# design 1

`config.mk`:
```
export PLATFORM = sky130hd
export DESIGN_NAME = i2c_temp_responder
export DESIGN_NICKNAME = d
export VERILOG_FILES = /design/src/rtl/i2c_resp_pkg.sv /design/src/rtl/i2c_line_cond.sv /design/src/rtl/i2c_temp_responder.sv
export SDC_FILE = /design/constraint.sdc
export NUM_CORES = 1
export LEC_CHECK = 0
export ABC_AREA = 1
export CAP_MARGIN = 10
export CORE_MARGIN = 2
export CORE_UTILIZATION = 59
export CTS_CLUSTER_DIAMETER = 50
export DETAILED_ROUTE_END_ITERATION = 6
export HOLD_SLACK_MARGIN = 0.03
export PLACE_DENSITY = 0.79
export SLEW_MARGIN = 40
export SYNTH_ARGS = -nofsm -noshare
export SYNTH_HDL_FRONTEND = slang
export SYNTH_HIERARCHICAL = 1
export SYNTH_SLANG_ARGS = --single-unit
```
`constraint.sdc`:
```
create_clock -name clk -period 2 [get_ports clk]
set_input_delay 0.6 -clock clk [delete_from_list [all_inputs] [get_ports clk]]
set_output_delay 0.6 -clock clk [all_outputs]
set_load 0.005 [all_outputs]
```
`src/rtl/i2c_resp_pkg.sv`:
```
// Shared types and constants for the I2C temperature-sensor responder.
package i2c_resp_pkg;

  typedef enum logic [2:0] {
    ST_IDLE     = 3'd0,
    ST_ADDR     = 3'd1,
    ST_ADDR_ACK = 3'd2,
    ST_WR_BYTE  = 3'd3,
    ST_WR_ACK   = 3'd4,
    ST_RD_BYTE  = 3'd5,
    ST_RD_ACK   = 3'd6,
    ST_IGNORE   = 3'd7
  } state_t;

  localparam logic [2:0] REG_TEMP_HI = 3'd0;
  localparam logic [2:0] REG_TEMP_LO = 3'd1;
  localparam logic [2:0] REG_CONFIG  = 3'd2;
  localparam logic [2:0] REG_TOS     = 3'd3;
  localparam logic [2:0] REG_THYST   = 3'd4;

  localparam int CFG_ALERT_EN_BIT = 0;

endpackage

```
`src/rtl/i2c_line_cond.sv`:
```
// SCL/SDA conditioning: 2-FF synchronizers, optional 3-sample stable filter
// (I2C_RESP_GLITCH_FILTER_EN), SCL edge and START/STOP detection.
module i2c_line_cond (
  input  logic clk,
  input  logic rst_n,
  input  logic scl_i,
  input  logic sda_i,
  output logic sda,
  output logic scl_rise,
  output logic scl_fall,
  output logic start_det,
  output logic stop_det
);

  logic [1:0] scl_sync_r;
  logic [1:0] sda_sync_r;
  logic       scl_f_s;
  logic       sda_f_s;
  logic       scl_prev_r;
  logic       sda_prev_r;

  // Idle bus is high, so synchronizers reset to 1 to avoid a false START.
  always_ff @(posedge clk or negedge rst_n) begin
    if (!rst_n) begin
      scl_sync_r <= 2'b11;
      sda_sync_r <= 2'b11;
    end else begin
      scl_sync_r <= {scl_sync_r[0], scl_i};
      sda_sync_r <= {sda_sync_r[0], sda_i};
    end
  end

`ifdef I2C_RESP_GLITCH_FILTER_EN
  logic [1:0] scl_hist_r;
  logic [1:0] sda_hist_r;
  logic       scl_filt_r;
  logic       sda_filt_r;

  // A level is accepted only after three consecutive equal samples.
  always_ff @(posedge clk or negedge rst_n) begin
    if (!rst_n) begin
      scl_hist_r <= 2'b11;
      sda_hist_r <= 2'b11;
      scl_filt_r <= 1'b1;
      sda_filt_r <= 1'b1;
    end else begin
      scl_hist_r <= {scl_hist_r[0], scl_sync_r[1]};
      sda_hist_r <= {sda_hist_r[0], sda_sync_r[1]};
      if ({scl_hist_r, scl_sync_r[1]} == 3'b111) scl_filt_r <= 1'b1;
      else if ({scl_hist_r, scl_sync_r[1]} == 3'b000) scl_filt_r <= 1'b0;
      else scl_filt_r <= scl_filt_r;
      if ({sda_hist_r, sda_sync_r[1]} == 3'b111) sda_filt_r <= 1'b1;
      else if ({sda_hist_r, sda_sync_r[1]} == 3'b000) sda_filt_r <= 1'b0;
      else sda_filt_r <= sda_filt_r;
    end
  end

  assign scl_f_s = scl_filt_r;
  assign sda_f_s = sda_filt_r;
`else
  assign scl_f_s = scl_sync_r[1];
  assign sda_f_s = sda_sync_r[1];
`endif

  always_ff @(posedge clk or negedge rst_n) begin
    if (!rst_n) begin
      scl_prev_r <= 1'b1;
      sda_prev_r <= 1'b1;
    end else begin
      scl_prev_r <= scl_f_s;
      sda_prev_r <= sda_f_s;
    end
  end

  assign sda       = sda_f_s;
  assign scl_rise  = scl_f_s & ~scl_prev_r;
  assign scl_fall  = ~scl_f_s & scl_prev_r;
  assign start_det = scl_f_s & scl_prev_r & sda_prev_r & ~sda_f_s;
  assign stop_det  = scl_f_s & scl_prev_r & ~sda_prev_r & sda_f_s;

endmodule

```
`src/rtl/i2c_temp_responder.sv`:
```
// I2C target emulating a temperature sensor: pointer + register file, hysteretic alert.
// Optional line glitch filter enabled by defining I2C_RESP_GLITCH_FILTER_EN.
module i2c_temp_responder
  import i2c_resp_pkg::*;
#(
  parameter logic [6:0] DEV_ADDR  = 7'h48,
  parameter logic [7:0] TOS_RST   = 8'h50,
  parameter logic [7:0] THYST_RST = 8'h4B
) (
  input  logic        clk,
  input  logic        rst_n,
  input  logic        scl_i,
  input  logic        sda_i,
  output logic        sda_oe,
  input  logic [15:0] temp_i,
  output logic        alert_o,
  output logic        busy_o,
  output logic [7:0]  cfg_o
);

  logic        sda_s, rise_s, fall_s, start_s, stop_s;
  state_t      state_r, state_next_s;
  logic [2:0]  bit_cnt_r, ptr_r;
  logic [6:0]  shift_r, tx_r;
  logic [7:0]  cfg_r, tos_r, thyst_r, rd_data_s, rx_byte_s;
  logic [15:0] temp_q_r;
  logic        ack_phase_r, rw_r, first_byte_r, load_pend_r;
  logic        sda_oe_r, busy_r, alert_r;
  logic        bit_done_s, addr_hit_s, oe_next_s, busy_next_s;

  i2c_line_cond u_line_cond (
    .clk       (clk),
    .rst_n     (rst_n),
    .scl_i     (scl_i),
    .sda_i     (sda_i),
    .sda       (sda_s),
    .scl_rise  (rise_s),
    .scl_fall  (fall_s),
    .start_det (start_s),
    .stop_det  (stop_s)
  );

  assign rx_byte_s  = {shift_r, sda_s};
  assign bit_done_s = rise_s && (bit_cnt_r == 3'd7);
  assign addr_hit_s = (rx_byte_s[7:1] == DEV_ADDR);

  always_comb begin
    case (ptr_r)
      REG_TEMP_HI: rd_data_s = temp_q_r[15:8];
      REG_TEMP_LO: rd_data_s = temp_q_r[7:0];
      REG_CONFIG:  rd_data_s = cfg_r;
      REG_TOS:     rd_data_s = tos_r;
      REG_THYST:   rd_data_s = thyst_r;
      default:     rd_data_s = 8'h00;
    endcase
  end

  always_ff @(posedge clk or negedge rst_n) begin
    if (!rst_n) state_r <= ST_IDLE;
    else        state_r <= state_next_s;
  end

  // Bus conditions override everything; otherwise advance on SCL edges.
  always_comb begin
    state_next_s = state_r;
    if (stop_s) begin
      state_next_s = ST_IDLE;
    end else if (start_s) begin
      state_next_s = ST_ADDR;
    end else begin
      case (state_r)
        ST_ADDR:     if (bit_done_s) state_next_s = addr_hit_s ? ST_ADDR_ACK : ST_IGNORE;
                     else state_next_s = state_r;
        ST_ADDR_ACK: if (fall_s && ack_phase_r) state_next_s = rw_r ? ST_RD_BYTE : ST_WR_BYTE;
                     else state_next_s = state_r;
        ST_WR_BYTE:  if (bit_done_s) state_next_s = ST_WR_ACK;
                     else state_next_s = state_r;
        ST_WR_ACK:   if (fall_s && ack_phase_r) state_next_s = ST_WR_BYTE;
                     else state_next_s = state_r;
        ST_RD_BYTE:  if (bit_done_s) state_next_s = ST_RD_ACK;
                     else state_next_s = state_r;
        ST_RD_ACK:   if (rise_s && ack_phase_r) state_next_s = sda_s ? ST_IGNORE : ST_RD_BYTE;
                     else state_next_s = state_r;
        ST_IDLE, ST_IGNORE: state_next_s = state_r;
        default:     state_next_s = ST_IDLE;
      endcase
    end
  end

  // SDA only moves right after a detected SCL fall (or on START/STOP release).
  always_comb begin
    oe_next_s = sda_oe_r;
    if (start_s || stop_s) begin
      oe_next_s = 1'b0;
    end else if (fall_s) begin
      case (state_r)
        ST_ADDR_ACK: oe_next_s = !ack_phase_r ? 1'b1 : (rw_r ? ~rd_data_s[7] : 1'b0);
        ST_WR_ACK:   oe_next_s = !ack_phase_r;
        ST_RD_BYTE:  oe_next_s = load_pend_r ? ~rd_data_s[7] : ~tx_r[6];
        default:     oe_next_s = 1'b0;
      endcase
    end else begin
      oe_next_s = sda_oe_r;
    end
    if (stop_s) busy_next_s = 1'b0;
    else if (state_r == ST_ADDR && bit_done_s && addr_hit_s) busy_next_s = 1'b1;
    else busy_next_s = busy_r;
  end

  always_ff @(posedge clk or negedge rst_n) begin
    if (!rst_n) begin
      sda_oe_r     <= 1'b0;
      busy_r       <= 1'b0;
      bit_cnt_r    <= 3'd0;
      shift_r      <= 7'd0;
      tx_r         <= 7'd0;
      ack_phase_r  <= 1'b0;
      rw_r         <= 1'b0;
      first_byte_r <= 1'b0;
      load_pend_r  <= 1'b0;
      ptr_r        <= 3'd0;
      temp_q_r     <= 16'h0000;
      cfg_r        <= 8'h00;
      tos_r        <= TOS_RST;
      thyst_r      <= THYST_RST;
    end else begin
      sda_oe_r <= oe_next_s;
      busy_r   <= busy_next_s;
      if (start_s || stop_s) begin
        bit_cnt_r   <= 3'd0;
        ack_phase_r <= 1'b0;
        load_pend_r <= 1'b0;
      end else begin
        case (state_r)
          ST_ADDR: if (rise_s) begin
            shift_r   <= rx_byte_s[6:0];
            bit_cnt_r <= bit_cnt_r + 3'd1;
            if (bit_done_s) begin
              rw_r <= sda_s;
              if (addr_hit_s && sda_s) temp_q_r <= temp_i;
            end
          end
          ST_ADDR_ACK, ST_WR_ACK: if (fall_s) begin
            ack_phase_r <= ~ack_phase_r;
            if (state_r == ST_ADDR_ACK && ack_phase_r) begin
              first_byte_r <= ~rw_r;
              tx_r         <= rd_data_s[6:0];
            end
          end
          ST_WR_BYTE: if (rise_s) begin
            shift_r   <= rx_byte_s[6:0];
            bit_cnt_r <= bit_cnt_r + 3'd1;
            if (bit_done_s && first_byte_r) begin
              ptr_r        <= rx_byte_s[2:0];
              first_byte_r <= 1'b0;
            end else if (bit_done_s) begin
              case (ptr_r)
                REG_CONFIG: cfg_r   <= rx_byte_s;
                REG_TOS:    tos_r   <= rx_byte_s;
                REG_THYST:  thyst_r <= rx_byte_s;
                default:    ;
              endcase
              ptr_r <= ptr_r + 3'd1;
            end
          end
          ST_RD_BYTE: begin
            if (rise_s) bit_cnt_r <= bit_cnt_r + 3'd1;
            if (fall_s && load_pend_r) begin
              tx_r        <= rd_data_s[6:0];
              load_pend_r <= 1'b0;
            end else if (fall_s) begin
              tx_r <= {tx_r[5:0], 1'b0};
            end
          end
          ST_RD_ACK: if (fall_s && !ack_phase_r) begin
            ack_phase_r <= 1'b1;
          end else if (rise_s && ack_phase_r) begin
            ack_phase_r <= 1'b0;
            ptr_r       <= ptr_r + 3'd1;
            load_pend_r <= ~sda_s;
          end
          default: ;
        endcase
      end
    end
  end

  // Alert with hysteresis; holds between THYST and TOS.
  always_ff @(posedge clk or negedge rst_n) begin
    if (!rst_n) alert_r <= 1'b0;
    else if (!cfg_r[CFG_ALERT_EN_BIT]) alert_r <= 1'b0;
    else if ($signed(temp_i[15:8]) < $signed(thyst_r)) alert_r <= 1'b0;
    else if ($signed(temp_i[15:8]) >= $signed(tos_r)) alert_r <= 1'b1;
    else alert_r <= alert_r;
  end

  assign sda_oe  = sda_oe_r;
  assign busy_o  = busy_r;
  assign alert_o = alert_r;
  assign cfg_o   = cfg_r;

endmodule

```
# design 2

==> config.mk <==
export PLATFORM = sky130hd
export DESIGN_NAME = if_id_reg
export DESIGN_NICKNAME = d
export VERILOG_FILES = /design/src/rtl/if_id_reg.sv
export SDC_FILE = /design/constraint.sdc
export NUM_CORES = 1
export LEC_CHECK = 0
export CORE_MARGIN = 2
export CORE_UTILIZATION = 30
export CTS_CLUSTER_SIZE = 25
export DETAILED_ROUTE_END_ITERATION = 12
export HOLD_SLACK_MARGIN = 0.06
export PLACE_DENSITY = 0.55
export SYNTH_ARGS = -nofsm -noshare
export SYNTH_HDL_FRONTEND = slang
export SYNTH_SLANG_ARGS = --single-unit
==> constraint.sdc <==
create_clock -name clk_i -period 28.1 [get_ports clk_i]
set_clock_uncertainty 0.2 [all_clocks]
set_input_delay 2.81 -clock clk_i [delete_from_list [all_inputs] [get_ports clk_i]]
set_output_delay 2.81 -clock clk_i [all_outputs]
set_load 0.1 [all_outputs]
==> src/rtl/if_id_reg.sv <==
// IF/ID pipeline register: a main entry driving decode plus a one-entry skid buffer,
// so in_ready_o is a pure register output. Define IF_ID_PERF_EN to enable the stall counter.
module if_id_reg #(
    parameter int unsigned      ADDR_W    = 64,
    parameter int unsigned      INSTR_W   = 32,
    parameter logic [INSTR_W-1:0] NOP_INSTR = 32'h00000013
) (
    input  logic               clk_i,
    input  logic               rst_i,
    input  logic               in_valid_i,
    output logic               in_ready_o,
    input  logic [ADDR_W-1:0]  pc_i,
    input  logic [INSTR_W-1:0] instr_i,
    input  logic               flush_i,
    output logic               out_valid_o,
    input  logic               out_ready_i,
    output logic [ADDR_W-1:0]  pc_o,
    output logic [INSTR_W-1:0] instr_o,
    output logic [31:0]        stall_cnt_o
);

    logic               m_valid_q, m_valid_d;
    logic [ADDR_W-1:0]  m_pc_q,    m_pc_d;
    logic [INSTR_W-1:0] m_instr_q, m_instr_d;
    logic               s_valid_q, s_valid_d;
    logic [ADDR_W-1:0]  s_pc_q,    s_pc_d;
    logic [INSTR_W-1:0] s_instr_q, s_instr_d;

    logic accept;
    logic consume;

    assign in_ready_o  = !s_valid_q;
    assign out_valid_o = m_valid_q;
    assign pc_o        = m_pc_q;
    assign instr_o     = m_valid_q ? m_instr_q : NOP_INSTR;

    assign accept  = in_valid_i && in_ready_o;
    assign consume = m_valid_q && out_ready_i;

    // NOTE: every _d gets a default first so no path through this block can infer a latch.
    always_comb begin
        m_valid_d = m_valid_q;
        m_pc_d    = m_pc_q;
        m_instr_d = m_instr_q;
        s_valid_d = s_valid_q;
        s_pc_d    = s_pc_q;
        s_instr_d = s_instr_q;

        if (flush_i) begin
            m_valid_d = 1'b0;
            s_valid_d = 1'b0;
        end else if (!m_valid_q || consume) begin
            // Main slot frees up: the skid entry is older than anything incoming.
            if (s_valid_q) begin
                m_valid_d = 1'b1;
                m_pc_d    = s_pc_q;
                m_instr_d = s_instr_q;
                s_valid_d = 1'b0;
            end else if (accept) begin
                m_valid_d = 1'b1;
                m_pc_d    = pc_i;
                m_instr_d = instr_i;
            end else begin
                m_valid_d = 1'b0;
            end
        end else if (accept) begin
            s_valid_d = 1'b1;
            s_pc_d    = pc_i;
            s_instr_d = instr_i;
        end
    end

    // NOTE: sequential state uses non-blocking assignments only; payload registers need no
    // reset because the valid bits gate them, except m_pc_q which is visible on pc_o.
    always_ff @(posedge clk_i) begin
        if (rst_i) begin
            m_valid_q <= 1'b0;
            s_valid_q <= 1'b0;
            m_pc_q    <= '0;
        end else begin
            m_valid_q <= m_valid_d;
            s_valid_q <= s_valid_d;
            m_pc_q    <= m_pc_d;
        end
        m_instr_q <= m_instr_d;
        s_pc_q    <= s_pc_d;
        s_instr_q <= s_instr_d;
    end

`ifdef IF_ID_PERF_EN
    logic [31:0] stall_q, stall_d;

    always_comb begin
        stall_d = stall_q;
        if (!flush_i && m_valid_q && !out_ready_i && stall_q != 32'hFFFF_FFFF) begin
            stall_d = stall_q + 32'd1;
        end
    end

    always_ff @(posedge clk_i) begin
        if (rst_i) begin
            stall_q <= '0;
        end else begin
            stall_q <= stall_d;
        end
    end

    assign stall_cnt_o = stall_q;
`else
    assign stall_cnt_o = 32'd0;
`endif

endmodule

# design 3

### src/rtl/uart_rx_cfg.sv
// Configurable UART receiver: 2-flop synchroniser, mid-bit sampling FSM, valid/ready output hold with overrun.
// Define UART_RX_MAJORITY_EN to take each bit sample as a 2-of-3 vote around the sample clock.
module uart_rx_cfg #(
    parameter int CLK_RATE      = 100_000_000,
    parameter int BAUD_RATE     = 115200,
    parameter int NCLKS_PER_BIT = CLK_RATE / BAUD_RATE,
    parameter int DATA_BITS     = 8,
    parameter int PARITY        = 0,
    parameter int STOP_BITS     = 1
) (
    input  logic                 clk,
    input  logic                 rst,
    input  logic                 i_rx,
    output logic [DATA_BITS-1:0] o_data,
    output logic                 o_valid,
    input  logic                 i_ready,
    output logic                 o_parity_err,
    output logic                 o_frame_err,
    output logic                 o_overrun,
    output logic                 o_busy
);

    localparam int CNT_W = $clog2(NCLKS_PER_BIT);
    localparam int BIT_W = $clog2(DATA_BITS);
    localparam logic [CNT_W-1:0] HALF_TC   = CNT_W'(NCLKS_PER_BIT / 2 - 1);
    localparam logic [CNT_W-1:0] FULL_TC   = CNT_W'(NCLKS_PER_BIT - 1);
    localparam logic [BIT_W-1:0] LAST_BIT  = BIT_W'(DATA_BITS - 1);
    localparam logic             LAST_STOP = (STOP_BITS == 2);
    localparam logic             ODD_PAR   = (PARITY == 2);

    typedef enum logic [2:0] {
        ST_IDLE,
        ST_START,
        ST_DATA,
        ST_PARITY,
        ST_STOP
    } state_t;

    state_t               state_q, state_d;
    logic [CNT_W-1:0]     cnt_q, cnt_d;
    logic [BIT_W-1:0]     bit_q, bit_d;
    logic                 stop_q, stop_d;
    logic [DATA_BITS-1:0] shift_q, shift_d;
    logic                 par_acc_q, par_acc_d;
    logic                 perr_q, perr_d;
    logic                 ferr_q, ferr_d;
    logic                 rx_meta_q, rx_sync_q, rx_prev_q;
    logic                 rx_bit;
    logic                 done;

    // rx_prev_q doubles as the edge-detect history and the "-1" tap of the vote.
    always_ff @(posedge clk) begin
        if (rst) begin
            rx_meta_q <= 1'b1;
            rx_sync_q <= 1'b1;
            rx_prev_q <= 1'b1;
        end else begin
            rx_meta_q <= i_rx;
            rx_sync_q <= rx_meta_q;
            rx_prev_q <= rx_sync_q;
        end
    end

`ifdef UART_RX_MAJORITY_EN
    // The "+1" tap is the sample one flop upstream, so the vote adds no latency.
    assign rx_bit = (rx_prev_q & rx_sync_q) | (rx_prev_q & rx_meta_q) | (rx_sync_q & rx_meta_q);
`else
    assign rx_bit = rx_sync_q;
`endif

    always_comb begin
        state_d   = state_q;
        cnt_d     = cnt_q + 1'b1;
        bit_d     = bit_q;
        stop_d    = stop_q;
        shift_d   = shift_q;
        par_acc_d = par_acc_q;
        perr_d    = perr_q;
        ferr_d    = ferr_q;
        done      = 1'b0;
        unique case (state_q)
            ST_IDLE: begin
                cnt_d = '0;
                if (rx_prev_q && !rx_sync_q) begin
                    state_d   = ST_START;
                    bit_d     = '0;
                    stop_d    = 1'b0;
                    par_acc_d = 1'b0;
                    perr_d    = 1'b0;
                    ferr_d    = 1'b0;
                end
            end
            ST_START: begin
                if (cnt_q == HALF_TC) begin
                    cnt_d   = '0;
                    state_d = rx_bit ? ST_IDLE : ST_DATA;
                end
            end
            ST_DATA: begin
                if (cnt_q == FULL_TC) begin
                    cnt_d     = '0;
                    shift_d   = {rx_bit, shift_q[DATA_BITS-1:1]};
                    par_acc_d = par_acc_q ^ rx_bit;
                    bit_d     = bit_q + 1'b1;
                    if (bit_q == LAST_BIT) begin
                        state_d = (PARITY != 0) ? ST_PARITY : ST_STOP;
                    end
                end
            end
            ST_PARITY: begin
                if (cnt_q == FULL_TC) begin
                    cnt_d   = '0;
                    perr_d  = ((par_acc_q ^ rx_bit) != ODD_PAR);
                    state_d = ST_STOP;
                end
            end
            ST_STOP: begin
                if (cnt_q == FULL_TC) begin
                    cnt_d = '0;
                    if (!rx_bit) begin
                        ferr_d = 1'b1;
                    end
                    if (stop_q == LAST_STOP) begin
                        state_d = ST_IDLE;
                        done    = 1'b1;
                    end else begin
                        stop_d = 1'b1;
                    end
                end
            end
            default: begin
                state_d = ST_IDLE;
                cnt_d   = '0;
            end
        endcase
    end

    always_ff @(posedge clk) begin
        if (rst) begin
            state_q <= ST_IDLE;
            cnt_q   <= '0;
            bit_q   <= '0;
            stop_q  <= 1'b0;
        end else begin
            state_q <= state_d;
            cnt_q   <= cnt_d;
            bit_q   <= bit_d;
            stop_q  <= stop_d;
        end
    end

    always_ff @(posedge clk) begin
        shift_q   <= shift_d;
        par_acc_q <= par_acc_d;
        perr_q    <= perr_d;
        ferr_q    <= ferr_d;
    end

    // A finished frame loads only if the slot is empty or being handed off this very edge.
    always_ff @(posedge clk) begin
        if (rst) begin
            o_data       <= '0;
            o_valid      <= 1'b0;
            o_parity_err <= 1'b0;
            o_frame_err  <= 1'b0;
            o_overrun    <= 1'b0;
        end else if (done && (!o_valid || i_ready)) begin
            o_data       <= shift_q;
            o_valid      <= 1'b1;
            o_parity_err <= perr_q;
            o_frame_err  <= ferr_d;
            o_overrun    <= 1'b0;
        end else if (done) begin
            o_overrun <= 1'b1;
        end else if (o_valid && i_ready) begin
            o_valid   <= 1'b0;
            o_overrun <= 1'b0;
        end
    end

    assign o_busy = (state_q != ST_IDLE);

endmodule

### config.mk
export PLATFORM = sky130hd
export DESIGN_NAME = uart_rx_cfg
export DESIGN_NICKNAME = d
export VERILOG_FILES = /design/src/rtl/uart_rx_cfg.sv
export SDC_FILE = /design/constraint.sdc
export NUM_CORES = 1
export LEC_CHECK = 0
export ABC_CLOCK_PERIOD_IN_PS = 2900
export CAP_MARGIN = 20
export CORE_MARGIN = 5
export CORE_UTILIZATION = 45
export CTS_CLUSTER_DIAMETER = 200
export DETAILED_ROUTE_END_ITERATION = 10
export PLACE_DENSITY = 0.65
export RECOVER_POWER = 25
export REMOVE_ABC_BUFFERS = 1
export SLEW_MARGIN = 30
export SYNTH_ARGS = -nofsm -noshare
export SYNTH_HDL_FRONTEND = slang
export SYNTH_SLANG_ARGS = --single-unit
### constraint.sdc
create_clock -name clk -period 2.9 [get_ports clk]
set_input_delay 0.58 -clock clk [delete_from_list [all_inputs] [get_ports clk]]
set_output_delay 0.58 -clock clk [all_outputs]
set_load 0.005 [all_outputs]
Figure 1. Ports around the boundary (design 3).
(6 px per um) Pins as bars across the die edge, other pins in grey.
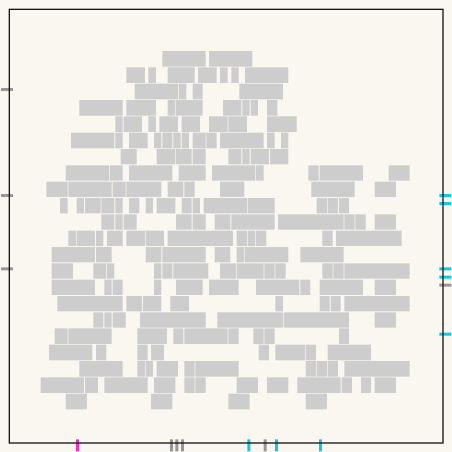
cyan -> o_data  # pins 8, direction output, edge 5 right, 3 bottom
magenta -> i_rx  # pins 1, direction input, edge bottom
all pins by edge = 8 bottom, 6 right, 3 left

==> ci_impl_report.md, design 3 <==
### Flow metrics

| Metric | Value |
|---|---|
| Post-route cell area | `2030 um^2` |
| Outcome | `completed` |
| Top cells by area | `dfxtp_1 37%, edfxtp_1 17%, a21oi_1 4.0%` |
| CP Buf/Inv Count | `2` |
| # diodes | `0` |
| Worst path required time | `3.06 ns` |
| CTS H-Tree Depth | `2` |
| NumNets Final | `201` |
| Ys flop type | `dfxtp_1` |
| Critical Path End Type | `register` |
| Multi-input gates | `121` |
| Final clock-cell share | `0.0425` |
| Yosys stat area | `1730 um^2` |
| Non-Filler Instances | `242` |
| Gr ovfl total | `0` |
| Total power | `0.000996 W` |
| Xor+xnor area frac | `0.0455` |
| Largest power group | `registers` |
| Final worst-path cycle share | `0.829` |
| Clk Latency, worst-skew pair | `0.30 ns` |
| Non-Clock Buffer Count | `18` |
| Post-synth EDFFs | `10` |
| Slowest Stage Delay on Critical Path | `0.75 ns` |
| Share of layout cells above drive strength 1 | `0.0928` |
| Finished Core Util | `0.551` |
| CP arrival | `2.57 ns` |
| Clock Tree Buf Depth | `2` |
| Hold WC Path Type | `reg -> reg` |
| Uppermost layer routed | `met4` |
| Vias in the first global route | `1265` |
| Most numerous logic cell after layout | `dfxtp_1` |
| Worst-margin pin slew | `0.993 ns` |
| RSZ-0062 raised after global routing | `no` |
| Flip-flops | `42` |
| Yosys stat cell total | `174` |
| Synth cell count leaders | `32 x dfxtp_1, 18 x nor2_1, 14 x a21oi_1, 14 x o21ai_0, 12 x nand3_1` |
| CP Cell Sequence | `dlygate4sd3_1 > clkbuf_1 > a21oi_1 > a32oi_2 > nor2_1` |
| Worst-case clock skew | `0.00894 ns` |
| Max reg flops | `10` |
| Min Tclk post-route | `2.40 ns` |
| Switching power | `0.000217 W` |
| Setup WS pre-CTS | `0.649 ns` |
| Simple Share, Synth | `0.225` |
| Total global-route track usage | `0.147` |
| Signal inverters | `5` |
| Power Clock | `0.000370 W` |
| Core Area | `3690 um^2` |
| Top Usage Layer GRT | `met2` |
| Fmax achieved | `416 MHz` |
| Top cell category | `sequential cells` |
| Lkg Pwr | `0.650 nW` |
| Hold Path Origin | `rx_meta_q` |
| Top-area cell type share of the netlist area | `0.370` |
| Worst setup SP type | `primary input` |
| Non-clock buffer share | `0.0844` |
| Floorplan core density | `0.470` |
| CP max-delay cell | `clkbuf_1` |
| Register area | `941 um^2` |
| Logic cell area | `753 um^2` |
| Comb power frac | `0.023` |
| Layout filler cell count | `339` |
| Mapped Area | `1730 um^2` |
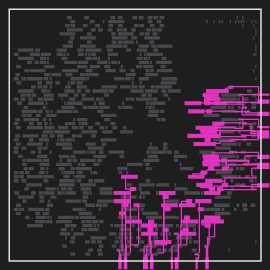
Figure 2: design 2, nets reached from selected ports.
(1.5 px per um)
magenta -> instr_i  # bits 32, direction input, edge 17 right, 15 bottom, end cells 64, buffers 32, wire 1480 um

==> ci_impl_report.md, design 2 <==
### Flow metrics

| Metric | Value |
|---|---|
| Ys flop type | `edfxtp_1` |
| Logic cell area | `2430 um^2` |
| Final GP Congestion | `0.759` |
| CP Buf/Inv Count | `1` |
| Simple Share, Synth | `0.0291` |
| Post-synth EDFFs | `128` |
| Hold Path Origin | `pc_o[43]` |
| Worst Setup SP | `out_valid_o` |
| Gate Count Post-Synth | `534` |
| Seq. pwr | `0.000319 W` |
| Post-DP Area | `10000 um^2` |
| Largest net degree at the start of global routing | `69` |
| Stage-log warning count | `26` |
| Outcome | `completed` |
| Non-Clock Buffer Count | `204` |
| Top Usage Layer GRT | `met2` |
| Critical path endpoint | `instr_o[29]` |
| Max_cap viols | `0` |
| Mapped Area | `7960 um^2` |
| Largest power group | `registers` |
| Total power | `0.000685 W` |
| Lkg Pwr | `3.38 nW` |
| Setup TNS | `0 ns` |
| Multiplexer share | `0.126` |
| Worst setup SP type | `register` |
| Multi-input gates | `295` |
| Clock Tree Buf Depth | `2` |
| CP max-delay cell | `clkdlybuf4s50_1` |
| Min Tclk post-route | `5.79 ns` |
| Die width | `167 um` |
| Cts bufs inserted | `17` |
| Worst reg2reg path startpoint | `out_valid_o` |
| Hold depth | `2` |
| Area growth from synthesis to layout | `33.3%` |
| CP Depth | `2` |
| Avg Cell Area, Syn | `14.9 um^2` |
| Global-route wire length before repair | `29.1 mm` |
| Cell Type Count | `19` |
| PwrDens | `64.6 nW/um^2` |
| Final ANT Viol Nets | `0` |
| GR met3 Demand/Resource | `0.0561` |
| Share of layout cells above drive strength 1 | `0.127` |
| Adder Area Share | `0` |
| Uppermost layer routed | `met5` |
| Synth cell count leaders | `128 x edfxtp_1, 66 x dfxtp_1, 64 x a21oi_1, 64 x mux2i_1, 50 x a211oi_2` |
| Resize count post-CTS | `0` |
| Finished Core Util | `0.407` |
Figure 3. Gate families picked out (design 1).
(6 px per um)
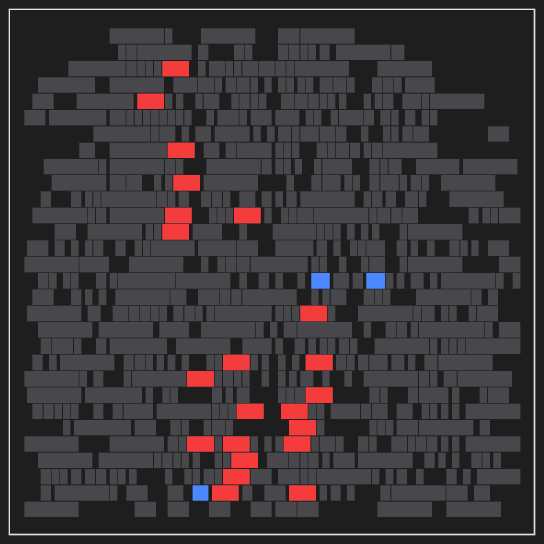
blue -> AND-OR and OR-AND gates  # cells 3, most used a22o_1
red -> adder and majority cells  # cells 22, most used ha_1

Figure 4. Placed standard cells (design 1).
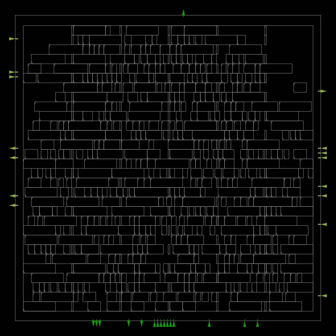
Tap Cells: 80
layout filler cell count: 544
Core Area: 6760 um^2
Seq area share: 0.391
Rows: 30

==> ci_impl_report.md, design 1 <==
### Flow metrics

| Metric | Value |
|---|---|
| Post-synth regs | `76` |
| Seq/Total Area, Yosys | `0.468` |
| Signal inverters | `77` |
| HPWL Detailed | `7.21 mm` |
| Non-Clock Buffer Count | `54` |
| Clock buffers | `10` |
| Outcome | `completed` |
| Resize count post-CTS | `0` |
| Placed insts | `639` |
| Cell family contributing the most delay on the critical path | `buffers and inverters` |
| Worst Setup SP | `cfg_o[7]` |
| Total length of routed met3 wires | `597 um` |
| Top cell category | `sequential cells` |
| Vias in the first global route | `3455` |
| Simple Share, Synth | `0.239` |
| YS warnings | `6` |
| Synth cell count leaders | `148 x nand2_1, 70 x inv_1, 64 x dfrtp_1` |
| Mapped Area | `4090 um^2` |
| Min Tclk post-route | `1.95 ns` |
| Stage-log warning count | `29` |
| Reg2reg setup slack | `0.20 ns` |
| Logic cell area | `1870 um^2` |
| Avg Cell Area, Syn | `7.92 um^2` |
| DR DRC count | `0` |
| Most numerous logic cell after layout | `nand2_1` |
| Mapped Nets | `559` |
| Setup TNS | `0 ns` |
| Routed wire length | `9.75 mm` |
| Gate Count Post-Synth | `517` |
| Flip-flops | `76` |
| Critical path endpoint | `cfg_o[7]` |
| Lkg Pwr | `2.33 nW` |
| CTS Root Cell | `clkbuf_8` |
| Leading area contributor after synthesis | `dfrtp_1` |
| Register area | `1920 um^2` |
| Max_cap viols | `0` |
| NumNets Final | `616` |
| Post-DP Area | `4650 um^2` |
| Comb pwr | `0.00177 W` |
| DR vias | `3617` |
| CP max-delay cell | `clkdlybuf4s50_1` |

# design 4

Figure 5. Cells by drive strength (design 4).
(4 px per um)
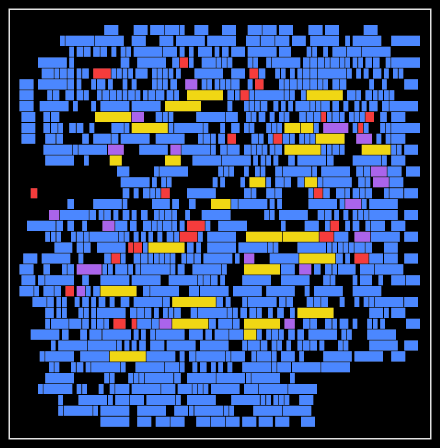

$ cat src/rtl/pipeline_id_tracker_if.sv
// ---------------------------------------------------------------------------
// pipeline_id_tracker_if
//   Groups the tracker's control inputs and per-stage observation outputs.
//   master : pipeline side (CPU or testbench). It drives stall/flush/hlt and
//            reads the stage and counter view.
//   slave  : the tracker itself.
//
//   stall, flush, hlt            pipeline control, sampled on posedge clk
//   <stg>_valid / <stg>_id       live bit and sequence ID per stage (IF..WB)
//   wb_stall_cnt                 stall cycles accumulated by the WB instruction
//   retired_count/squashed_count wrapping event counters
//   done                         sticky, set once the HLT instruction has retired
// ---------------------------------------------------------------------------
interface pipeline_id_tracker_if #(
    parameter int ID_W    = 7,
    parameter int STALL_W = 4
);
    logic               stall;
    logic               flush;
    logic               hlt;

    logic               if_valid;
    logic               id_valid;
    logic               ex_valid;
    logic               mem_valid;
    logic               wb_valid;
    logic [ID_W-1:0]    if_id;
    logic [ID_W-1:0]    id_id;
    logic [ID_W-1:0]    ex_id;
    logic [ID_W-1:0]    mem_id;
    logic [ID_W-1:0]    wb_id;
    logic [STALL_W-1:0] wb_stall_cnt;
    logic [31:0]        retired_count;
    logic [15:0]        squashed_count;
    logic               done;

    modport master (
        output stall, flush, hlt,
        input  if_valid, id_valid, ex_valid, mem_valid, wb_valid,
        input  if_id, id_id, ex_id, mem_id, wb_id,
        input  wb_stall_cnt, retired_count, squashed_count, done
    );

    modport slave (
        input  stall, flush, hlt,
        output if_valid, id_valid, ex_valid, mem_valid, wb_valid,
        output if_id, id_id, ex_id, mem_id, wb_id,
        output wb_stall_cnt, retired_count, squashed_count, done
    );
endinterface

$ cat src/rtl/pipeline_id_tracker.sv
// ---------------------------------------------------------------------------
// pipeline_id_tracker
//   Shadows the five-stage CPU pipeline. Every fetched instruction gets a
//   sequence ID (0..DEPTH-1, wrapping). The ID, a valid bit and a saturating
//   stall count travel IF->ID->EX->MEM->WB under the CPU's stall, flush and
//   halt rules. Retired and squashed instructions are counted, and done is
//   set once the HLT instruction leaves WB.
//
//   Ports
//     clk   sole clock, everything updates on posedge
//     rst   synchronous active-high reset
//     bus   pipeline_id_tracker_if.slave (controls in, stage view out)
//
//   All outputs come straight from flops, so there is no combinational path
//   from any input to any output.
//   Requirement on parameters: 2**ID_W >= DEPTH.
// ---------------------------------------------------------------------------
module pipeline_id_tracker #(
    parameter int DEPTH   = 72,
    parameter int ID_W    = 7,
    parameter int STALL_W = 4
) (
    input  logic                  clk,
    input  logic                  rst,
    pipeline_id_tracker_if.slave  bus
);

    localparam int NSTG  = 5;
    localparam int S_IF  = 0;
    localparam int S_ID  = 1;
    localparam int S_EX  = 2;
    localparam int S_MEM = 3;
    localparam int S_WB  = 4;

    // Contents of one pipeline stage. A bubble is all zeros, so consumers
    // must qualify id with valid.
    typedef struct packed {
        logic               valid;
        logic [ID_W-1:0]    id;
        logic [STALL_W-1:0] stall;
    } stage_t;

    localparam stage_t BUBBLE = '0;

    stage_t [NSTG-1:0]  stg_q, stg_d;
    logic [ID_W-1:0]    next_id_q, next_id_d;
    logic               halt_seen_q, halt_seen_d;
    logic [ID_W-1:0]    halt_id_q, halt_id_d;
    logic [31:0]        retired_q, retired_d;
    logic [15:0]        squashed_q, squashed_d;
    logic               done_q, done_d;

    logic               halt_take;

    function automatic logic [STALL_W-1:0] sat_inc(input logic [STALL_W-1:0] v);
        return (&v) ? v : v + STALL_W'(1);
    endfunction

    always_comb begin
        stg_d       = stg_q;
        next_id_d   = next_id_q;
        halt_id_d   = halt_id_q;
        retired_d   = retired_q;
        squashed_d  = squashed_q;
        done_d      = done_q;

        // HLT only counts when it actually leaves IF: stalled or squashed
        // HLTs do not halt fetch.
        halt_take   = bus.hlt & stg_q[S_IF].valid & ~bus.stall & ~bus.flush;
        halt_seen_d = halt_seen_q | halt_take;
        if (halt_take && !halt_seen_q) begin
            halt_id_d = stg_q[S_IF].id;
        end

        // IF: allocate the next ID unless fetch has stopped. A flushed IF
        // slot is simply not forwarded to ID, so IDs stay contiguous and a
        // squashed ID is never reused.
        if (bus.stall) begin
            if (stg_q[S_IF].valid) begin
                stg_d[S_IF].stall = sat_inc(stg_q[S_IF].stall);
            end
        end else if (halt_seen_d) begin
            stg_d[S_IF] = BUBBLE;
        end else begin
            stg_d[S_IF] = '{valid: 1'b1, id: next_id_q, stall: '0};
            next_id_d   = (next_id_q == ID_W'(DEPTH - 1)) ? '0 : next_id_q + ID_W'(1);
        end

        // ID: stall beats flush.
        if (bus.stall) begin
            if (stg_q[S_ID].valid) begin
                stg_d[S_ID].stall = sat_inc(stg_q[S_ID].stall);
            end
        end else if (bus.flush) begin
            stg_d[S_ID] = BUBBLE;
        end else begin
            stg_d[S_ID] = stg_q[S_IF];
        end

        // EX: a stall inserts a bubble. Flush does not touch ID->EX because
        // the branch that caused it sits in ID and proceeds.
        stg_d[S_EX]  = bus.stall ? BUBBLE : stg_q[S_ID];
        stg_d[S_MEM] = stg_q[S_EX];
        stg_d[S_WB]  = stg_q[S_MEM];

        if (stg_q[S_WB].valid) begin
            retired_d = retired_q + 32'd1;
        end
        if (bus.flush && !bus.stall && stg_q[S_IF].valid) begin
            squashed_d = squashed_q + 16'd1;
        end
        if (stg_q[S_WB].valid && halt_seen_q && (stg_q[S_WB].id == halt_id_q)) begin
            done_d = 1'b1;
        end
    end

    always_ff @(posedge clk) begin
        if (rst) begin
            stg_q       <= '0;
            next_id_q   <= '0;
            halt_seen_q <= 1'b0;
            halt_id_q   <= '0;
            retired_q   <= '0;
            squashed_q  <= '0;
            done_q      <= 1'b0;
        end else begin
            stg_q       <= stg_d;
            next_id_q   <= next_id_d;
            halt_seen_q <= halt_seen_d;
            halt_id_q   <= halt_id_d;
            retired_q   <= retired_d;
            squashed_q  <= squashed_d;
            done_q      <= done_d;
        end
    end

    assign bus.if_valid       = stg_q[S_IF].valid;
    assign bus.id_valid       = stg_q[S_ID].valid;
    assign bus.ex_valid       = stg_q[S_EX].valid;
    assign bus.mem_valid      = stg_q[S_MEM].valid;
    assign bus.wb_valid       = stg_q[S_WB].valid;
    assign bus.if_id          = stg_q[S_IF].id;
    assign bus.id_id          = stg_q[S_ID].id;
    assign bus.ex_id          = stg_q[S_EX].id;
    assign bus.mem_id         = stg_q[S_MEM].id;
    assign bus.wb_id          = stg_q[S_WB].id;
    assign bus.wb_stall_cnt   = stg_q[S_WB].stall;
    assign bus.retired_count  = retired_q;
    assign bus.squashed_count = squashed_q;
    assign bus.done           = done_q;

endmodule

$ cat src/flat_wrapper.sv
// flat-port wrapper written by rule: the top's interface ports become plain ports
module pipeline_id_tracker_flat 
#(
    parameter int DEPTH   = 72,
    parameter int ID_W    = 7,
    parameter int STALL_W = 4
)
  (clk, rst, bus_stall, bus_flush, bus_hlt, bus_if_valid, bus_id_valid, bus_ex_valid, bus_mem_valid, bus_wb_valid, bus_if_id, bus_id_id, bus_ex_id, bus_mem_id, bus_wb_id, bus_wb_stall_cnt, bus_retired_count, bus_squashed_count, bus_done);
  pipeline_id_tracker_if #(.ID_W(ID_W), .STALL_W(STALL_W)) bus_i ();
  input  logic clk;
  input  logic rst;
  input wire logic [$bits(bus_i.stall)-1:0] bus_stall;
  input wire logic [$bits(bus_i.flush)-1:0] bus_flush;
  input wire logic [$bits(bus_i.hlt)-1:0] bus_hlt;
  output wire logic [$bits(bus_i.if_valid)-1:0] bus_if_valid;
  output wire logic [$bits(bus_i.id_valid)-1:0] bus_id_valid;
  output wire logic [$bits(bus_i.ex_valid)-1:0] bus_ex_valid;
  output wire logic [$bits(bus_i.mem_valid)-1:0] bus_mem_valid;
  output wire logic [$bits(bus_i.wb_valid)-1:0] bus_wb_valid;
  output wire logic [$bits(bus_i.if_id)-1:0] bus_if_id;
  output wire logic [$bits(bus_i.id_id)-1:0] bus_id_id;
  output wire logic [$bits(bus_i.ex_id)-1:0] bus_ex_id;
  output wire logic [$bits(bus_i.mem_id)-1:0] bus_mem_id;
  output wire logic [$bits(bus_i.wb_id)-1:0] bus_wb_id;
  output wire logic [$bits(bus_i.wb_stall_cnt)-1:0] bus_wb_stall_cnt;
  output wire logic [$bits(bus_i.retired_count)-1:0] bus_retired_count;
  output wire logic [$bits(bus_i.squashed_count)-1:0] bus_squashed_count;
  output wire logic [$bits(bus_i.done)-1:0] bus_done;
  assign bus_i.stall = bus_stall;
  assign bus_i.flush = bus_flush;
  assign bus_i.hlt = bus_hlt;
  assign bus_if_valid = bus_i.if_valid;
  assign bus_id_valid = bus_i.id_valid;
  assign bus_ex_valid = bus_i.ex_valid;
  assign bus_mem_valid = bus_i.mem_valid;
  assign bus_wb_valid = bus_i.wb_valid;
  assign bus_if_id = bus_i.if_id;
  assign bus_id_id = bus_i.id_id;
  assign bus_ex_id = bus_i.ex_id;
  assign bus_mem_id = bus_i.mem_id;
  assign bus_wb_id = bus_i.wb_id;
  assign bus_wb_stall_cnt = bus_i.wb_stall_cnt;
  assign bus_retired_count = bus_i.retired_count;
  assign bus_squashed_count = bus_i.squashed_count;
  assign bus_done = bus_i.done;
  pipeline_id_tracker #(.DEPTH(DEPTH), .ID_W(ID_W), .STALL_W(STALL_W)) u_core (.clk(clk), .rst(rst), .bus(bus_i));
endmodule
$ cat config.mk
export PLATFORM = sky130hd
export DESIGN_NAME = pipeline_id_tracker_flat
export DESIGN_NICKNAME = d
export VERILOG_FILES = /design/src/rtl/pipeline_id_tracker_if.sv /design/src/rtl/pipeline_id_tracker.sv /design/src/flat_wrapper.sv
export SDC_FILE = /design/constraint.sdc
export NUM_CORES = 1
export LEC_CHECK = 0
export ABC_AREA = 1
export ABC_CLOCK_PERIOD_IN_PS = 4100
export CORE_AREA = 2 2 103 105
export DETAILED_ROUTE_END_ITERATION = 12
export DIE_AREA = 0 0 105 107
export PLACE_DENSITY = 0.85
export SETUP_SLACK_MARGIN = 0.2
export SLEW_MARGIN = 15
export SYNTH_ARGS = -nofsm -noshare
export SYNTH_HDL_FRONTEND = slang
export SYNTH_SLANG_ARGS = --single-unit
$ cat constraint.sdc
create_clock -name clk -period 4.1 [get_ports clk]
set_input_delay 0.41 -clock clk [delete_from_list [all_inputs] [get_ports clk]]
set_output_delay 0.41 -clock clk [all_outputs]
set_load 0.02 [all_outputs]
# design 5

File: src/rtl/uart_rx_pkg.sv
// Shared types and constants for the UART receive frame sequencer.
package uart_rx_pkg;

    typedef enum logic [2:0] {
        IDLE,
        START,
        DATA,
        PARITY,
        STOP
    } rx_state_e;

    localparam int DEF_DATA_W     = 8;
    localparam int DEF_PRESCALE_W = 6;
    localparam int MIN_PRESCALE   = 4;

    localparam logic [3:0] START_BIT     = 4'd0;
    localparam logic [3:0] LAST_DATA_BIT = 4'd8;
    localparam logic [3:0] PAR_BIT       = 4'd9;

endpackage

File: src/rtl/uart_rx_edge_bit_counter.sv
// Oversample edge counter and frame bit counter; edge wraps at P-1 and carries into bit.
module uart_rx_edge_bit_counter
    import uart_rx_pkg::*;
#(
    parameter int PRESCALE_W = DEF_PRESCALE_W
) (
    input  logic                  clk,
    input  logic                  rst,
    input  logic                  en,
    input  logic                  clr,
    input  logic [PRESCALE_W-1:0] prescale,
    output logic [PRESCALE_W-1:0] edge_cnt,
    output logic [3:0]            bit_cnt,
    output logic                  last_edge
);

    logic [PRESCALE_W-1:0] edge_q, edge_d;
    logic [3:0]            bit_q, bit_d;
    logic [PRESCALE_W-1:0] last_idx;

    assign last_idx  = prescale - 1'b1;
    assign last_edge = (edge_q == last_idx);

    // Clear wins over enable so the frame exit never leaves a stale bit index.
    always_comb begin
        edge_d = edge_q;
        bit_d  = bit_q;
        if (clr) begin
            edge_d = '0;
            bit_d  = START_BIT;
        end else if (en) begin
            if (last_edge) begin
                edge_d = '0;
                bit_d  = bit_q + 4'd1;
            end else begin
                edge_d = edge_q + 1'b1;
            end
        end
    end

    // NOTE: sequential state uses non-blocking assignments so every register
    // samples pre-edge values regardless of process ordering.
    always_ff @(posedge clk or negedge rst) begin
        if (!rst) begin
            edge_q <= '0;
            bit_q  <= START_BIT;
        end else begin
            edge_q <= edge_d;
            bit_q  <= bit_d;
        end
    end

    assign edge_cnt = edge_q;
    assign bit_cnt  = bit_q;

endmodule

File: src/rtl/uart_rx_ctrl.sv
// UART RX frame sequencer: walks start/data/parity/stop, strobes the datapath
// checkers and reports the frame verdict one cycle after the stop bit.
module uart_rx_ctrl
    import uart_rx_pkg::*;
#(
    parameter int PRESCALE_W = DEF_PRESCALE_W,
    parameter int DATA_W     = DEF_DATA_W
) (
    input  logic                  clk,
    input  logic                  rst,
    input  logic                  RX_IN,
    input  logic                  PAR_EN,
    input  logic [PRESCALE_W-1:0] Prescale,
    input  logic                  sampled_bit,
    input  logic                  strt_glitch,
    input  logic                  par_err,
    input  logic                  stp_err,
    output logic [PRESCALE_W-1:0] edge_cnt,
    output logic [3:0]            bit_cnt,
    output logic                  dat_samp_en,
    output logic                  deser_en,
    output logic                  strt_chk_en,
    output logic                  par_chk_en,
    output logic                  stp_chk_en,
    output logic                  data_valid,
    output logic                  frame_err,
    output logic                  busy
);

    localparam logic [3:0] LAST_BIT = START_BIT + 4'(DATA_W);

    rx_state_e             state_q, state_d;
    logic [PRESCALE_W-1:0] p_q, p_d;
    logic                  par_en_q, par_en_d;
    logic                  par_flag_q, par_flag_d;
    logic                  data_valid_q, data_valid_d;
    logic                  frame_err_q, frame_err_d;
    logic                  last_edge;
    logic                  cnt_clr;
    logic                  start_ok;

    // The sampled data path goes straight to the deserializer, not through here.
    logic unused_sampled_bit;
    assign unused_sampled_bit = sampled_bit;

    assign start_ok = !RX_IN && (Prescale >= PRESCALE_W'(MIN_PRESCALE));
    assign cnt_clr  = (state_d == IDLE);

    uart_rx_edge_bit_counter #(
        .PRESCALE_W (PRESCALE_W)
    ) u_counter (
        .clk       (clk),
        .rst       (rst),
        .en        (!cnt_clr),
        .clr       (cnt_clr),
        .prescale  (p_q),
        .edge_cnt  (edge_cnt),
        .bit_cnt   (bit_cnt),
        .last_edge (last_edge)
    );

    // NOTE: every output of this block gets a default first, so no path can
    // infer a latch.
    always_comb begin
        state_d      = state_q;
        p_d          = p_q;
        par_en_d     = par_en_q;
        par_flag_d   = par_flag_q;
        data_valid_d = 1'b0;
        frame_err_d  = 1'b0;
        dat_samp_en  = (state_q != IDLE);
        deser_en     = 1'b0;
        strt_chk_en  = 1'b0;
        par_chk_en   = 1'b0;
        stp_chk_en   = 1'b0;

        unique case (state_q)
            IDLE: begin
                if (start_ok) begin
                    p_d        = Prescale;
                    par_en_d   = PAR_EN;
                    par_flag_d = 1'b0;
                    state_d    = START;
                end
            end
            START: begin
                if (last_edge) begin
                    strt_chk_en = 1'b1;
                    state_d     = strt_glitch ? IDLE : DATA;
                end
            end
            DATA: begin
                if (last_edge) begin
                    deser_en = 1'b1;
                    if (bit_cnt == LAST_BIT) begin
                        state_d = par_en_q ? PARITY : STOP;
                    end
                end
            end
            PARITY: begin
                // Even a failed parity bit moves on to STOP to stay frame-aligned.
                if (last_edge) begin
                    par_chk_en = 1'b1;
                    par_flag_d = par_flag_q | par_err;
                    state_d    = STOP;
                end
            end
            STOP: begin
                if (last_edge) begin
                    stp_chk_en = 1'b1;
                    state_d    = IDLE;
                    if (par_flag_q || stp_err) begin
                        frame_err_d = 1'b1;
                    end else begin
                        data_valid_d = 1'b1;
                    end
                end
            end
            default: state_d = IDLE;
        endcase
    end

    always_ff @(posedge clk or negedge rst) begin
        if (!rst) begin
            state_q      <= IDLE;
            p_q          <= '0;
            par_en_q     <= 1'b0;
            par_flag_q   <= 1'b0;
            data_valid_q <= 1'b0;
            frame_err_q  <= 1'b0;
        end else begin
            state_q      <= state_d;
            p_q          <= p_d;
            par_en_q     <= par_en_d;
            par_flag_q   <= par_flag_d;
            data_valid_q <= data_valid_d;
            frame_err_q  <= frame_err_d;
        end
    end

    assign data_valid = data_valid_q;
    assign frame_err  = frame_err_q;
    assign busy       = (state_q != IDLE);

endmodule

File: config.mk
export PLATFORM = sky130hd
export DESIGN_NAME = uart_rx_ctrl
export DESIGN_NICKNAME = d
export VERILOG_FILES = /design/src/rtl/uart_rx_pkg.sv /design/src/rtl/uart_rx_edge_bit_counter.sv /design/src/rtl/uart_rx_ctrl.sv
export SDC_FILE = /design/constraint.sdc
export NUM_CORES = 1
export LEC_CHECK = 0
export CAP_MARGIN = 5
export CELL_PAD_IN_SITES_DETAIL_PLACEMENT = 1
export CELL_PAD_IN_SITES_GLOBAL_PLACEMENT = 1
export CORE_UTILIZATION = 30
export DETAILED_ROUTE_END_ITERATION = 8
export PLACE_DENSITY = 0.77
export SETUP_SLACK_MARGIN = 0.1
export SLEW_MARGIN = 20
export SYNTH_ARGS = -nofsm -noshare
export SYNTH_HDL_FRONTEND = slang
export SYNTH_SLANG_ARGS = --single-unit
File: constraint.sdc
create_clock -name clk -period 5.7 [get_ports clk]
set_clock_uncertainty 0.1 [all_clocks]
set_input_delay 0.57 -clock clk [delete_from_list [all_inputs] [get_ports clk]]
set_output_delay 0.57 -clock clk [all_outputs]
set_load 0.05 [all_outputs]
# design 6

[config.mk]
export PLATFORM = sky130hd
export DESIGN_NAME = sdram_io
export DESIGN_NICKNAME = d
export VERILOG_FILES = /design/src/rtl/sdram_io_pkg.sv /design/src/rtl/sdram_io_rd_pipe.sv /design/src/rtl/sdram_io.sv
export SDC_FILE = /design/constraint.sdc
export NUM_CORES = 1
export LEC_CHECK = 0
export CORE_MARGIN = 2
export CORE_UTILIZATION = 30
export DETAILED_ROUTE_END_ITERATION = 10
export GPL_ROUTABILITY_DRIVEN = 0
export GPL_TIMING_DRIVEN = 0
export PLACE_DENSITY = 0.63
export SLEW_MARGIN = 20
export SYNTH_ARGS = -nofsm -noshare
export SYNTH_HDL_FRONTEND = slang
export SYNTH_SLANG_ARGS = --single-unit
[constraint.sdc]
create_clock -name CLK -period 2.6 [get_ports CLK]
set_input_delay 0.52 -clock CLK [delete_from_list [all_inputs] [get_ports CLK]]
set_output_delay 0.52 -clock CLK [all_outputs]
set_load 0.02 [all_outputs]
[src/rtl/sdram_io_pkg.sv]
// Shared SDRAM types, timing tables and command-to-pin encoding for sdram_io.
// Optional build macro used by the importers: SDRAM_IO_IOREG_EN (extra DQ input register).
package sdram_io_pkg;

    localparam int unsigned DATA_W   = 16;
    localparam int unsigned TAG_W    = 4;
    localparam int unsigned BANK_W   = 2;
    localparam int unsigned ROW_W    = 13;
    localparam int unsigned DQM_W    = DATA_W / 8;
    localparam int unsigned CNT_W    = 5;
    localparam int unsigned PALL_BIT = 10;
    localparam int unsigned A10_BIT  = 10;

    typedef logic [DATA_W-1:0] data_t;
    typedef logic [TAG_W-1:0]  tag_t;
    typedef logic [BANK_W-1:0] bank_t;
    typedef logic [ROW_W-1:0]  row_t;

    typedef enum logic {CAS_2, CAS_3} cas_t;
    typedef enum logic [1:0] {BURST_1, BURST_2, BURST_4, BURST_8} burst_t;

    localparam int unsigned N_CAS    [2] = '{32'd2, 32'd3};
    localparam int unsigned N_BURSTS [4] = '{32'd1, 32'd2, 32'd4, 32'd8};

    typedef enum logic [2:0] {
        OP_NOP   = 3'd0,
        OP_ACT   = 3'd1,
        OP_READ  = 3'd2,
        OP_WRITE = 3'd3,
        OP_PRE   = 3'd4,
        OP_REF   = 3'd5,
        OP_MRS   = 3'd6
    } op_t;

    typedef struct packed {
        op_t   op;
        bank_t bank;
        row_t  addr;
        data_t data;
    } cmd_t;

    typedef struct packed {
        logic cs_n;
        logic ras_n;
        logic cas_n;
        logic we_n;
    } pins_t;

    // {CS_N, RAS_N, CAS_N, WE_N} for each op; anything unknown is a NOP.
    function automatic pins_t op_pins(input op_t op);
        pins_t p;
        case (op)
            OP_ACT:   p = pins_t'(4'b0011);
            OP_READ:  p = pins_t'(4'b0101);
            OP_WRITE: p = pins_t'(4'b0100);
            OP_PRE:   p = pins_t'(4'b0010);
            OP_REF:   p = pins_t'(4'b0001);
            OP_MRS:   p = pins_t'(4'b0000);
            default:  p = pins_t'(4'b0111);
        endcase
        return p;
    endfunction

endpackage

[src/rtl/sdram_io_rd_pipe.sv]
// Read return path: tag delay line aligned to the first captured DQ word.
// SDRAM_IO_IOREG_EN adds a pad register ahead of the capture register (+1 latency).
module sdram_io_rd_pipe
    import sdram_io_pkg::*;
#(
    parameter int unsigned NCAS = 3
) (
    input  logic  i_clk,
    input  logic  i_rst_n,
    input  tag_t  i_tag,
    input  data_t i_dq,
    output data_t o_data,
    output tag_t  o_tag
);

`ifdef SDRAM_IO_IOREG_EN
    localparam int unsigned DEPTH = NCAS + 2;
`else
    localparam int unsigned DEPTH = NCAS + 1;
`endif

    tag_t  r_tag_dly [DEPTH];
    tag_t  r_tag;
    data_t r_data;

    // Tag delay line; reset discards tags still in flight.
    always_ff @(posedge i_clk or negedge i_rst_n) begin
        if (!i_rst_n) begin
            for (int i = 0; i < int'(DEPTH); i++) begin
                r_tag_dly[i] <= '0;
            end
            r_tag <= '0;
        end else begin
            r_tag_dly[0] <= i_tag;
            for (int i = 1; i < int'(DEPTH); i++) begin
                r_tag_dly[i] <= r_tag_dly[i-1];
            end
            r_tag <= r_tag_dly[DEPTH-1];
        end
    end

`ifdef SDRAM_IO_IOREG_EN
    data_t r_pad;

    always_ff @(posedge i_clk or negedge i_rst_n) begin
        if (!i_rst_n) begin
            r_pad  <= '0;
            r_data <= '0;
        end else begin
            r_pad  <= i_dq;
            r_data <= r_pad;
        end
    end
`else
    always_ff @(posedge i_clk or negedge i_rst_n) begin
        if (!i_rst_n) begin
            r_data <= '0;
        end else begin
            r_data <= i_dq;
        end
    end
`endif

    assign o_data = r_data;
    assign o_tag  = r_tag;

endmodule

[src/rtl/sdram_io.sv]
// SDRAM command/pin controller: registered command pins, write burst data, tagged read return.
// Build option SDRAM_IO_IOREG_EN: extra DQ input register stage, read latency +1.
module sdram_io
    import sdram_io_pkg::*;
#(
    parameter cas_t   CAS   = CAS_3,
    parameter burst_t BURST = BURST_8
) (
    input  logic              CLK,
    input  logic              RESET_N_IN,
    input  cmd_t              CMD_DATA_IN,
    input  logic              CMD_REQ_IN,
    output logic              CMD_ACK_OUT,
    output data_t             READ_DATA_OUT,
    output tag_t              READ_TAG_OUT,
    output logic              SDRAM_CKE_OUT,
    output logic              SDRAM_CS_N_OUT,
    output logic              SDRAM_RAS_N_OUT,
    output logic              SDRAM_CAS_N_OUT,
    output logic              SDRAM_WE_N_OUT,
    output logic [BANK_W-1:0] SDRAM_BA_OUT,
    output logic [ROW_W-1:0]  SDRAM_A_OUT,
    output logic [DQM_W-1:0]  SDRAM_DQM_OUT,
    output data_t             SDRAM_DQ_OUT,
    output logic              SDRAM_DQ_OE_OUT,
    input  data_t             SDRAM_DQ_IN
);

    localparam int unsigned NCAS   = N_CAS[CAS];
    localparam int unsigned NBURST = N_BURSTS[BURST];
`ifdef SDRAM_IO_IOREG_EN
    localparam int unsigned RD_LOAD = NCAS + NBURST + 1;
`else
    localparam int unsigned RD_LOAD = NCAS + NBURST;
`endif

    logic             w_is_rd;
    logic             w_is_wr;
    logic             w_ack;
    logic             w_accept;
    tag_t             w_rd_tag;
    pins_t            w_pins;
    bank_t            w_ba;
    row_t             w_a;

    logic             r_cke;
    logic [DQM_W-1:0] r_dqm;
    pins_t            r_pins;
    bank_t            r_ba;
    row_t             r_a;
    data_t            r_dq;
    logic             r_oe;
    logic             r_wr_burst;
    logic [CNT_W-1:0] r_burst_cnt;
    logic [CNT_W-1:0] r_rd_cnt;

    // Accept gating: one burst on DQ at a time, plus a turnaround gap before a write.
    always_comb begin
        w_is_rd  = (CMD_DATA_IN.op == OP_READ);
        w_is_wr  = (CMD_DATA_IN.op == OP_WRITE);
        w_ack    = r_cke
                 && !((w_is_rd || w_is_wr) && (r_burst_cnt != '0))
                 && !(w_is_wr && (r_rd_cnt != '0));
        w_accept = CMD_REQ_IN && w_ack;
        w_rd_tag = (w_accept && w_is_rd) ? CMD_DATA_IN.data[TAG_W-1:0] : '0;
    end

    // Next pin values; BA/A hold their last value on NOP cycles.
    always_comb begin
        w_pins = op_pins(OP_NOP);
        w_ba   = r_ba;
        w_a    = r_a;
        if (w_accept) begin
            w_pins = op_pins(CMD_DATA_IN.op);
            case (CMD_DATA_IN.op)
                OP_ACT, OP_MRS: begin
                    w_ba = CMD_DATA_IN.bank;
                    w_a  = CMD_DATA_IN.addr;
                end
                OP_READ, OP_WRITE: begin
                    w_ba         = CMD_DATA_IN.bank;
                    w_a          = CMD_DATA_IN.addr;
                    w_a[A10_BIT] = 1'b0;
                end
                OP_PRE: begin
                    w_ba         = CMD_DATA_IN.bank;
                    w_a          = '0;
                    w_a[A10_BIT] = CMD_DATA_IN.addr[PALL_BIT];
                end
                default: ;
            endcase
        end
    end

    always_ff @(posedge CLK or negedge RESET_N_IN) begin
        if (!RESET_N_IN) begin
            r_cke  <= 1'b0;
            r_dqm  <= '1;
            r_pins <= pins_t'(4'b1111);
            r_ba   <= '0;
            r_a    <= '0;
        end else begin
            r_cke  <= 1'b1;
            r_dqm  <= '0;
            r_pins <= w_pins;
            r_ba   <= w_ba;
            r_a    <= w_a;
        end
    end

    always_ff @(posedge CLK or negedge RESET_N_IN) begin
        if (!RESET_N_IN) begin
            r_burst_cnt <= '0;
            r_rd_cnt    <= '0;
        end else begin
            if (w_accept && (w_is_rd || w_is_wr)) begin
                r_burst_cnt <= CNT_W'(NBURST - 1);
            end else if (r_burst_cnt != '0) begin
                r_burst_cnt <= r_burst_cnt - CNT_W'(1);
            end
            if (w_accept && w_is_rd) begin
                r_rd_cnt <= CNT_W'(RD_LOAD);
            end else if (r_rd_cnt != '0) begin
                r_rd_cnt <= r_rd_cnt - CNT_W'(1);
            end
        end
    end

    // Write data: first word rides with the command, the rest are sampled live.
    always_ff @(posedge CLK or negedge RESET_N_IN) begin
        if (!RESET_N_IN) begin
            r_dq       <= '0;
            r_oe       <= 1'b0;
            r_wr_burst <= 1'b0;
        end else if (w_accept && w_is_wr) begin
            r_dq       <= CMD_DATA_IN.data;
            r_oe       <= 1'b1;
            r_wr_burst <= 1'b1;
        end else if (r_wr_burst && (r_burst_cnt != '0)) begin
            r_dq       <= CMD_DATA_IN.data;
            r_oe       <= 1'b1;
        end else begin
            r_oe       <= 1'b0;
            r_wr_burst <= 1'b0;
        end
    end

    sdram_io_rd_pipe #(
        .NCAS (NCAS)
    ) u_rd_pipe (
        .i_clk   (CLK),
        .i_rst_n (RESET_N_IN),
        .i_tag   (w_rd_tag),
        .i_dq    (SDRAM_DQ_IN),
        .o_data  (READ_DATA_OUT),
        .o_tag   (READ_TAG_OUT)
    );

    assign CMD_ACK_OUT     = w_ack;
    assign SDRAM_CKE_OUT   = r_cke;
    assign SDRAM_CS_N_OUT  = r_pins.cs_n;
    assign SDRAM_RAS_N_OUT = r_pins.ras_n;
    assign SDRAM_CAS_N_OUT = r_pins.cas_n;
    assign SDRAM_WE_N_OUT  = r_pins.we_n;
    assign SDRAM_BA_OUT    = r_ba;
    assign SDRAM_A_OUT     = r_a;
    assign SDRAM_DQM_OUT   = r_dqm;
    assign SDRAM_DQ_OUT    = r_dq;
    assign SDRAM_DQ_OE_OUT = r_oe;

endmodule

# design 7

**src/rtl/interrupt_sequencer.sv**
```systemverilog
// Interrupt status/control register owner: synchronises button/watchdog events into sticky W1C bits and drives IntReq.
// Latency: raw input high -> status on the 3rd clock edge; status with enable -> IntReq two edges later.
// Backpressure: none; events are held in sticky status bits until software clears them, and IntReq keeps minimum pulse/gap timing.
module interrupt_sequencer #(
    parameter logic [7:0] INT_ADDR  = 8'h09,
    parameter int         PULSE_MIN = 4,
    parameter int         HOLDOFF   = 2
) (
    input  logic       CLK32768,
    input  logic       PORB,
    input  logic       Wr,
    input  logic [7:0] Addr,
    input  logic [7:0] DataWr,
    input  logic       ATX,
    input  logic [2:0] EnableInt,
    input  logic [3:0] Interrupt,
    input  logic       WatchDogIREQ,
    output logic [2:0] IntStatus,
    output logic       IntReq,
    output logic [7:0] IntCount
);

    localparam logic [3:0] PULSE_MIN_C = PULSE_MIN[3:0];
    localparam logic [3:0] HOLDOFF_C   = HOLDOFF[3:0];

    typedef enum logic [1:0] {
        S_IDLE    = 2'd0,
        S_ASSERT  = 2'd1,
        S_HOLDOFF = 2'd2
    } state_t;

    logic       resetSrc;
    logic       powerSrc;
    logic [1:0] resetSync;
    logic [1:0] powerSync;
    logic       resetPrev;
    logic       powerPrev;
    logic [1:0] armCnt;
    logic       edgeEn;
    logic       resetEdge;
    logic       powerEdge;
    logic       wrClr;
    logic [2:0] setMask;
    logic [2:0] clrMask;
    logic [2:0] statusQ;
    logic       pendingQ;
    state_t     state;
    state_t     stateNext;
    logic [3:0] timer;
    logic [3:0] timerNext;
    logic       intReqQ;
    logic       intReqNext;
    logic [7:0] countQ;
    logic [7:0] countNext;
    logic       unusedData;

    assign resetSrc = ATX ? Interrupt[0] : Interrupt[1];
    assign powerSrc = ATX ? Interrupt[2] : Interrupt[3];

    // Edge detection stays masked until the synchroniser and previous-value flops
    // have been refilled after reset, so a level already high at release is not an event.
    assign edgeEn    = (armCnt == 2'd3);
    assign resetEdge = edgeEn & resetSync[1] & ~resetPrev;
    assign powerEdge = edgeEn & powerSync[1] & ~powerPrev;

    assign wrClr      = Wr & (Addr == INT_ADDR);
    assign setMask    = {WatchDogIREQ, resetEdge, powerEdge};
    assign clrMask    = wrClr ? DataWr[6:4] : 3'b000;
    assign unusedData = ^DataWr[3:0];

    // Two-flop synchronisers, previous-value flops and the post-reset arming counter.
    always_ff @(posedge CLK32768 or negedge PORB) begin
        if (!PORB) begin
            resetSync <= 2'b00;
            powerSync <= 2'b00;
            resetPrev <= 1'b0;
            powerPrev <= 1'b0;
            armCnt    <= 2'd0;
        end else begin
            resetSync <= {resetSync[0], resetSrc};
            powerSync <= {powerSync[0], powerSrc};
            resetPrev <= resetSync[1];
            powerPrev <= powerSync[1];
            if (armCnt != 2'd3) begin
                armCnt <= armCnt + 2'd1;
            end
        end
    end

    // Sticky status bits (set beats clear) and the registered pending decode.
    always_ff @(posedge CLK32768 or negedge PORB) begin
        if (!PORB) begin
            statusQ  <= 3'b000;
            pendingQ <= 1'b0;
        end else begin
            statusQ  <= (statusQ & ~clrMask) | setMask;
            pendingQ <= |(statusQ & EnableInt);
        end
    end

    // Request FSM state, timer, registered IntReq and delivered-interrupt counter.
    always_ff @(posedge CLK32768 or negedge PORB) begin
        if (!PORB) begin
            state   <= S_IDLE;
            timer   <= 4'd0;
            intReqQ <= 1'b0;
            countQ  <= 8'd0;
        end else begin
            state   <= stateNext;
            timer   <= timerNext;
            intReqQ <= intReqNext;
            countQ  <= countNext;
        end
    end

    // Next-state decode: timer holds the number of cycles already spent in ASSERT/HOLDOFF.
    always_comb begin
        stateNext  = state;
        timerNext  = timer;
        intReqNext = 1'b0;
        countNext  = countQ;
        if (wrClr && DataWr[7]) begin
            countNext = 8'd0;
        end
        case (state)
            S_IDLE: begin
                if (pendingQ) begin
                    stateNext  = S_ASSERT;
                    timerNext  = 4'd1;
                    intReqNext = 1'b1;
                    // A request entering ASSERT in the same cycle as a count clear is still counted.
                    if (wrClr && DataWr[7]) begin
                        countNext = 8'd1;
                    end else if (countQ != 8'hFF) begin
                        countNext = countQ + 8'd1;
                    end
                end
            end
            S_ASSERT: begin
                intReqNext = 1'b1;
                if ((timer >= PULSE_MIN_C) && !pendingQ) begin
                    stateNext  = S_HOLDOFF;
                    timerNext  = 4'd1;
                    intReqNext = 1'b0;
                end else if (timer != 4'hF) begin
                    timerNext = timer + 4'd1;
                end
            end
            S_HOLDOFF: begin
                if (timer >= HOLDOFF_C) begin
                    stateNext = S_IDLE;
                    timerNext = 4'd0;
                end else begin
                    timerNext = timer + 4'd1;
                end
            end
            default: begin
                stateNext = S_IDLE;
                timerNext = 4'd0;
            end
        endcase
    end

    assign IntStatus = statusQ;
    assign IntReq    = intReqQ;
    assign IntCount  = countQ;

endmodule

```
**config.mk**
```make
export PLATFORM = sky130hd
export DESIGN_NAME = interrupt_sequencer
export DESIGN_NICKNAME = d
export VERILOG_FILES = /design/src/rtl/interrupt_sequencer.sv
export SDC_FILE = /design/constraint.sdc
export NUM_CORES = 1
export LEC_CHECK = 0
export CAP_MARGIN = 20
export CORE_UTILIZATION = 40
export DETAILED_ROUTE_END_ITERATION = 7
export HOLD_SLACK_MARGIN = 0.1
export PLACE_DENSITY_LB_ADDON = 0.1
export SYNTH_ARGS = -nofsm -noshare
export SYNTH_HDL_FRONTEND = slang
export SYNTH_SLANG_ARGS = --single-unit
```
**constraint.sdc**
```tcl
create_clock -name CLK32768 -period 2.3 [get_ports CLK32768]
set_clock_uncertainty 0.1 [all_clocks]
set_input_delay 0.46 -clock CLK32768 [delete_from_list [all_inputs] [get_ports CLK32768]]
set_output_delay 0.46 -clock CLK32768 [all_outputs]
set_load 0.01 [all_outputs]
```
Figure 6. Nets reached from selected ports (design 7).
(4 px per um)
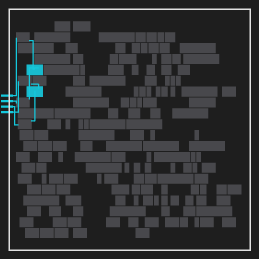
cyan -> Interrupt  # bits 4, direction input, edge left, end cells 2, buffers 4, wire 62.6 um

==> ci_impl_report.md, design 7 <==
### Flow metrics

| Metric | Value |
|---|---|
| Die width | `59.9 um` |
| Seq. pwr | `0.000758 W` |
| Mapped Area | `1340 um^2` |
| Kind of critical path | `reg -> out` |
| Floorplan core density | `0.431` |
| Hold_buf cts | `0` |
| CP Depth | `1` |
| Leading area contributor after synthesis | `dfrtp_1` |
| Lkg Pwr | `0.696 nW` |
| # Post-CTS Setup Buffers | `0` |
| CP Buf/Inv Count | `1` |
| # diodes | `0` |
| Outcome | `completed` |
| Setup WS pre-CTS | `0.176 ns` |
| Uppermost layer routed | `met4` |
| Worst R2R Path Depth | `5` |
| Max reg flops | `8` |
| Total length of routed met3 wires | `120 um` |
| Final GP Congestion | `0.788` |
| Grt met1 use | `0.206` |
| Clk Latency, worst-skew pair | `0.32 ns` |
| Min Tclk post-route | `1.96 ns` |
| Clk pwr share | `0.128` |
| GR met3 Demand/Resource | `0.0433` |
| CTS H-Tree Depth | `1` |
| Multiplexer share | `0.0561` |
| Gr ovfl total | `0` |
| Global routing usage on met2 | `0.294` |
| Top cell category | `sequential cells` |
| Critical path endpoint | `IntCount[2]` |
| Slew margin rel. | `0.661` |
| Comb pwr | `0.000611 W` |
| WL/cell | `13.0 um` |
| Final ANT Viol Nets | `0` |
| Worst-margin pin slew | `0.504 ns` |
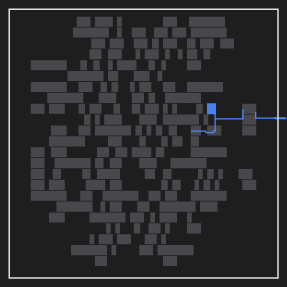
Figure 7: design 5, nets reached from selected ports.
(4 px per um)
blue -> busy  # bits 1, direction output, edge right, end cells 1, buffers 1, wire 27.3 um

Figure 8. Placed standard cells (design 5).
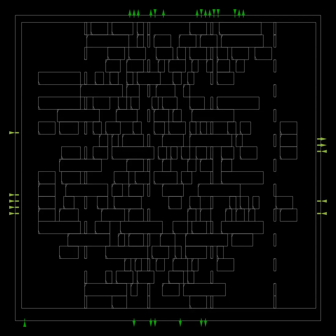
Non-Filler Instances: 205
Finished Core Util: 0.411
Rows: 23
Seq area share: 0.347

==> ci_impl_report.md, design 5 <==
### Flow metrics

| Metric | Value |
|---|---|
| Worst setup SP type | `register` |
| Die Ht | `66.8 um` |
| Top logic cells by instance count in the layout | `29 x clkdlybuf4s50_1, 23 x dfrtp_1, 12 x nor2_1` |
| Final worst slack | `1.75 ns` |
| Share of layout cells above drive strength 1 | `0.129` |
| Internal power | `0.000490 W` |
| Maximum vdd drop | `0.226 mV` |
| Hold WC Path Type | `in -> async` |
| Fmax achieved | `253 MHz` |
| CTS Root Cell | `clkbuf_8` |
| Final ANT Viol Nets | `0` |
| Final worst-path cycle share | `0.694` |
| Total global-route track usage | `0.162` |
| CTS H-Tree Depth | `1` |
| Clk pwr share | `0.110` |
| # diodes | `0` |
| Outcome | `completed` |
| Vias/cell | `5.00` |
| Critical Path End Type | `primary output` |
| Tap Cells | `50` |
| RSZ-0062 raised after global routing | `no` |
| Switching power | `0.000462 W` |
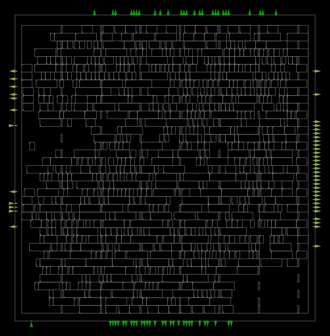
Figure 9: design 4, placed standard cells.
flip-flops: 124
Finished Core Util: 0.689
Seq area share: 0.357
Rows: 37
Core Area: 10100 um^2

Figure 10. Nets reached from selected ports (design 4).
(2 px per um)
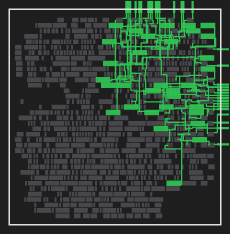
green -> bus_retired_count  # bits 32, direction output, edge 16 right, 16 top, end cells 32, buffers 32, wire 1440 um

About Figure 5:
red -> _2 cells  # cells 24, share 2.9%
purple -> _3 and _4 cells  # cells 18, share 2.1%
yellow -> _6 and larger  # cells 27, share 3.2%
blue -> _0 and _1 cells  # cells 772, share 92%

==> ci_impl_report.md, design 4 <==
### Flow metrics

| Metric | Value |
|---|---|
| Clock slew at reported path FFs | `0.06 ns` |
| Lkg Pwr | `2.74 nW` |
| Final hold violations | `0` |
| Reg2reg setup slack | `2.41 ns` |
| Top cells by area | `dfxtp_1 44%, nor2_1 8.0%, inv_1 7.9%` |
| Iter 0 DRT Violations | `255` |
| Worst Setup SP | `u_core.bus.wb_valid` |
| Hold Path Sink | `u_core.stg_d[48]` |
| Critical path endpoint | `bus_wb_valid` |
| Post-route cell area | `6960 um^2` |
| Global routing usage on met2 | `0.381` |
| Total length of routed met3 wires | `651 um` |
| Aoi share | `0.0944` |
| Top-area cell type share of the netlist area | `0.443` |
| Cts bufs inserted | `17` |
| Cell family contributing the most delay on the critical path | `buffers and inverters` |
| Non-clock buffer share | `0.141` |
| Post-synth EDFFs | `0` |
| GR met3 Demand/Resource | `0.0559` |
| Leading area contributor after synthesis | `dfxtp_1` |
| Mapped Area | `5610 um^2` |
| Outcome | `completed` |
| Sw frac | `0.245` |
| Clk pwr share | `0.521` |
| CTS tree | `done` |
| Floorplan core density | `0.555` |
| Setup WS pre-CTS | `1.72 ns` |
| Synth logic family | `simple AND/OR/NAND/NOR gates` |
| Hold Path Origin | `rst` |
| # diodes | `0` |
| Signal inverters | `123` |
| Kind of critical path | `reg -> out` |
| Xor+xnor area frac | `0.0188` |
| Total power | `0.00274 W` |
| Switching power | `0.000673 W` |
| Slew margin rel. | `0.447` |
| Placed insts | `945` |
| Power Clock | `0.00143 W` |
| Final worst-path cycle share | `0.565` |
| Comb power frac | `0.032` |
| CP max-delay cell | `clkdlybuf4s50_1` |
| Clk Latency, worst-skew pair | `0.52 ns` |
| Total global-route track usage | `0.227` |
Figure 11. Gate families picked out (design 6).
(4 px per um)
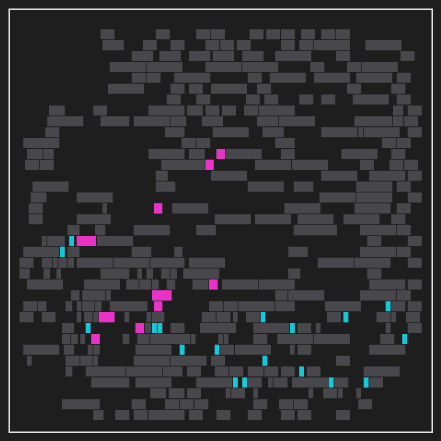
magenta -> AND and OR gates  # cells 10, most used and2_1
cyan -> inverters  # cells 18, most used inv_1

==> ci_impl_report.md, design 6 <==
### Flow metrics

| Metric | Value |
|---|---|
| Outcome | `completed` |
| Global routing usage on met2 | `0.203` |
| Initial antenna violation count | `0` |
| Worst-case clock skew | `0.0105 ns` |
| Gr ovfl total | `0` |
| Worst hold margin | `0.0971 ns` |
| GR met3 Demand/Resource | `0.0260` |
| CP Cell Sequence | `inv_1 > ha_4 > or4b_4 > nand2_1 > a21oi_1 > nor2b_1 > buf_4` |
| Top logic cells by instance count in the layout | `110 x clkdlybuf4s50_1, 80 x dfrtp_1, 19 x nand2_1` |
| Resize count post-CTS | `6` |
| Post-synth regs | `84` |
| Critical Path End Type | `primary output` |
| Hold WC Path Type | `in -> async` |
| # Post-CTS Setup Buffers | `2` |
| Flip-flops | `84` |
| DR WL met2 | `3.33 mm` |
| YS warnings | `0` |
| CTS tree | `done` |
| Final worst-path cycle share | `0.965` |
| Layout filler cell count | `863` |
| Max_cap viols | `0` |
| Finished Core Util | `0.475` |
| Multiplexer share | `0.119` |
| Multi-input gates | `106` |
| Worst-path maximum fanout | `4` |
| CP Buf/Inv Count | `2` |
| Setup WS pre-CTS | `-0.248 ns` |
| Register area | `2110 um^2` |
| Wire length on met1 | `2.70 mm` |
| Kind of critical path | `reg -> out` |
| Die Ht | `105 um` |
| Xor+xnor area frac | `0.0114` |
| I/O pins | `113` |
| Placed insts | `460` |
| Top-area cell type share of the netlist area | `0.650` |
| Die width | `105 um` |
| Global-route wire length before repair | `10.7 mm` |
| Share of layout cells above drive strength 1 | `0.165` |
| Lkg Pwr | `2.06 nW` |
| Grt met1 use | `0.153` |

## Gallery

Ports around the boundary.
Plate I
(4 px per um) Pins as bars across the die edge, other pins in grey.
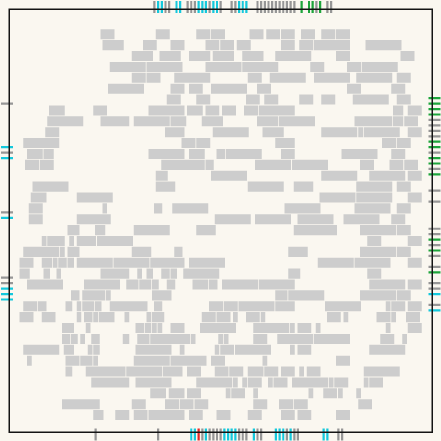
Plate II
(8 px per um) Pins as bars across the die edge, other pins in grey.
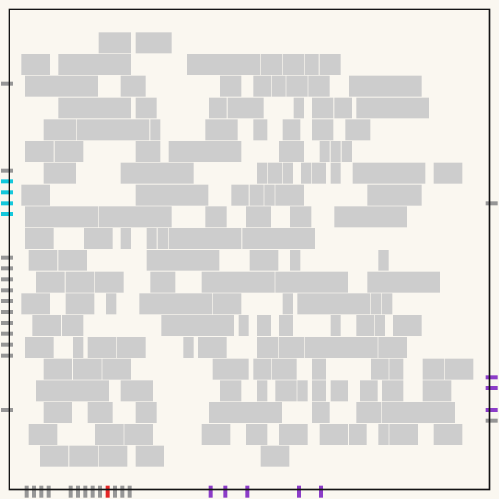
Plate III
(8 px per um) Pins as bars across the die edge, other pins in grey.
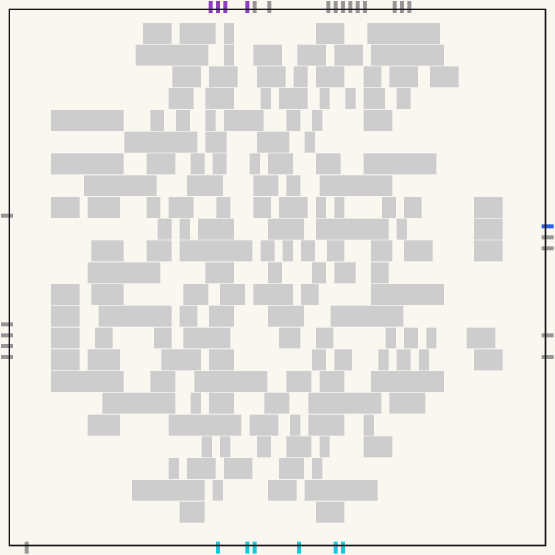
Plate IV
(4 px per um) Pins as bars across the die edge, other pins in grey.
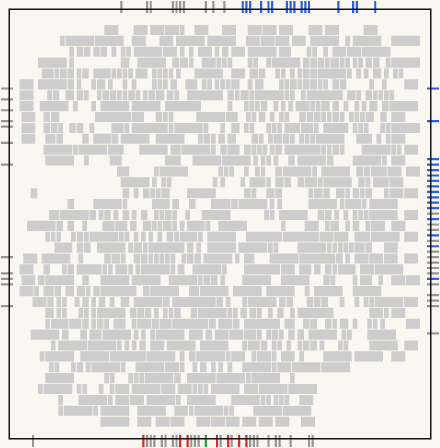
- smallest die: Plate II
- fewest pins: Plate III
Plate I: design 6
Plate II: design 7
Plate III: design 5
Plate IV: design 4

Key to Plate III:
blue -> busy  # pins 1, direction output, edge right
purple -> bit_cnt  # pins 4, direction output, edge top
cyan -> edge_cnt  # pins 6, direction output, edge bottom


# design 8

Figure 12. Placed standard cells (design 8).
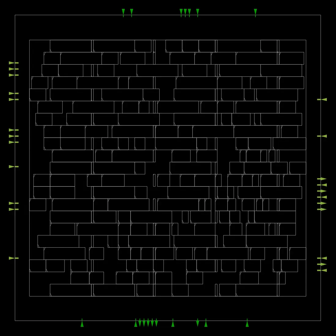

===== config.mk =====
export PLATFORM = sky130hd
export DESIGN_NAME = tx_resp_arbiter
export DESIGN_NICKNAME = d
export VERILOG_FILES = /design/src/rtl/uart_alu_pkg.sv /design/src/rtl/resp_slot.sv /design/src/rtl/tx_resp_arbiter.sv
export SDC_FILE = /design/constraint.sdc
export NUM_CORES = 1
export LEC_CHECK = 0
export CAP_MARGIN = 30
export CORE_MARGIN = 3
export CORE_UTILIZATION = 55
export CTS_CLUSTER_SIZE = 10
export DETAILED_ROUTE_END_ITERATION = 10
export MAX_ROUTING_LAYER = met4
export PLACE_DENSITY_LB_ADDON = 0.08
export SLEW_MARGIN = 20
export SYNTH_ARGS = -nofsm -noshare
export SYNTH_HDL_FRONTEND = slang
export SYNTH_HIERARCHICAL = 1
export SYNTH_SLANG_ARGS = --single-unit

===== constraint.sdc =====
create_clock -name clk -period 2.93 [get_ports clk]
set_clock_uncertainty 0.05 [all_clocks]
set_input_delay 0.586 -clock clk [delete_from_list [all_inputs] [get_ports clk]]
set_output_delay 0.586 -clock clk [all_outputs]
set_load 0.01 [all_outputs]

===== src/rtl/uart_alu_pkg.sv =====
// Shared types for the TX response path: FSM state encoding, source ids and the arbitration helper.
package uart_alu_pkg;

  typedef enum logic [1:0] {IDLE, SEND_LO, SEND_HI, SEND_CHK} resp_state_e;

  localparam logic SRC_RF  = 1'b0;
  localparam logic SRC_ALU = 1'b1;

  // Round-robin pick: with both sources pending, the one not served last wins.
  function automatic logic pick_src(input logic rf_pend, input logic alu_pend, input logic last);
    if (rf_pend && alu_pend) return ~last;
    return alu_pend ? SRC_ALU : SRC_RF;
  endfunction

endpackage


===== src/rtl/resp_slot.sv =====
// One-entry pending slot for a response source; a capture that lands on an occupied,
// ungranted slot is refused and reported through the drop pulse.
module resp_slot #(
  parameter int W = 8
) (
  input  logic         clk,
  input  logic         rst,
  input  logic         vld,
  input  logic [W-1:0] data,
  input  logic         grant,
  output logic         pending,
  output logic [W-1:0] q,
  output logic         drop
);

  assign drop = vld && pending && !grant;

  always_ff @(posedge clk or negedge rst) begin
    if (!rst) begin
      pending <= 1'b0;
      q       <= '0;
    end else if (vld && !drop) begin
      q       <= data;
      pending <= 1'b1;
    end else if (grant) begin
      pending <= 1'b0;
    end
  end

endmodule


===== src/rtl/tx_resp_arbiter.sv =====
// Round-robin serialiser of RF read data and ALU results into the TX FIFO (ALU LSB byte first).
// Optional trailing XOR checksum byte per response when RESP_CHKSUM_EN is defined.
module tx_resp_arbiter
  import uart_alu_pkg::*;
#(
  parameter int DATA_W = 8,
  parameter int ALU_W  = 16
) (
  input  logic              clk,
  input  logic              rst,
  input  logic [DATA_W-1:0] rd_data,
  input  logic              rd_data_vld,
  input  logic [ALU_W-1:0]  alu_out,
  input  logic              alu_out_vld,
  input  logic              fifo_full,
  output logic [DATA_W-1:0] fifo_wr_data,
  output logic              fifo_wr_inc,
  output logic              busy,
  output logic              ovf_err,
  input  logic              ovf_clr
);

`ifdef RESP_CHKSUM_EN
  localparam resp_state_e AFTER_DATA = SEND_CHK;
`else
  localparam resp_state_e AFTER_DATA = IDLE;
`endif

  resp_state_e       state, state_nxt;
  logic              src, last_grant;
  logic [ALU_W-1:0]  hold_reg;
  logic              grant_any, grant_src, rf_grant, alu_grant;
  logic              rf_pend, alu_pend, rf_drop, alu_drop;
  logic [DATA_W-1:0] rf_q;
  logic [ALU_W-1:0]  alu_q;

  resp_slot #(.W(DATA_W)) u_rf_slot (
    .clk(clk), .rst(rst), .vld(rd_data_vld), .data(rd_data), .grant(rf_grant),
    .pending(rf_pend), .q(rf_q), .drop(rf_drop)
  );

  resp_slot #(.W(ALU_W)) u_alu_slot (
    .clk(clk), .rst(rst), .vld(alu_out_vld), .data(alu_out), .grant(alu_grant),
    .pending(alu_pend), .q(alu_q), .drop(alu_drop)
  );

`ifdef RESP_CHKSUM_EN
  logic [DATA_W-1:0] chk_acc;
`endif

  assign rf_grant  = grant_any && (grant_src == SRC_RF);
  assign alu_grant = grant_any && (grant_src == SRC_ALU);
  assign busy      = rf_pend || alu_pend || (state != IDLE);

  always_comb begin
    state_nxt    = state;
    grant_any    = 1'b0;
    grant_src    = pick_src(rf_pend, alu_pend, last_grant);
    fifo_wr_inc  = (state != IDLE) && !fifo_full;
    fifo_wr_data = '0;
    case (state)
      IDLE: begin
        if (rf_pend || alu_pend) begin
          grant_any = 1'b1;
          state_nxt = SEND_LO;
        end
      end
      SEND_LO: begin
        fifo_wr_data = hold_reg[DATA_W-1:0];
        if (fifo_wr_inc) state_nxt = (src == SRC_ALU) ? SEND_HI : AFTER_DATA;
      end
      SEND_HI: begin
        fifo_wr_data = hold_reg[ALU_W-1:DATA_W];
        if (fifo_wr_inc) state_nxt = AFTER_DATA;
      end
`ifdef RESP_CHKSUM_EN
      SEND_CHK: begin
        fifo_wr_data = chk_acc;
        if (fifo_wr_inc) state_nxt = IDLE;
      end
`endif
      default: state_nxt = IDLE;
    endcase
  end

  always_ff @(posedge clk or negedge rst) begin
    if (!rst) begin
      state      <= IDLE;
      src        <= SRC_RF;
      last_grant <= SRC_ALU;
      hold_reg   <= '0;
      ovf_err    <= 1'b0;
    end else begin
      state <= state_nxt;
      if (grant_any) begin
        src        <= grant_src;
        last_grant <= grant_src;
        hold_reg   <= (grant_src == SRC_ALU) ? alu_q : {{(ALU_W-DATA_W){1'b0}}, rf_q};
      end
      // A drop in the same cycle as a clear keeps the flag set.
      if (rf_drop || alu_drop) ovf_err <= 1'b1;
      else if (ovf_clr)        ovf_err <= 1'b0;
    end
  end

`ifdef RESP_CHKSUM_EN
  always_ff @(posedge clk or negedge rst) begin
    if (!rst) begin
      chk_acc <= '0;
    end else if (grant_any) begin
      chk_acc <= '0;
    end else if (fifo_wr_inc && (state == SEND_LO || state == SEND_HI)) begin
      chk_acc <= chk_acc ^ fifo_wr_data;
    end
  end
`endif

endmodule

# design 9

===== config.mk =====
export PLATFORM = sky130hd
export DESIGN_NAME = ccgc_phase_unwrap
export DESIGN_NICKNAME = d
export VERILOG_FILES = /design/src/rtl/ccgc_pkg.sv /design/src/rtl/ccgc_sync_fifo.sv /design/src/rtl/ccgc_phase_unwrap.sv
export SDC_FILE = /design/constraint.sdc
export NUM_CORES = 1
export LEC_CHECK = 0
export CORE_ASPECT_RATIO = 1.4
export CORE_MARGIN = 5
export CORE_UTILIZATION = 45
export DETAILED_ROUTE_END_ITERATION = 7
export SYNTH_ARGS = -nofsm -noshare
export SYNTH_HDL_FRONTEND = slang
export SYNTH_SLANG_ARGS = --single-unit

===== constraint.sdc =====
create_clock -name clk -period 4.8 [get_ports clk]
set_input_delay 0.96 -clock clk [delete_from_list [all_inputs] [get_ports clk]]
set_output_delay 0.96 -clock clk [all_outputs]
set_load 0.01 [all_outputs]

===== src/rtl/ccgc_pkg.sv =====
// Shared types for the CCGC phase-unwrap slice: order widths, phase regions, decoded order tuple.
package ccgc_pkg;

  localparam int unsigned K_W  = 4;
  localparam int unsigned K1_W = 3;

  typedef enum logic [1:0] {
    REG_MID = 2'b00,
    REG_HI  = 2'b01,
    REG_LO  = 2'b10
  } region_e;

  typedef struct packed {
    logic            k3;
    logic [K_W-1:0]  k2;
    logic [K1_W-1:0] k1;
  } k_tuple_t;

  localparam int unsigned TUPLE_W = $bits(k_tuple_t);

  // Top two phase bits: 10 below -pi/2, 01 at or above pi/2, 11/00 in the middle band.
  function automatic region_e region_of(input logic [1:0] top);
    case (top)
      2'b10:   return REG_LO;
      2'b01:   return REG_HI;
      default: return REG_MID;
    endcase
  endfunction

endpackage


===== src/rtl/ccgc_sync_fifo.sv =====
// Single-clock FIFO with flush; a pop frees space for a push in the same cycle.
module ccgc_sync_fifo #(
  parameter int unsigned WIDTH = 8,
  parameter int unsigned DEPTH = 16
) (
  input  logic             clk,
  input  logic             rst,
  input  logic             flush,
  input  logic             push,
  input  logic [WIDTH-1:0] din,
  input  logic             pop,
  output logic [WIDTH-1:0] dout,
  output logic             full,
  output logic             empty
);

  localparam int unsigned AW = $clog2(DEPTH);
  localparam logic [AW:0] FULL_CNT = (AW+1)'(DEPTH);

  logic [AW-1:0]    wptr_q, wptr_d, rptr_q, rptr_d;
  logic [AW:0]      cnt_q, cnt_d;
  logic [WIDTH-1:0] mem_q [DEPTH];
  logic             do_push_c, do_pop_c, wr_en_c;

  assign full      = (cnt_q == FULL_CNT);
  assign empty     = (cnt_q == '0);
  assign do_pop_c  = pop & ~empty;
  assign do_push_c = push & (~full | do_pop_c);
  assign wr_en_c   = do_push_c & ~flush;
  assign dout      = mem_q[rptr_q];

  always_comb begin
    wptr_d = wptr_q;
    rptr_d = rptr_q;
    cnt_d  = cnt_q;
    if (flush) begin
      wptr_d = '0;
      rptr_d = '0;
      cnt_d  = '0;
    end else begin
      if (do_push_c) wptr_d = wptr_q + AW'(1);
      if (do_pop_c)  rptr_d = rptr_q + AW'(1);
      case ({do_push_c, do_pop_c})
        2'b10:   cnt_d = cnt_q + (AW+1)'(1);
        2'b01:   cnt_d = cnt_q - (AW+1)'(1);
        default: cnt_d = cnt_q;
      endcase
    end
  end

  always_ff @(posedge clk) begin
    if (rst) begin
      wptr_q <= '0;
      rptr_q <= '0;
      cnt_q  <= '0;
    end else begin
      wptr_q <= wptr_d;
      rptr_q <= rptr_d;
      cnt_q  <= cnt_d;
    end
  end

  always_ff @(posedge clk) begin
    if (wr_en_c) mem_q[wptr_q] <= din;
  end

endmodule


===== src/rtl/ccgc_phase_unwrap.sv =====
// Pairs decoded CCGC order tuples with wrapped phase and emits absolute phase with line markers.
// Optional CCGC_UNWRAP_STATS_EN adds a per-line fringe-order jump counter.
module ccgc_phase_unwrap
  import ccgc_pkg::*;
#(
  parameter int unsigned PH_W       = 12,
  parameter int unsigned FIFO_DEPTH = 16,
  parameter int unsigned LINE_W     = 1280
) (
  input  logic              clk,
  input  logic              rst,
  input  logic              frame_valid,
  input  logic              k_valid,
  input  logic [K1_W-1:0]   k1,
  input  logic [K_W-1:0]    k2,
  input  logic              k3,
  input  logic              ph_valid,
  input  logic [PH_W-1:0]   ph_in,
  output logic              out_valid,
  output logic [PH_W+3:0]   out_phase,
  output logic [K_W-1:0]    out_k,
  output logic              out_k3,
  output logic              out_sol,
  output logic              out_eol,
`ifdef CCGC_UNWRAP_STATS_EN
  input  logic [3:0]        k_hist_sel,
  output logic [15:0]       jump_cnt,
`endif
  output logic              err_ovf,
  output logic              err_order
);

  localparam int unsigned X_W = (LINE_W > 1) ? $clog2(LINE_W) : 1;
  localparam logic [X_W-1:0] X_LAST = X_W'(LINE_W - 1);

  logic               fv_q, frame_start_c, pop_c;
  logic               k_push_c, ph_push_c, k_full, k_empty, ph_full, ph_empty;
  logic [TUPLE_W-1:0] k_dout;
  logic [PH_W-1:0]    ph_head;
  k_tuple_t           k_head;
  logic [K_W-1:0]     k_sel_c;
  logic               ord_err_c;

  logic               s1_valid_q, s1_valid_d, s1_k3_q, s1_k3_d;
  logic [K_W-1:0]     s1_k_q, s1_k_d;
  logic [PH_W-1:0]    s1_ph_q, s1_ph_d;
  logic               out_valid_q, out_valid_d, out_k3_q, out_k3_d;
  logic               out_sol_q, out_sol_d, out_eol_q, out_eol_d;
  logic [PH_W+3:0]    out_phase_q, out_phase_d;
  logic [K_W-1:0]     out_k_q, out_k_d;
  logic [X_W-1:0]     x_q, x_d;
  logic               err_ovf_q, err_ovf_d, err_order_q, err_order_d;

  // A rising frame envelope flushes alignment state; strobes in that cycle are discarded.
  assign frame_start_c = frame_valid & ~fv_q;
  assign k_push_c      = k_valid & ~frame_start_c;
  assign ph_push_c     = ph_valid & ~frame_start_c;
  assign pop_c         = ~k_empty & ~ph_empty & ~frame_start_c;
  assign k_head        = k_tuple_t'(k_dout);

  ccgc_sync_fifo #(.WIDTH(TUPLE_W), .DEPTH(FIFO_DEPTH)) u_k_fifo (
    .clk(clk), .rst(rst), .flush(frame_start_c), .push(k_push_c),
    .din({k3, k2, k1}), .pop(pop_c), .dout(k_dout), .full(k_full), .empty(k_empty)
  );

  ccgc_sync_fifo #(.WIDTH(PH_W), .DEPTH(FIFO_DEPTH)) u_ph_fifo (
    .clk(clk), .rst(rst), .flush(frame_start_c), .push(ph_push_c),
    .din(ph_in), .pop(pop_c), .dout(ph_head), .full(ph_full), .empty(ph_empty)
  );

  // Complementary order selection from the phase region.
  always_comb begin
    k_sel_c   = K_W'(k_head.k1);
    ord_err_c = 1'b0;
    case (region_of(ph_head[PH_W-1 -: 2]))
      REG_LO: k_sel_c = k_head.k2;
      REG_HI: begin
        if (k_head.k2 == '0) begin
          k_sel_c   = '0;
          ord_err_c = 1'b1;
        end else begin
          k_sel_c = k_head.k2 - K_W'(1);
        end
      end
      default: ;
    endcase
  end

  always_comb begin
    s1_valid_d  = pop_c;
    s1_k_d      = s1_k_q;
    s1_k3_d     = s1_k3_q;
    s1_ph_d     = s1_ph_q;
    out_valid_d = s1_valid_q;
    out_phase_d = out_phase_q;
    out_k_d     = out_k_q;
    out_k3_d    = out_k3_q;
    out_sol_d   = out_sol_q;
    out_eol_d   = out_eol_q;
    x_d         = x_q;
    err_ovf_d   = err_ovf_q | (k_push_c & k_full & ~pop_c) | (ph_push_c & ph_full & ~pop_c);
    err_order_d = err_order_q | (pop_c & ord_err_c);
    if (pop_c) begin
      s1_k_d  = k_sel_c;
      s1_k3_d = k_head.k3;
      s1_ph_d = ph_head;
    end
    // Adding half-scale to a signed phase is an MSB flip, so no carry reaches the order field.
    if (s1_valid_q) begin
      out_phase_d = {s1_k_q, ~s1_ph_q[PH_W-1], s1_ph_q[PH_W-2:0]};
      out_k_d     = s1_k_q;
      out_k3_d    = s1_k3_q;
      out_sol_d   = (x_q == '0);
      out_eol_d   = (x_q == X_LAST);
      x_d         = (x_q == X_LAST) ? '0 : x_q + X_W'(1);
    end
    if (frame_start_c) begin
      s1_valid_d  = 1'b0;
      out_valid_d = 1'b0;
      x_d         = '0;
    end
  end

  always_ff @(posedge clk) begin
    if (rst) begin
      fv_q        <= 1'b0;
      s1_valid_q  <= 1'b0;
      s1_k_q      <= '0;
      s1_k3_q     <= 1'b0;
      s1_ph_q     <= '0;
      out_valid_q <= 1'b0;
      out_phase_q <= '0;
      out_k_q     <= '0;
      out_k3_q    <= 1'b0;
      out_sol_q   <= 1'b0;
      out_eol_q   <= 1'b0;
      x_q         <= '0;
      err_ovf_q   <= 1'b0;
      err_order_q <= 1'b0;
    end else begin
      fv_q        <= frame_valid;
      s1_valid_q  <= s1_valid_d;
      s1_k_q      <= s1_k_d;
      s1_k3_q     <= s1_k3_d;
      s1_ph_q     <= s1_ph_d;
      out_valid_q <= out_valid_d;
      out_phase_q <= out_phase_d;
      out_k_q     <= out_k_d;
      out_k3_q    <= out_k3_d;
      out_sol_q   <= out_sol_d;
      out_eol_q   <= out_eol_d;
      x_q         <= x_d;
      err_ovf_q   <= err_ovf_d;
      err_order_q <= err_order_d;
    end
  end

  assign out_valid = out_valid_q;
  assign out_phase = out_phase_q;
  assign out_k     = out_k_q;
  assign out_k3    = out_k3_q;
  assign out_sol   = out_sol_q;
  assign out_eol   = out_eol_q;
  assign err_ovf   = err_ovf_q;
  assign err_order = err_order_q;

`ifdef CCGC_UNWRAP_STATS_EN
  logic [15:0] run_q, run_d, jump_cnt_q, jump_cnt_d;
  logic        jump_c;

  // Counts order steps larger than one between neighbouring pixels; published at end of line.
  always_comb begin
    jump_c     = (s1_k_q > out_k_q) ? ((s1_k_q - out_k_q) > K_W'(1))
                                    : ((out_k_q - s1_k_q) > K_W'(1));
    run_d      = run_q;
    jump_cnt_d = jump_cnt_q;
    if (frame_start_c) begin
      run_d = '0;
    end else if (s1_valid_q) begin
      if (x_q == '0)  run_d = '0;
      else if (jump_c) run_d = run_q + 16'd1;
      if (x_q == X_LAST) jump_cnt_d = run_d;
    end
  end

  always_ff @(posedge clk) begin
    if (rst) begin
      run_q      <= '0;
      jump_cnt_q <= '0;
    end else begin
      run_q      <= run_d;
      jump_cnt_q <= jump_cnt_d;
    end
  end

  assign jump_cnt = jump_cnt_q;
`endif

endmodule

# design 10

===== config.mk =====
export PLATFORM = sky130hd
export DESIGN_NAME = cdb_starve_guard
export DESIGN_NICKNAME = d
export VERILOG_FILES = /design/src/rtl/cdb_starve_guard_pkg.sv /design/src/rtl/cdb_wait_counter.sv /design/src/rtl/cdb_starve_guard.sv
export SDC_FILE = /design/constraint.sdc
export NUM_CORES = 1
export LEC_CHECK = 0
export ABC_AREA = 1
export CELL_PAD_IN_SITES_DETAIL_PLACEMENT = 1
export CELL_PAD_IN_SITES_GLOBAL_PLACEMENT = 1
export CORE_UTILIZATION = 40
export DETAILED_ROUTE_END_ITERATION = 8
export GPL_ROUTABILITY_DRIVEN = 0
export PLACE_DENSITY_LB_ADDON = 0.1
export SYNTH_ARGS = -nofsm -noshare
export SYNTH_HDL_FRONTEND = slang
export SYNTH_SLANG_ARGS = --single-unit
export TNS_END_PERCENT = 100

===== constraint.sdc =====
create_clock -name clock -period 2.4 [get_ports clock]
set_input_delay 0.48 -clock clock [delete_from_list [all_inputs] [get_ports clock]]
set_output_delay 0.48 -clock clock [all_outputs]
set_load 0.005 [all_outputs]

===== src/rtl/cdb_starve_guard_pkg.sv =====
// Shared definitions for the CDB anti-starvation guard: FSM state type,
// default limits and the flat requester priority order used by the CDB arbiter.
package cdb_starve_guard_pkg;

  // Flat requester layout, highest priority first (index 0).
  localparam int NUM_BRANCH_FU = 1;
  localparam int NUM_ALU_FU    = 2;
  localparam int NUM_MEM_FU    = 1;
  localparam int NUM_MULT_FU   = 2;
  localparam int NUM_FU_TOTAL  = NUM_BRANCH_FU + NUM_ALU_FU + NUM_MEM_FU + NUM_MULT_FU;

  localparam int CDB_PRIO_BRANCH_BASE = 0;
  localparam int CDB_PRIO_ALU_BASE    = CDB_PRIO_BRANCH_BASE + NUM_BRANCH_FU;
  localparam int CDB_PRIO_MEM_BASE    = CDB_PRIO_ALU_BASE + NUM_ALU_FU;
  localparam int CDB_PRIO_MULT_BASE   = CDB_PRIO_MEM_BASE + NUM_MEM_FU;

  // Default guard tuning.
  localparam int CDB_STARVE_LIMIT   = 8;
  localparam int CDB_GUARD_COOLDOWN = 2;

  // state    | meaning
  // NORMAL   | requests pass through, watching for a saturated wait counter
  // BOOST    | requests above the victim are masked until it is served
  // COOLDOWN | pass-through, no new boost until the cooldown count expires
  typedef enum logic [1:0] {
    NORMAL   = 2'd0,
    BOOST    = 2'd1,
    COOLDOWN = 2'd2
  } CDB_GUARD_STATE;

endpackage


===== src/rtl/cdb_wait_counter.sv =====
// Saturating per-requester wait counter. clr wins over inc; sat flags that
// the count has reached LIMIT and holds there until cleared.
module cdb_wait_counter #(
  parameter int LIMIT = 8,
  parameter int W     = $clog2(LIMIT + 1)
) (
  input  logic clock,
  input  logic reset,
  input  logic inc,
  input  logic clr,
  output logic sat
);

  logic [W-1:0] count_q;
  logic [W-1:0] count_d;

  assign sat = (count_q == LIMIT[W-1:0]);

  // Next count: clear, increment, or hold once saturated.
  always_comb begin
    count_d = count_q;
    if (clr) begin
      count_d = '0;
    end else if (inc && !sat) begin
      count_d = count_q + 1'b1;
    end
  end

  // Count register.
  always_ff @(posedge clock) begin
    if (reset) begin
      count_q <= '0;
    end else begin
      count_q <= count_d;
    end
  end

endmodule


===== src/rtl/cdb_starve_guard.sv =====
// Anti-starvation request filter in front of the fixed-priority CDB arbiter.
// Counts ungranted request cycles per requester; when one saturates, every
// higher-priority request is masked until that requester is served, then a
// cooldown blocks the next boost. Grants, payloads and tags are untouched.
// Optional build macro CDB_STARVE_STATS_EN adds boost statistics outputs
// (boost_count, boost_cycles), cleared by reset only.
module cdb_starve_guard
  import cdb_starve_guard_pkg::*;
#(
  parameter  int NUM_REQ         = NUM_FU_TOTAL,
  parameter  int STARVE_LIMIT    = CDB_STARVE_LIMIT,
  parameter  int COOLDOWN_CYCLES = CDB_GUARD_COOLDOWN,
  localparam int VW              = (NUM_REQ > 1) ? $clog2(NUM_REQ) : 1
) (
  input  logic               clock,
  input  logic               reset,
  input  logic [NUM_REQ-1:0] req_in,
  input  logic [NUM_REQ-1:0] gnt_in,
  input  logic               squash,
  output logic [NUM_REQ-1:0] req_out,
  output logic               boost_active,
  output logic [VW-1:0]      boost_victim
`ifdef CDB_STARVE_STATS_EN
  ,
  output logic [NUM_REQ-1:0][15:0] boost_count,
  output logic [31:0]              boost_cycles
`endif
);

  localparam logic [3:0] COOL_INIT = COOLDOWN_CYCLES[3:0];

  CDB_GUARD_STATE     state_q, state_d;
  logic [VW-1:0]      victim_q, victim_d;
  logic [3:0]         cool_q, cool_d;
  logic [NUM_REQ-1:0] sat;
  logic               any_sat;
  logic [VW-1:0]      sat_idx;
  logic [NUM_REQ-1:0] keep;

  for (genvar gi = 0; gi < NUM_REQ; gi++) begin : g_wait
    cdb_wait_counter #(
      .LIMIT(STARVE_LIMIT)
    ) u_wait (
      .clock(clock),
      .reset(reset),
      .inc  (req_in[gi] & ~gnt_in[gi]),
      .clr  (gnt_in[gi] | ~req_in[gi] | squash),
      .sat  (sat[gi])
    );
  end

  assign any_sat = |sat;

  // Victim pick: the highest saturated index, so the lowest priority wins ties.
  always_comb begin
    sat_idx = '0;
    for (int i = 0; i < NUM_REQ; i++) begin
      if (sat[i]) begin
        sat_idx = i[VW-1:0];
      end
    end
  end

  // Keep the victim and everything below it in priority; reset forces pass-through.
  assign keep    = {NUM_REQ{1'b1}} << victim_q;
  assign req_out = (state_q == BOOST && !reset) ? (req_in & keep) : req_in;

  assign boost_active = (state_q == BOOST);
  assign boost_victim = victim_q;

  // Next-state, victim and cooldown logic; squash overrides everything.
  always_comb begin
    state_d  = state_q;
    victim_d = victim_q;
    cool_d   = cool_q;
    if (squash) begin
      state_d  = NORMAL;
      victim_d = '0;
      cool_d   = '0;
    end else begin
      case (state_q)
        NORMAL: begin
          if (any_sat) begin
            state_d  = BOOST;
            victim_d = sat_idx;
          end
        end
        BOOST: begin
          if (gnt_in[victim_q] || !req_in[victim_q]) begin
            state_d  = COOLDOWN;
            victim_d = '0;
            cool_d   = COOL_INIT;
          end
        end
        COOLDOWN: begin
          if (cool_q == 4'd0) begin
            state_d = NORMAL;
          end else begin
            cool_d = cool_q - 4'd1;
          end
        end
        default: begin
          state_d  = NORMAL;
          victim_d = '0;
          cool_d   = '0;
        end
      endcase
    end
  end

  // FSM state registers.
  always_ff @(posedge clock) begin
    if (reset) begin
      state_q  <= NORMAL;
      victim_q <= '0;
      cool_q   <= '0;
    end else begin
      state_q  <= state_d;
      victim_q <= victim_d;
      cool_q   <= cool_d;
    end
  end

`ifdef CDB_STARVE_STATS_EN
  logic                          enter_boost;
  logic [NUM_REQ-1:0]            enter_vec;
  logic [NUM_REQ-1:0][15:0]      boost_count_q;
  logic [31:0]                   boost_cycles_q;

  assign enter_boost = (state_q == NORMAL) && (state_d == BOOST);
  assign enter_vec   = enter_boost ? ({{(NUM_REQ-1){1'b0}}, 1'b1} << sat_idx) : '0;

  for (genvar gs = 0; gs < NUM_REQ; gs++) begin : g_stat
    // Saturating count of boosts granted to this requester.
    always_ff @(posedge clock) begin
      if (reset) begin
        boost_count_q[gs] <= '0;
      end else if (enter_vec[gs] && boost_count_q[gs] != 16'hFFFF) begin
        boost_count_q[gs] <= boost_count_q[gs] + 16'd1;
      end
    end
  end

  // Saturating count of cycles spent boosting.
  always_ff @(posedge clock) begin
    if (reset) begin
      boost_cycles_q <= '0;
    end else if (state_q == BOOST && boost_cycles_q != 32'hFFFF_FFFF) begin
      boost_cycles_q <= boost_cycles_q + 32'd1;
    end
  end

  assign boost_count  = boost_count_q;
  assign boost_cycles = boost_cycles_q;
`endif

endmodule


Figure 13. Nets reached from selected ports (design 8).
(4 px per um)
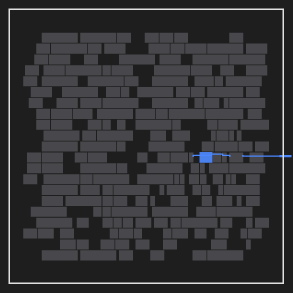
blue -> busy  # bits 1, direction output, edge right, end cells 1, buffers 1, wire 20.2 um

Notes on Figure 12 above:
Non-Filler Instances: 241
layout filler cell count: 236

==> ci_impl_report.md, design 8 <==
### Flow metrics

| Metric | Value |
|---|---|
| Top logic cells by instance count in the layout | `46 x dfrtp_1, 39 x clkdlybuf4s50_1, 18 x mux2_4` |
| DR WL met2 | `2.11 mm` |
| Rows | `21` |
| Reg-to-Reg End | `u_rf_slot/q[6]` |
| CP arrival | `2.06 ns` |
| Final GP Congestion | `0.832` |
| Fmax achieved | `370 MHz` |
| HPWL Detailed | `3.00 mm` |
| Max_cap viols | `0` |
| Setup TNS | `0 ns` |
| Clock buffers | `6` |
| Gate Count Post-Synth | `151` |
| PwrDens | `1110 nW/um^2` |
| Vias in the first global route | `1424` |
| DR DRC count | `0` |
| Cell Type Count | `29` |
| Setup WS pre-CTS | `0.573 ns` |
| Clk pwr share | `0.133` |
| Flip-flops | `47` |
| Worst Setup SP | `state[1]` |
| Internal power | `0.00194 W` |
| Mapped Nets | `185` |
| CTS Root Cell | `clkbuf_8` |
| CP Cell Sequence | `inv_1 > ha_1 > a22oi_1 > nor2b_1 > clkdlybuf4s50_1` |
| Worst R2R Path Depth | `7` |
| Resize count post-CTS | `0` |
| Post-synth EDFFs | `0` |
| Worst path required time | `2.29 ns` |
| Outcome | `completed` |
| Worst-margin pin slew | `0.766 ns` |
| Post-DP Area | `2560 um^2` |
| Simple Share, Synth | `0.0937` |
| Worst reg2reg path startpoint | `state[1]` |
| Total power | `0.00293 W` |
| Critical path endpoint | `fifo_wr_data[4]` |
| Final clock-cell share | `0.0331` |
| Clock slew at reported path FFs | `0.08 ns` |
| Synth logic family | `multiplexers` |
| Hold_buf cts | `0` |
| Reg2reg setup slack | `0.84 ns` |
| Global-route wire length before repair | `6.80 mm` |
| CP Buf/Inv Count | `2` |
| WL/cell | `17.0 um` |
| Top cells by area | `dfrtp_1 54%, mux2_4 13%, a221o_1 3.8%` |
| Stage-log warning count | `29` |
| Clk Latency, worst-skew pair | `0.30 ns` |
| Multiplexer share | `0.164` |
| Die Ht | `68.1 um` |
| Slew margin rel. | `0.489` |
| Total global-route track usage | `0.209` |
| Hold WC Path Type | `in -> async` |
| Final Setup Violations | `0` |
| Register area | `1180 um^2` |
| Non-Clock Buffer Count | `42` |
| Fraction of registers with async set/reset | `1.00` |
| Wire length on met1 | `1.73 mm` |
| Share of layout cells above drive strength 1 | `0.221` |
| Adder Area Share | `0.0236` |
| Seq pwr share | `0.407` |
| Final worst-path cycle share | `0.921` |
| Leading area contributor after synthesis | `dfrtp_1` |
| DR vias | `1343` |
| Xor+xnor area frac | `0` |
| Final hold violations | `0` |
| I/O Buffers | `40` |
| Logic cell area | `876 um^2` |
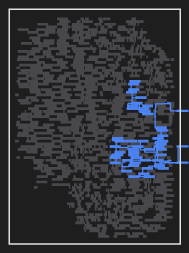
Figure 14: design 9, nets reached from selected ports.
(1 px per um)
blue -> k1  # bits 3, direction input, edge right, end cells 48, buffers 3, wire 540 um

==> ci_impl_report.md, design 9 <==
### Flow metrics

| Metric | Value |
|---|---|
| PwrDens | `381 nW/um^2` |
| Total length of routed met3 wires | `1.19 mm` |
| Hold WC Path Type | `reg -> reg` |
| Seq. pwr | `0.00382 W` |
| CTS H-Tree Depth | `2` |
| Worst hold margin | `0.456 ns` |
| Maximum vdd drop | `0.257 mV` |
| Setup WS pre-CTS | `0.643 ns` |
| Flip-flops | `406` |
| I/O pins | `51` |
| Routed wire length | `33.2 mm` |
| Cell mode on critical path | `o21a_1` |
| Worst-margin pin slew | `0.946 ns` |
| Clk pwr share | `0.429` |
| Cell Type Count | `54` |
| Largest net degree at the start of global routing | `42` |
| Reg2reg setup slack | `1.27 ns` |
| Kind of critical path | `in -> reg` |
| Synth logic family | `multiplexers` |
| Iter 0 DRT Violations | `498` |
| Adder Area Share | `0.0200` |
| Vias in the first global route | `8394` |
| Setup TNS | `0 ns` |
| Final ANT Viol Nets | `0` |
| Hold Path Origin | `s1_ph_q[6]` |
| Comb power frac | `0.026` |
| Clock buffers | `47` |
| Final worst-path cycle share | `0.752` |
| Outcome | `completed` |
| Gate Count Post-Synth | `928` |
Figure 15. Cells by drive strength (design 10).
(6 px per um)
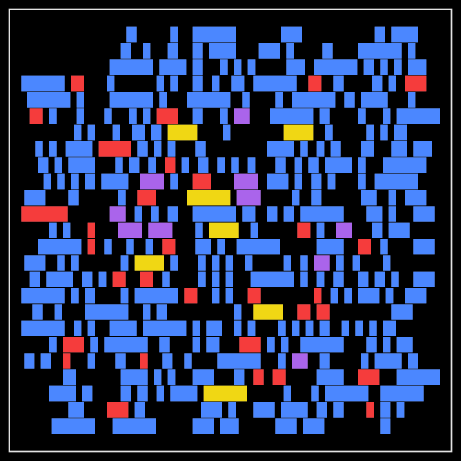
blue -> _0 and _1 cells  # cells 276, share 85%
purple -> _3 and _4 cells  # cells 10, share 3.1%
red -> _2 cells  # cells 31, share 9.6%
yellow -> _6 and larger  # cells 7, share 2.2%

Figure 16. Nets reached from selected ports (design 10).
(4 px per um)
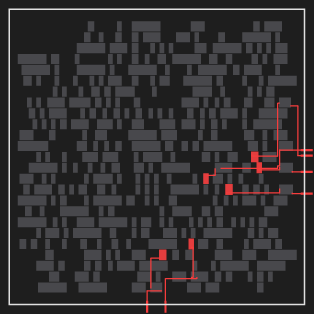
red -> req_out  # bits 6, direction output, edge 4 right, 2 bottom, end cells 6, buffers 6, wire 130 um

==> ci_impl_report.md, design 10 <==
### Flow metrics

| Metric | Value |
|---|---|
| Worst-case clock skew | `0.00841 ns` |
| Multi-input gates | `200` |
| Outcome | `completed` |
| Clock Tree Buf Depth | `2` |
| HPWL Detailed | `3.93 mm` |
| Ys flop type | `dfxtp_1` |
| Aoi share | `0.147` |
| Setup WS pre-CTS | `-0.0805 ns` |
| GR met3 Demand/Resource | `0.0398` |
| Hold WC Path Type | `reg -> reg` |
| Post-route cell area | `2480 um^2` |
| Switching power | `0.000256 W` |
| Worst-margin pin slew | `0.282 ns` |
| Clock slew at reported path FFs | `0.07 ns` |
| Routed wire length | `4.89 mm` |


==> notes/layouts.md <==
Pictures saved along the way, in no particular order.

Gate families picked out.
panel A
(6 px per um)
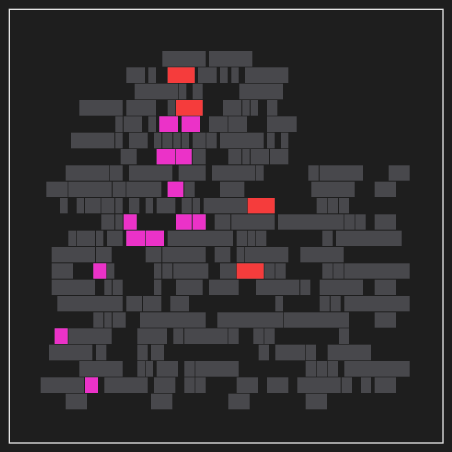
panel B
(8 px per um)
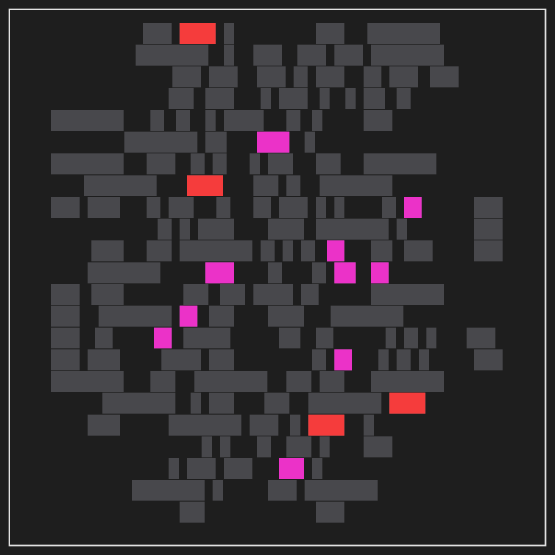
panel C
(6 px per um)
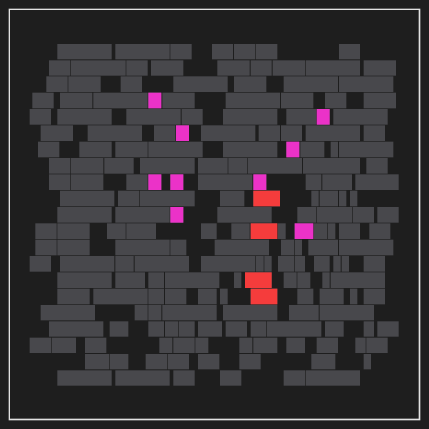
panel D
(6 px per um)
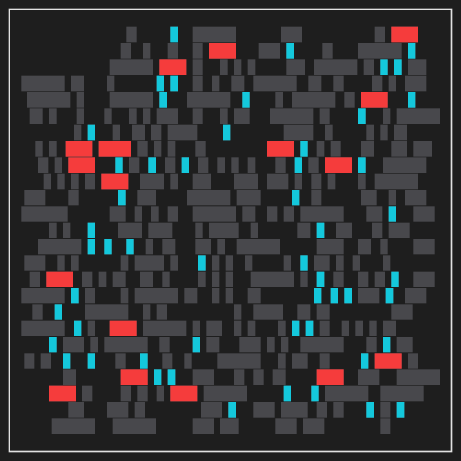
panel E
(3 px per um)
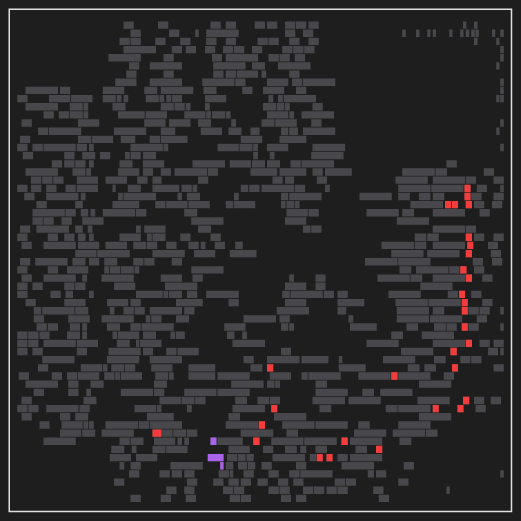
panel F
(2 px per um)
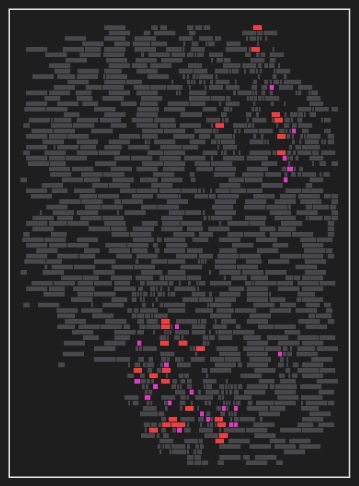
- fewest cells: panel B
- panel A = design 3
- panel E = design 2
- panel C = design 8
- panel B = design 5
- panel F = design 9
- panel D = design 10


==> screenshots <==
Nets reached from selected ports.
(a)
(4 px per um)
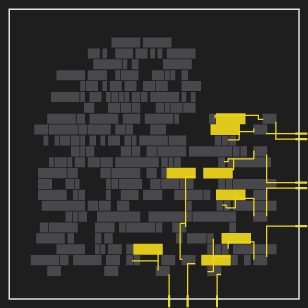
(b)
(3 px per um)
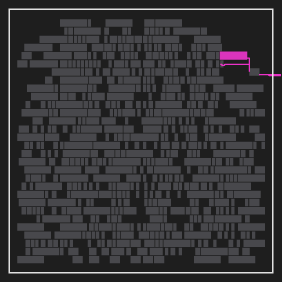
(c)
(2 px per um)
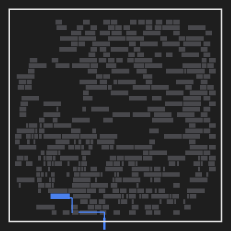
| from | picture |
|---|---|
| design 3 | (a) |
| design 6 | (c) |
| design 1 | (b) |
Of these, largest die: (c)

Key to (c):
blue -> SDRAM_RAS_N_OUT  # bits 1, direction output, edge bottom, end cells 1, buffers 1, wire 26.1 um

No activity file was given, so power comes from the tool's default toggle rates.
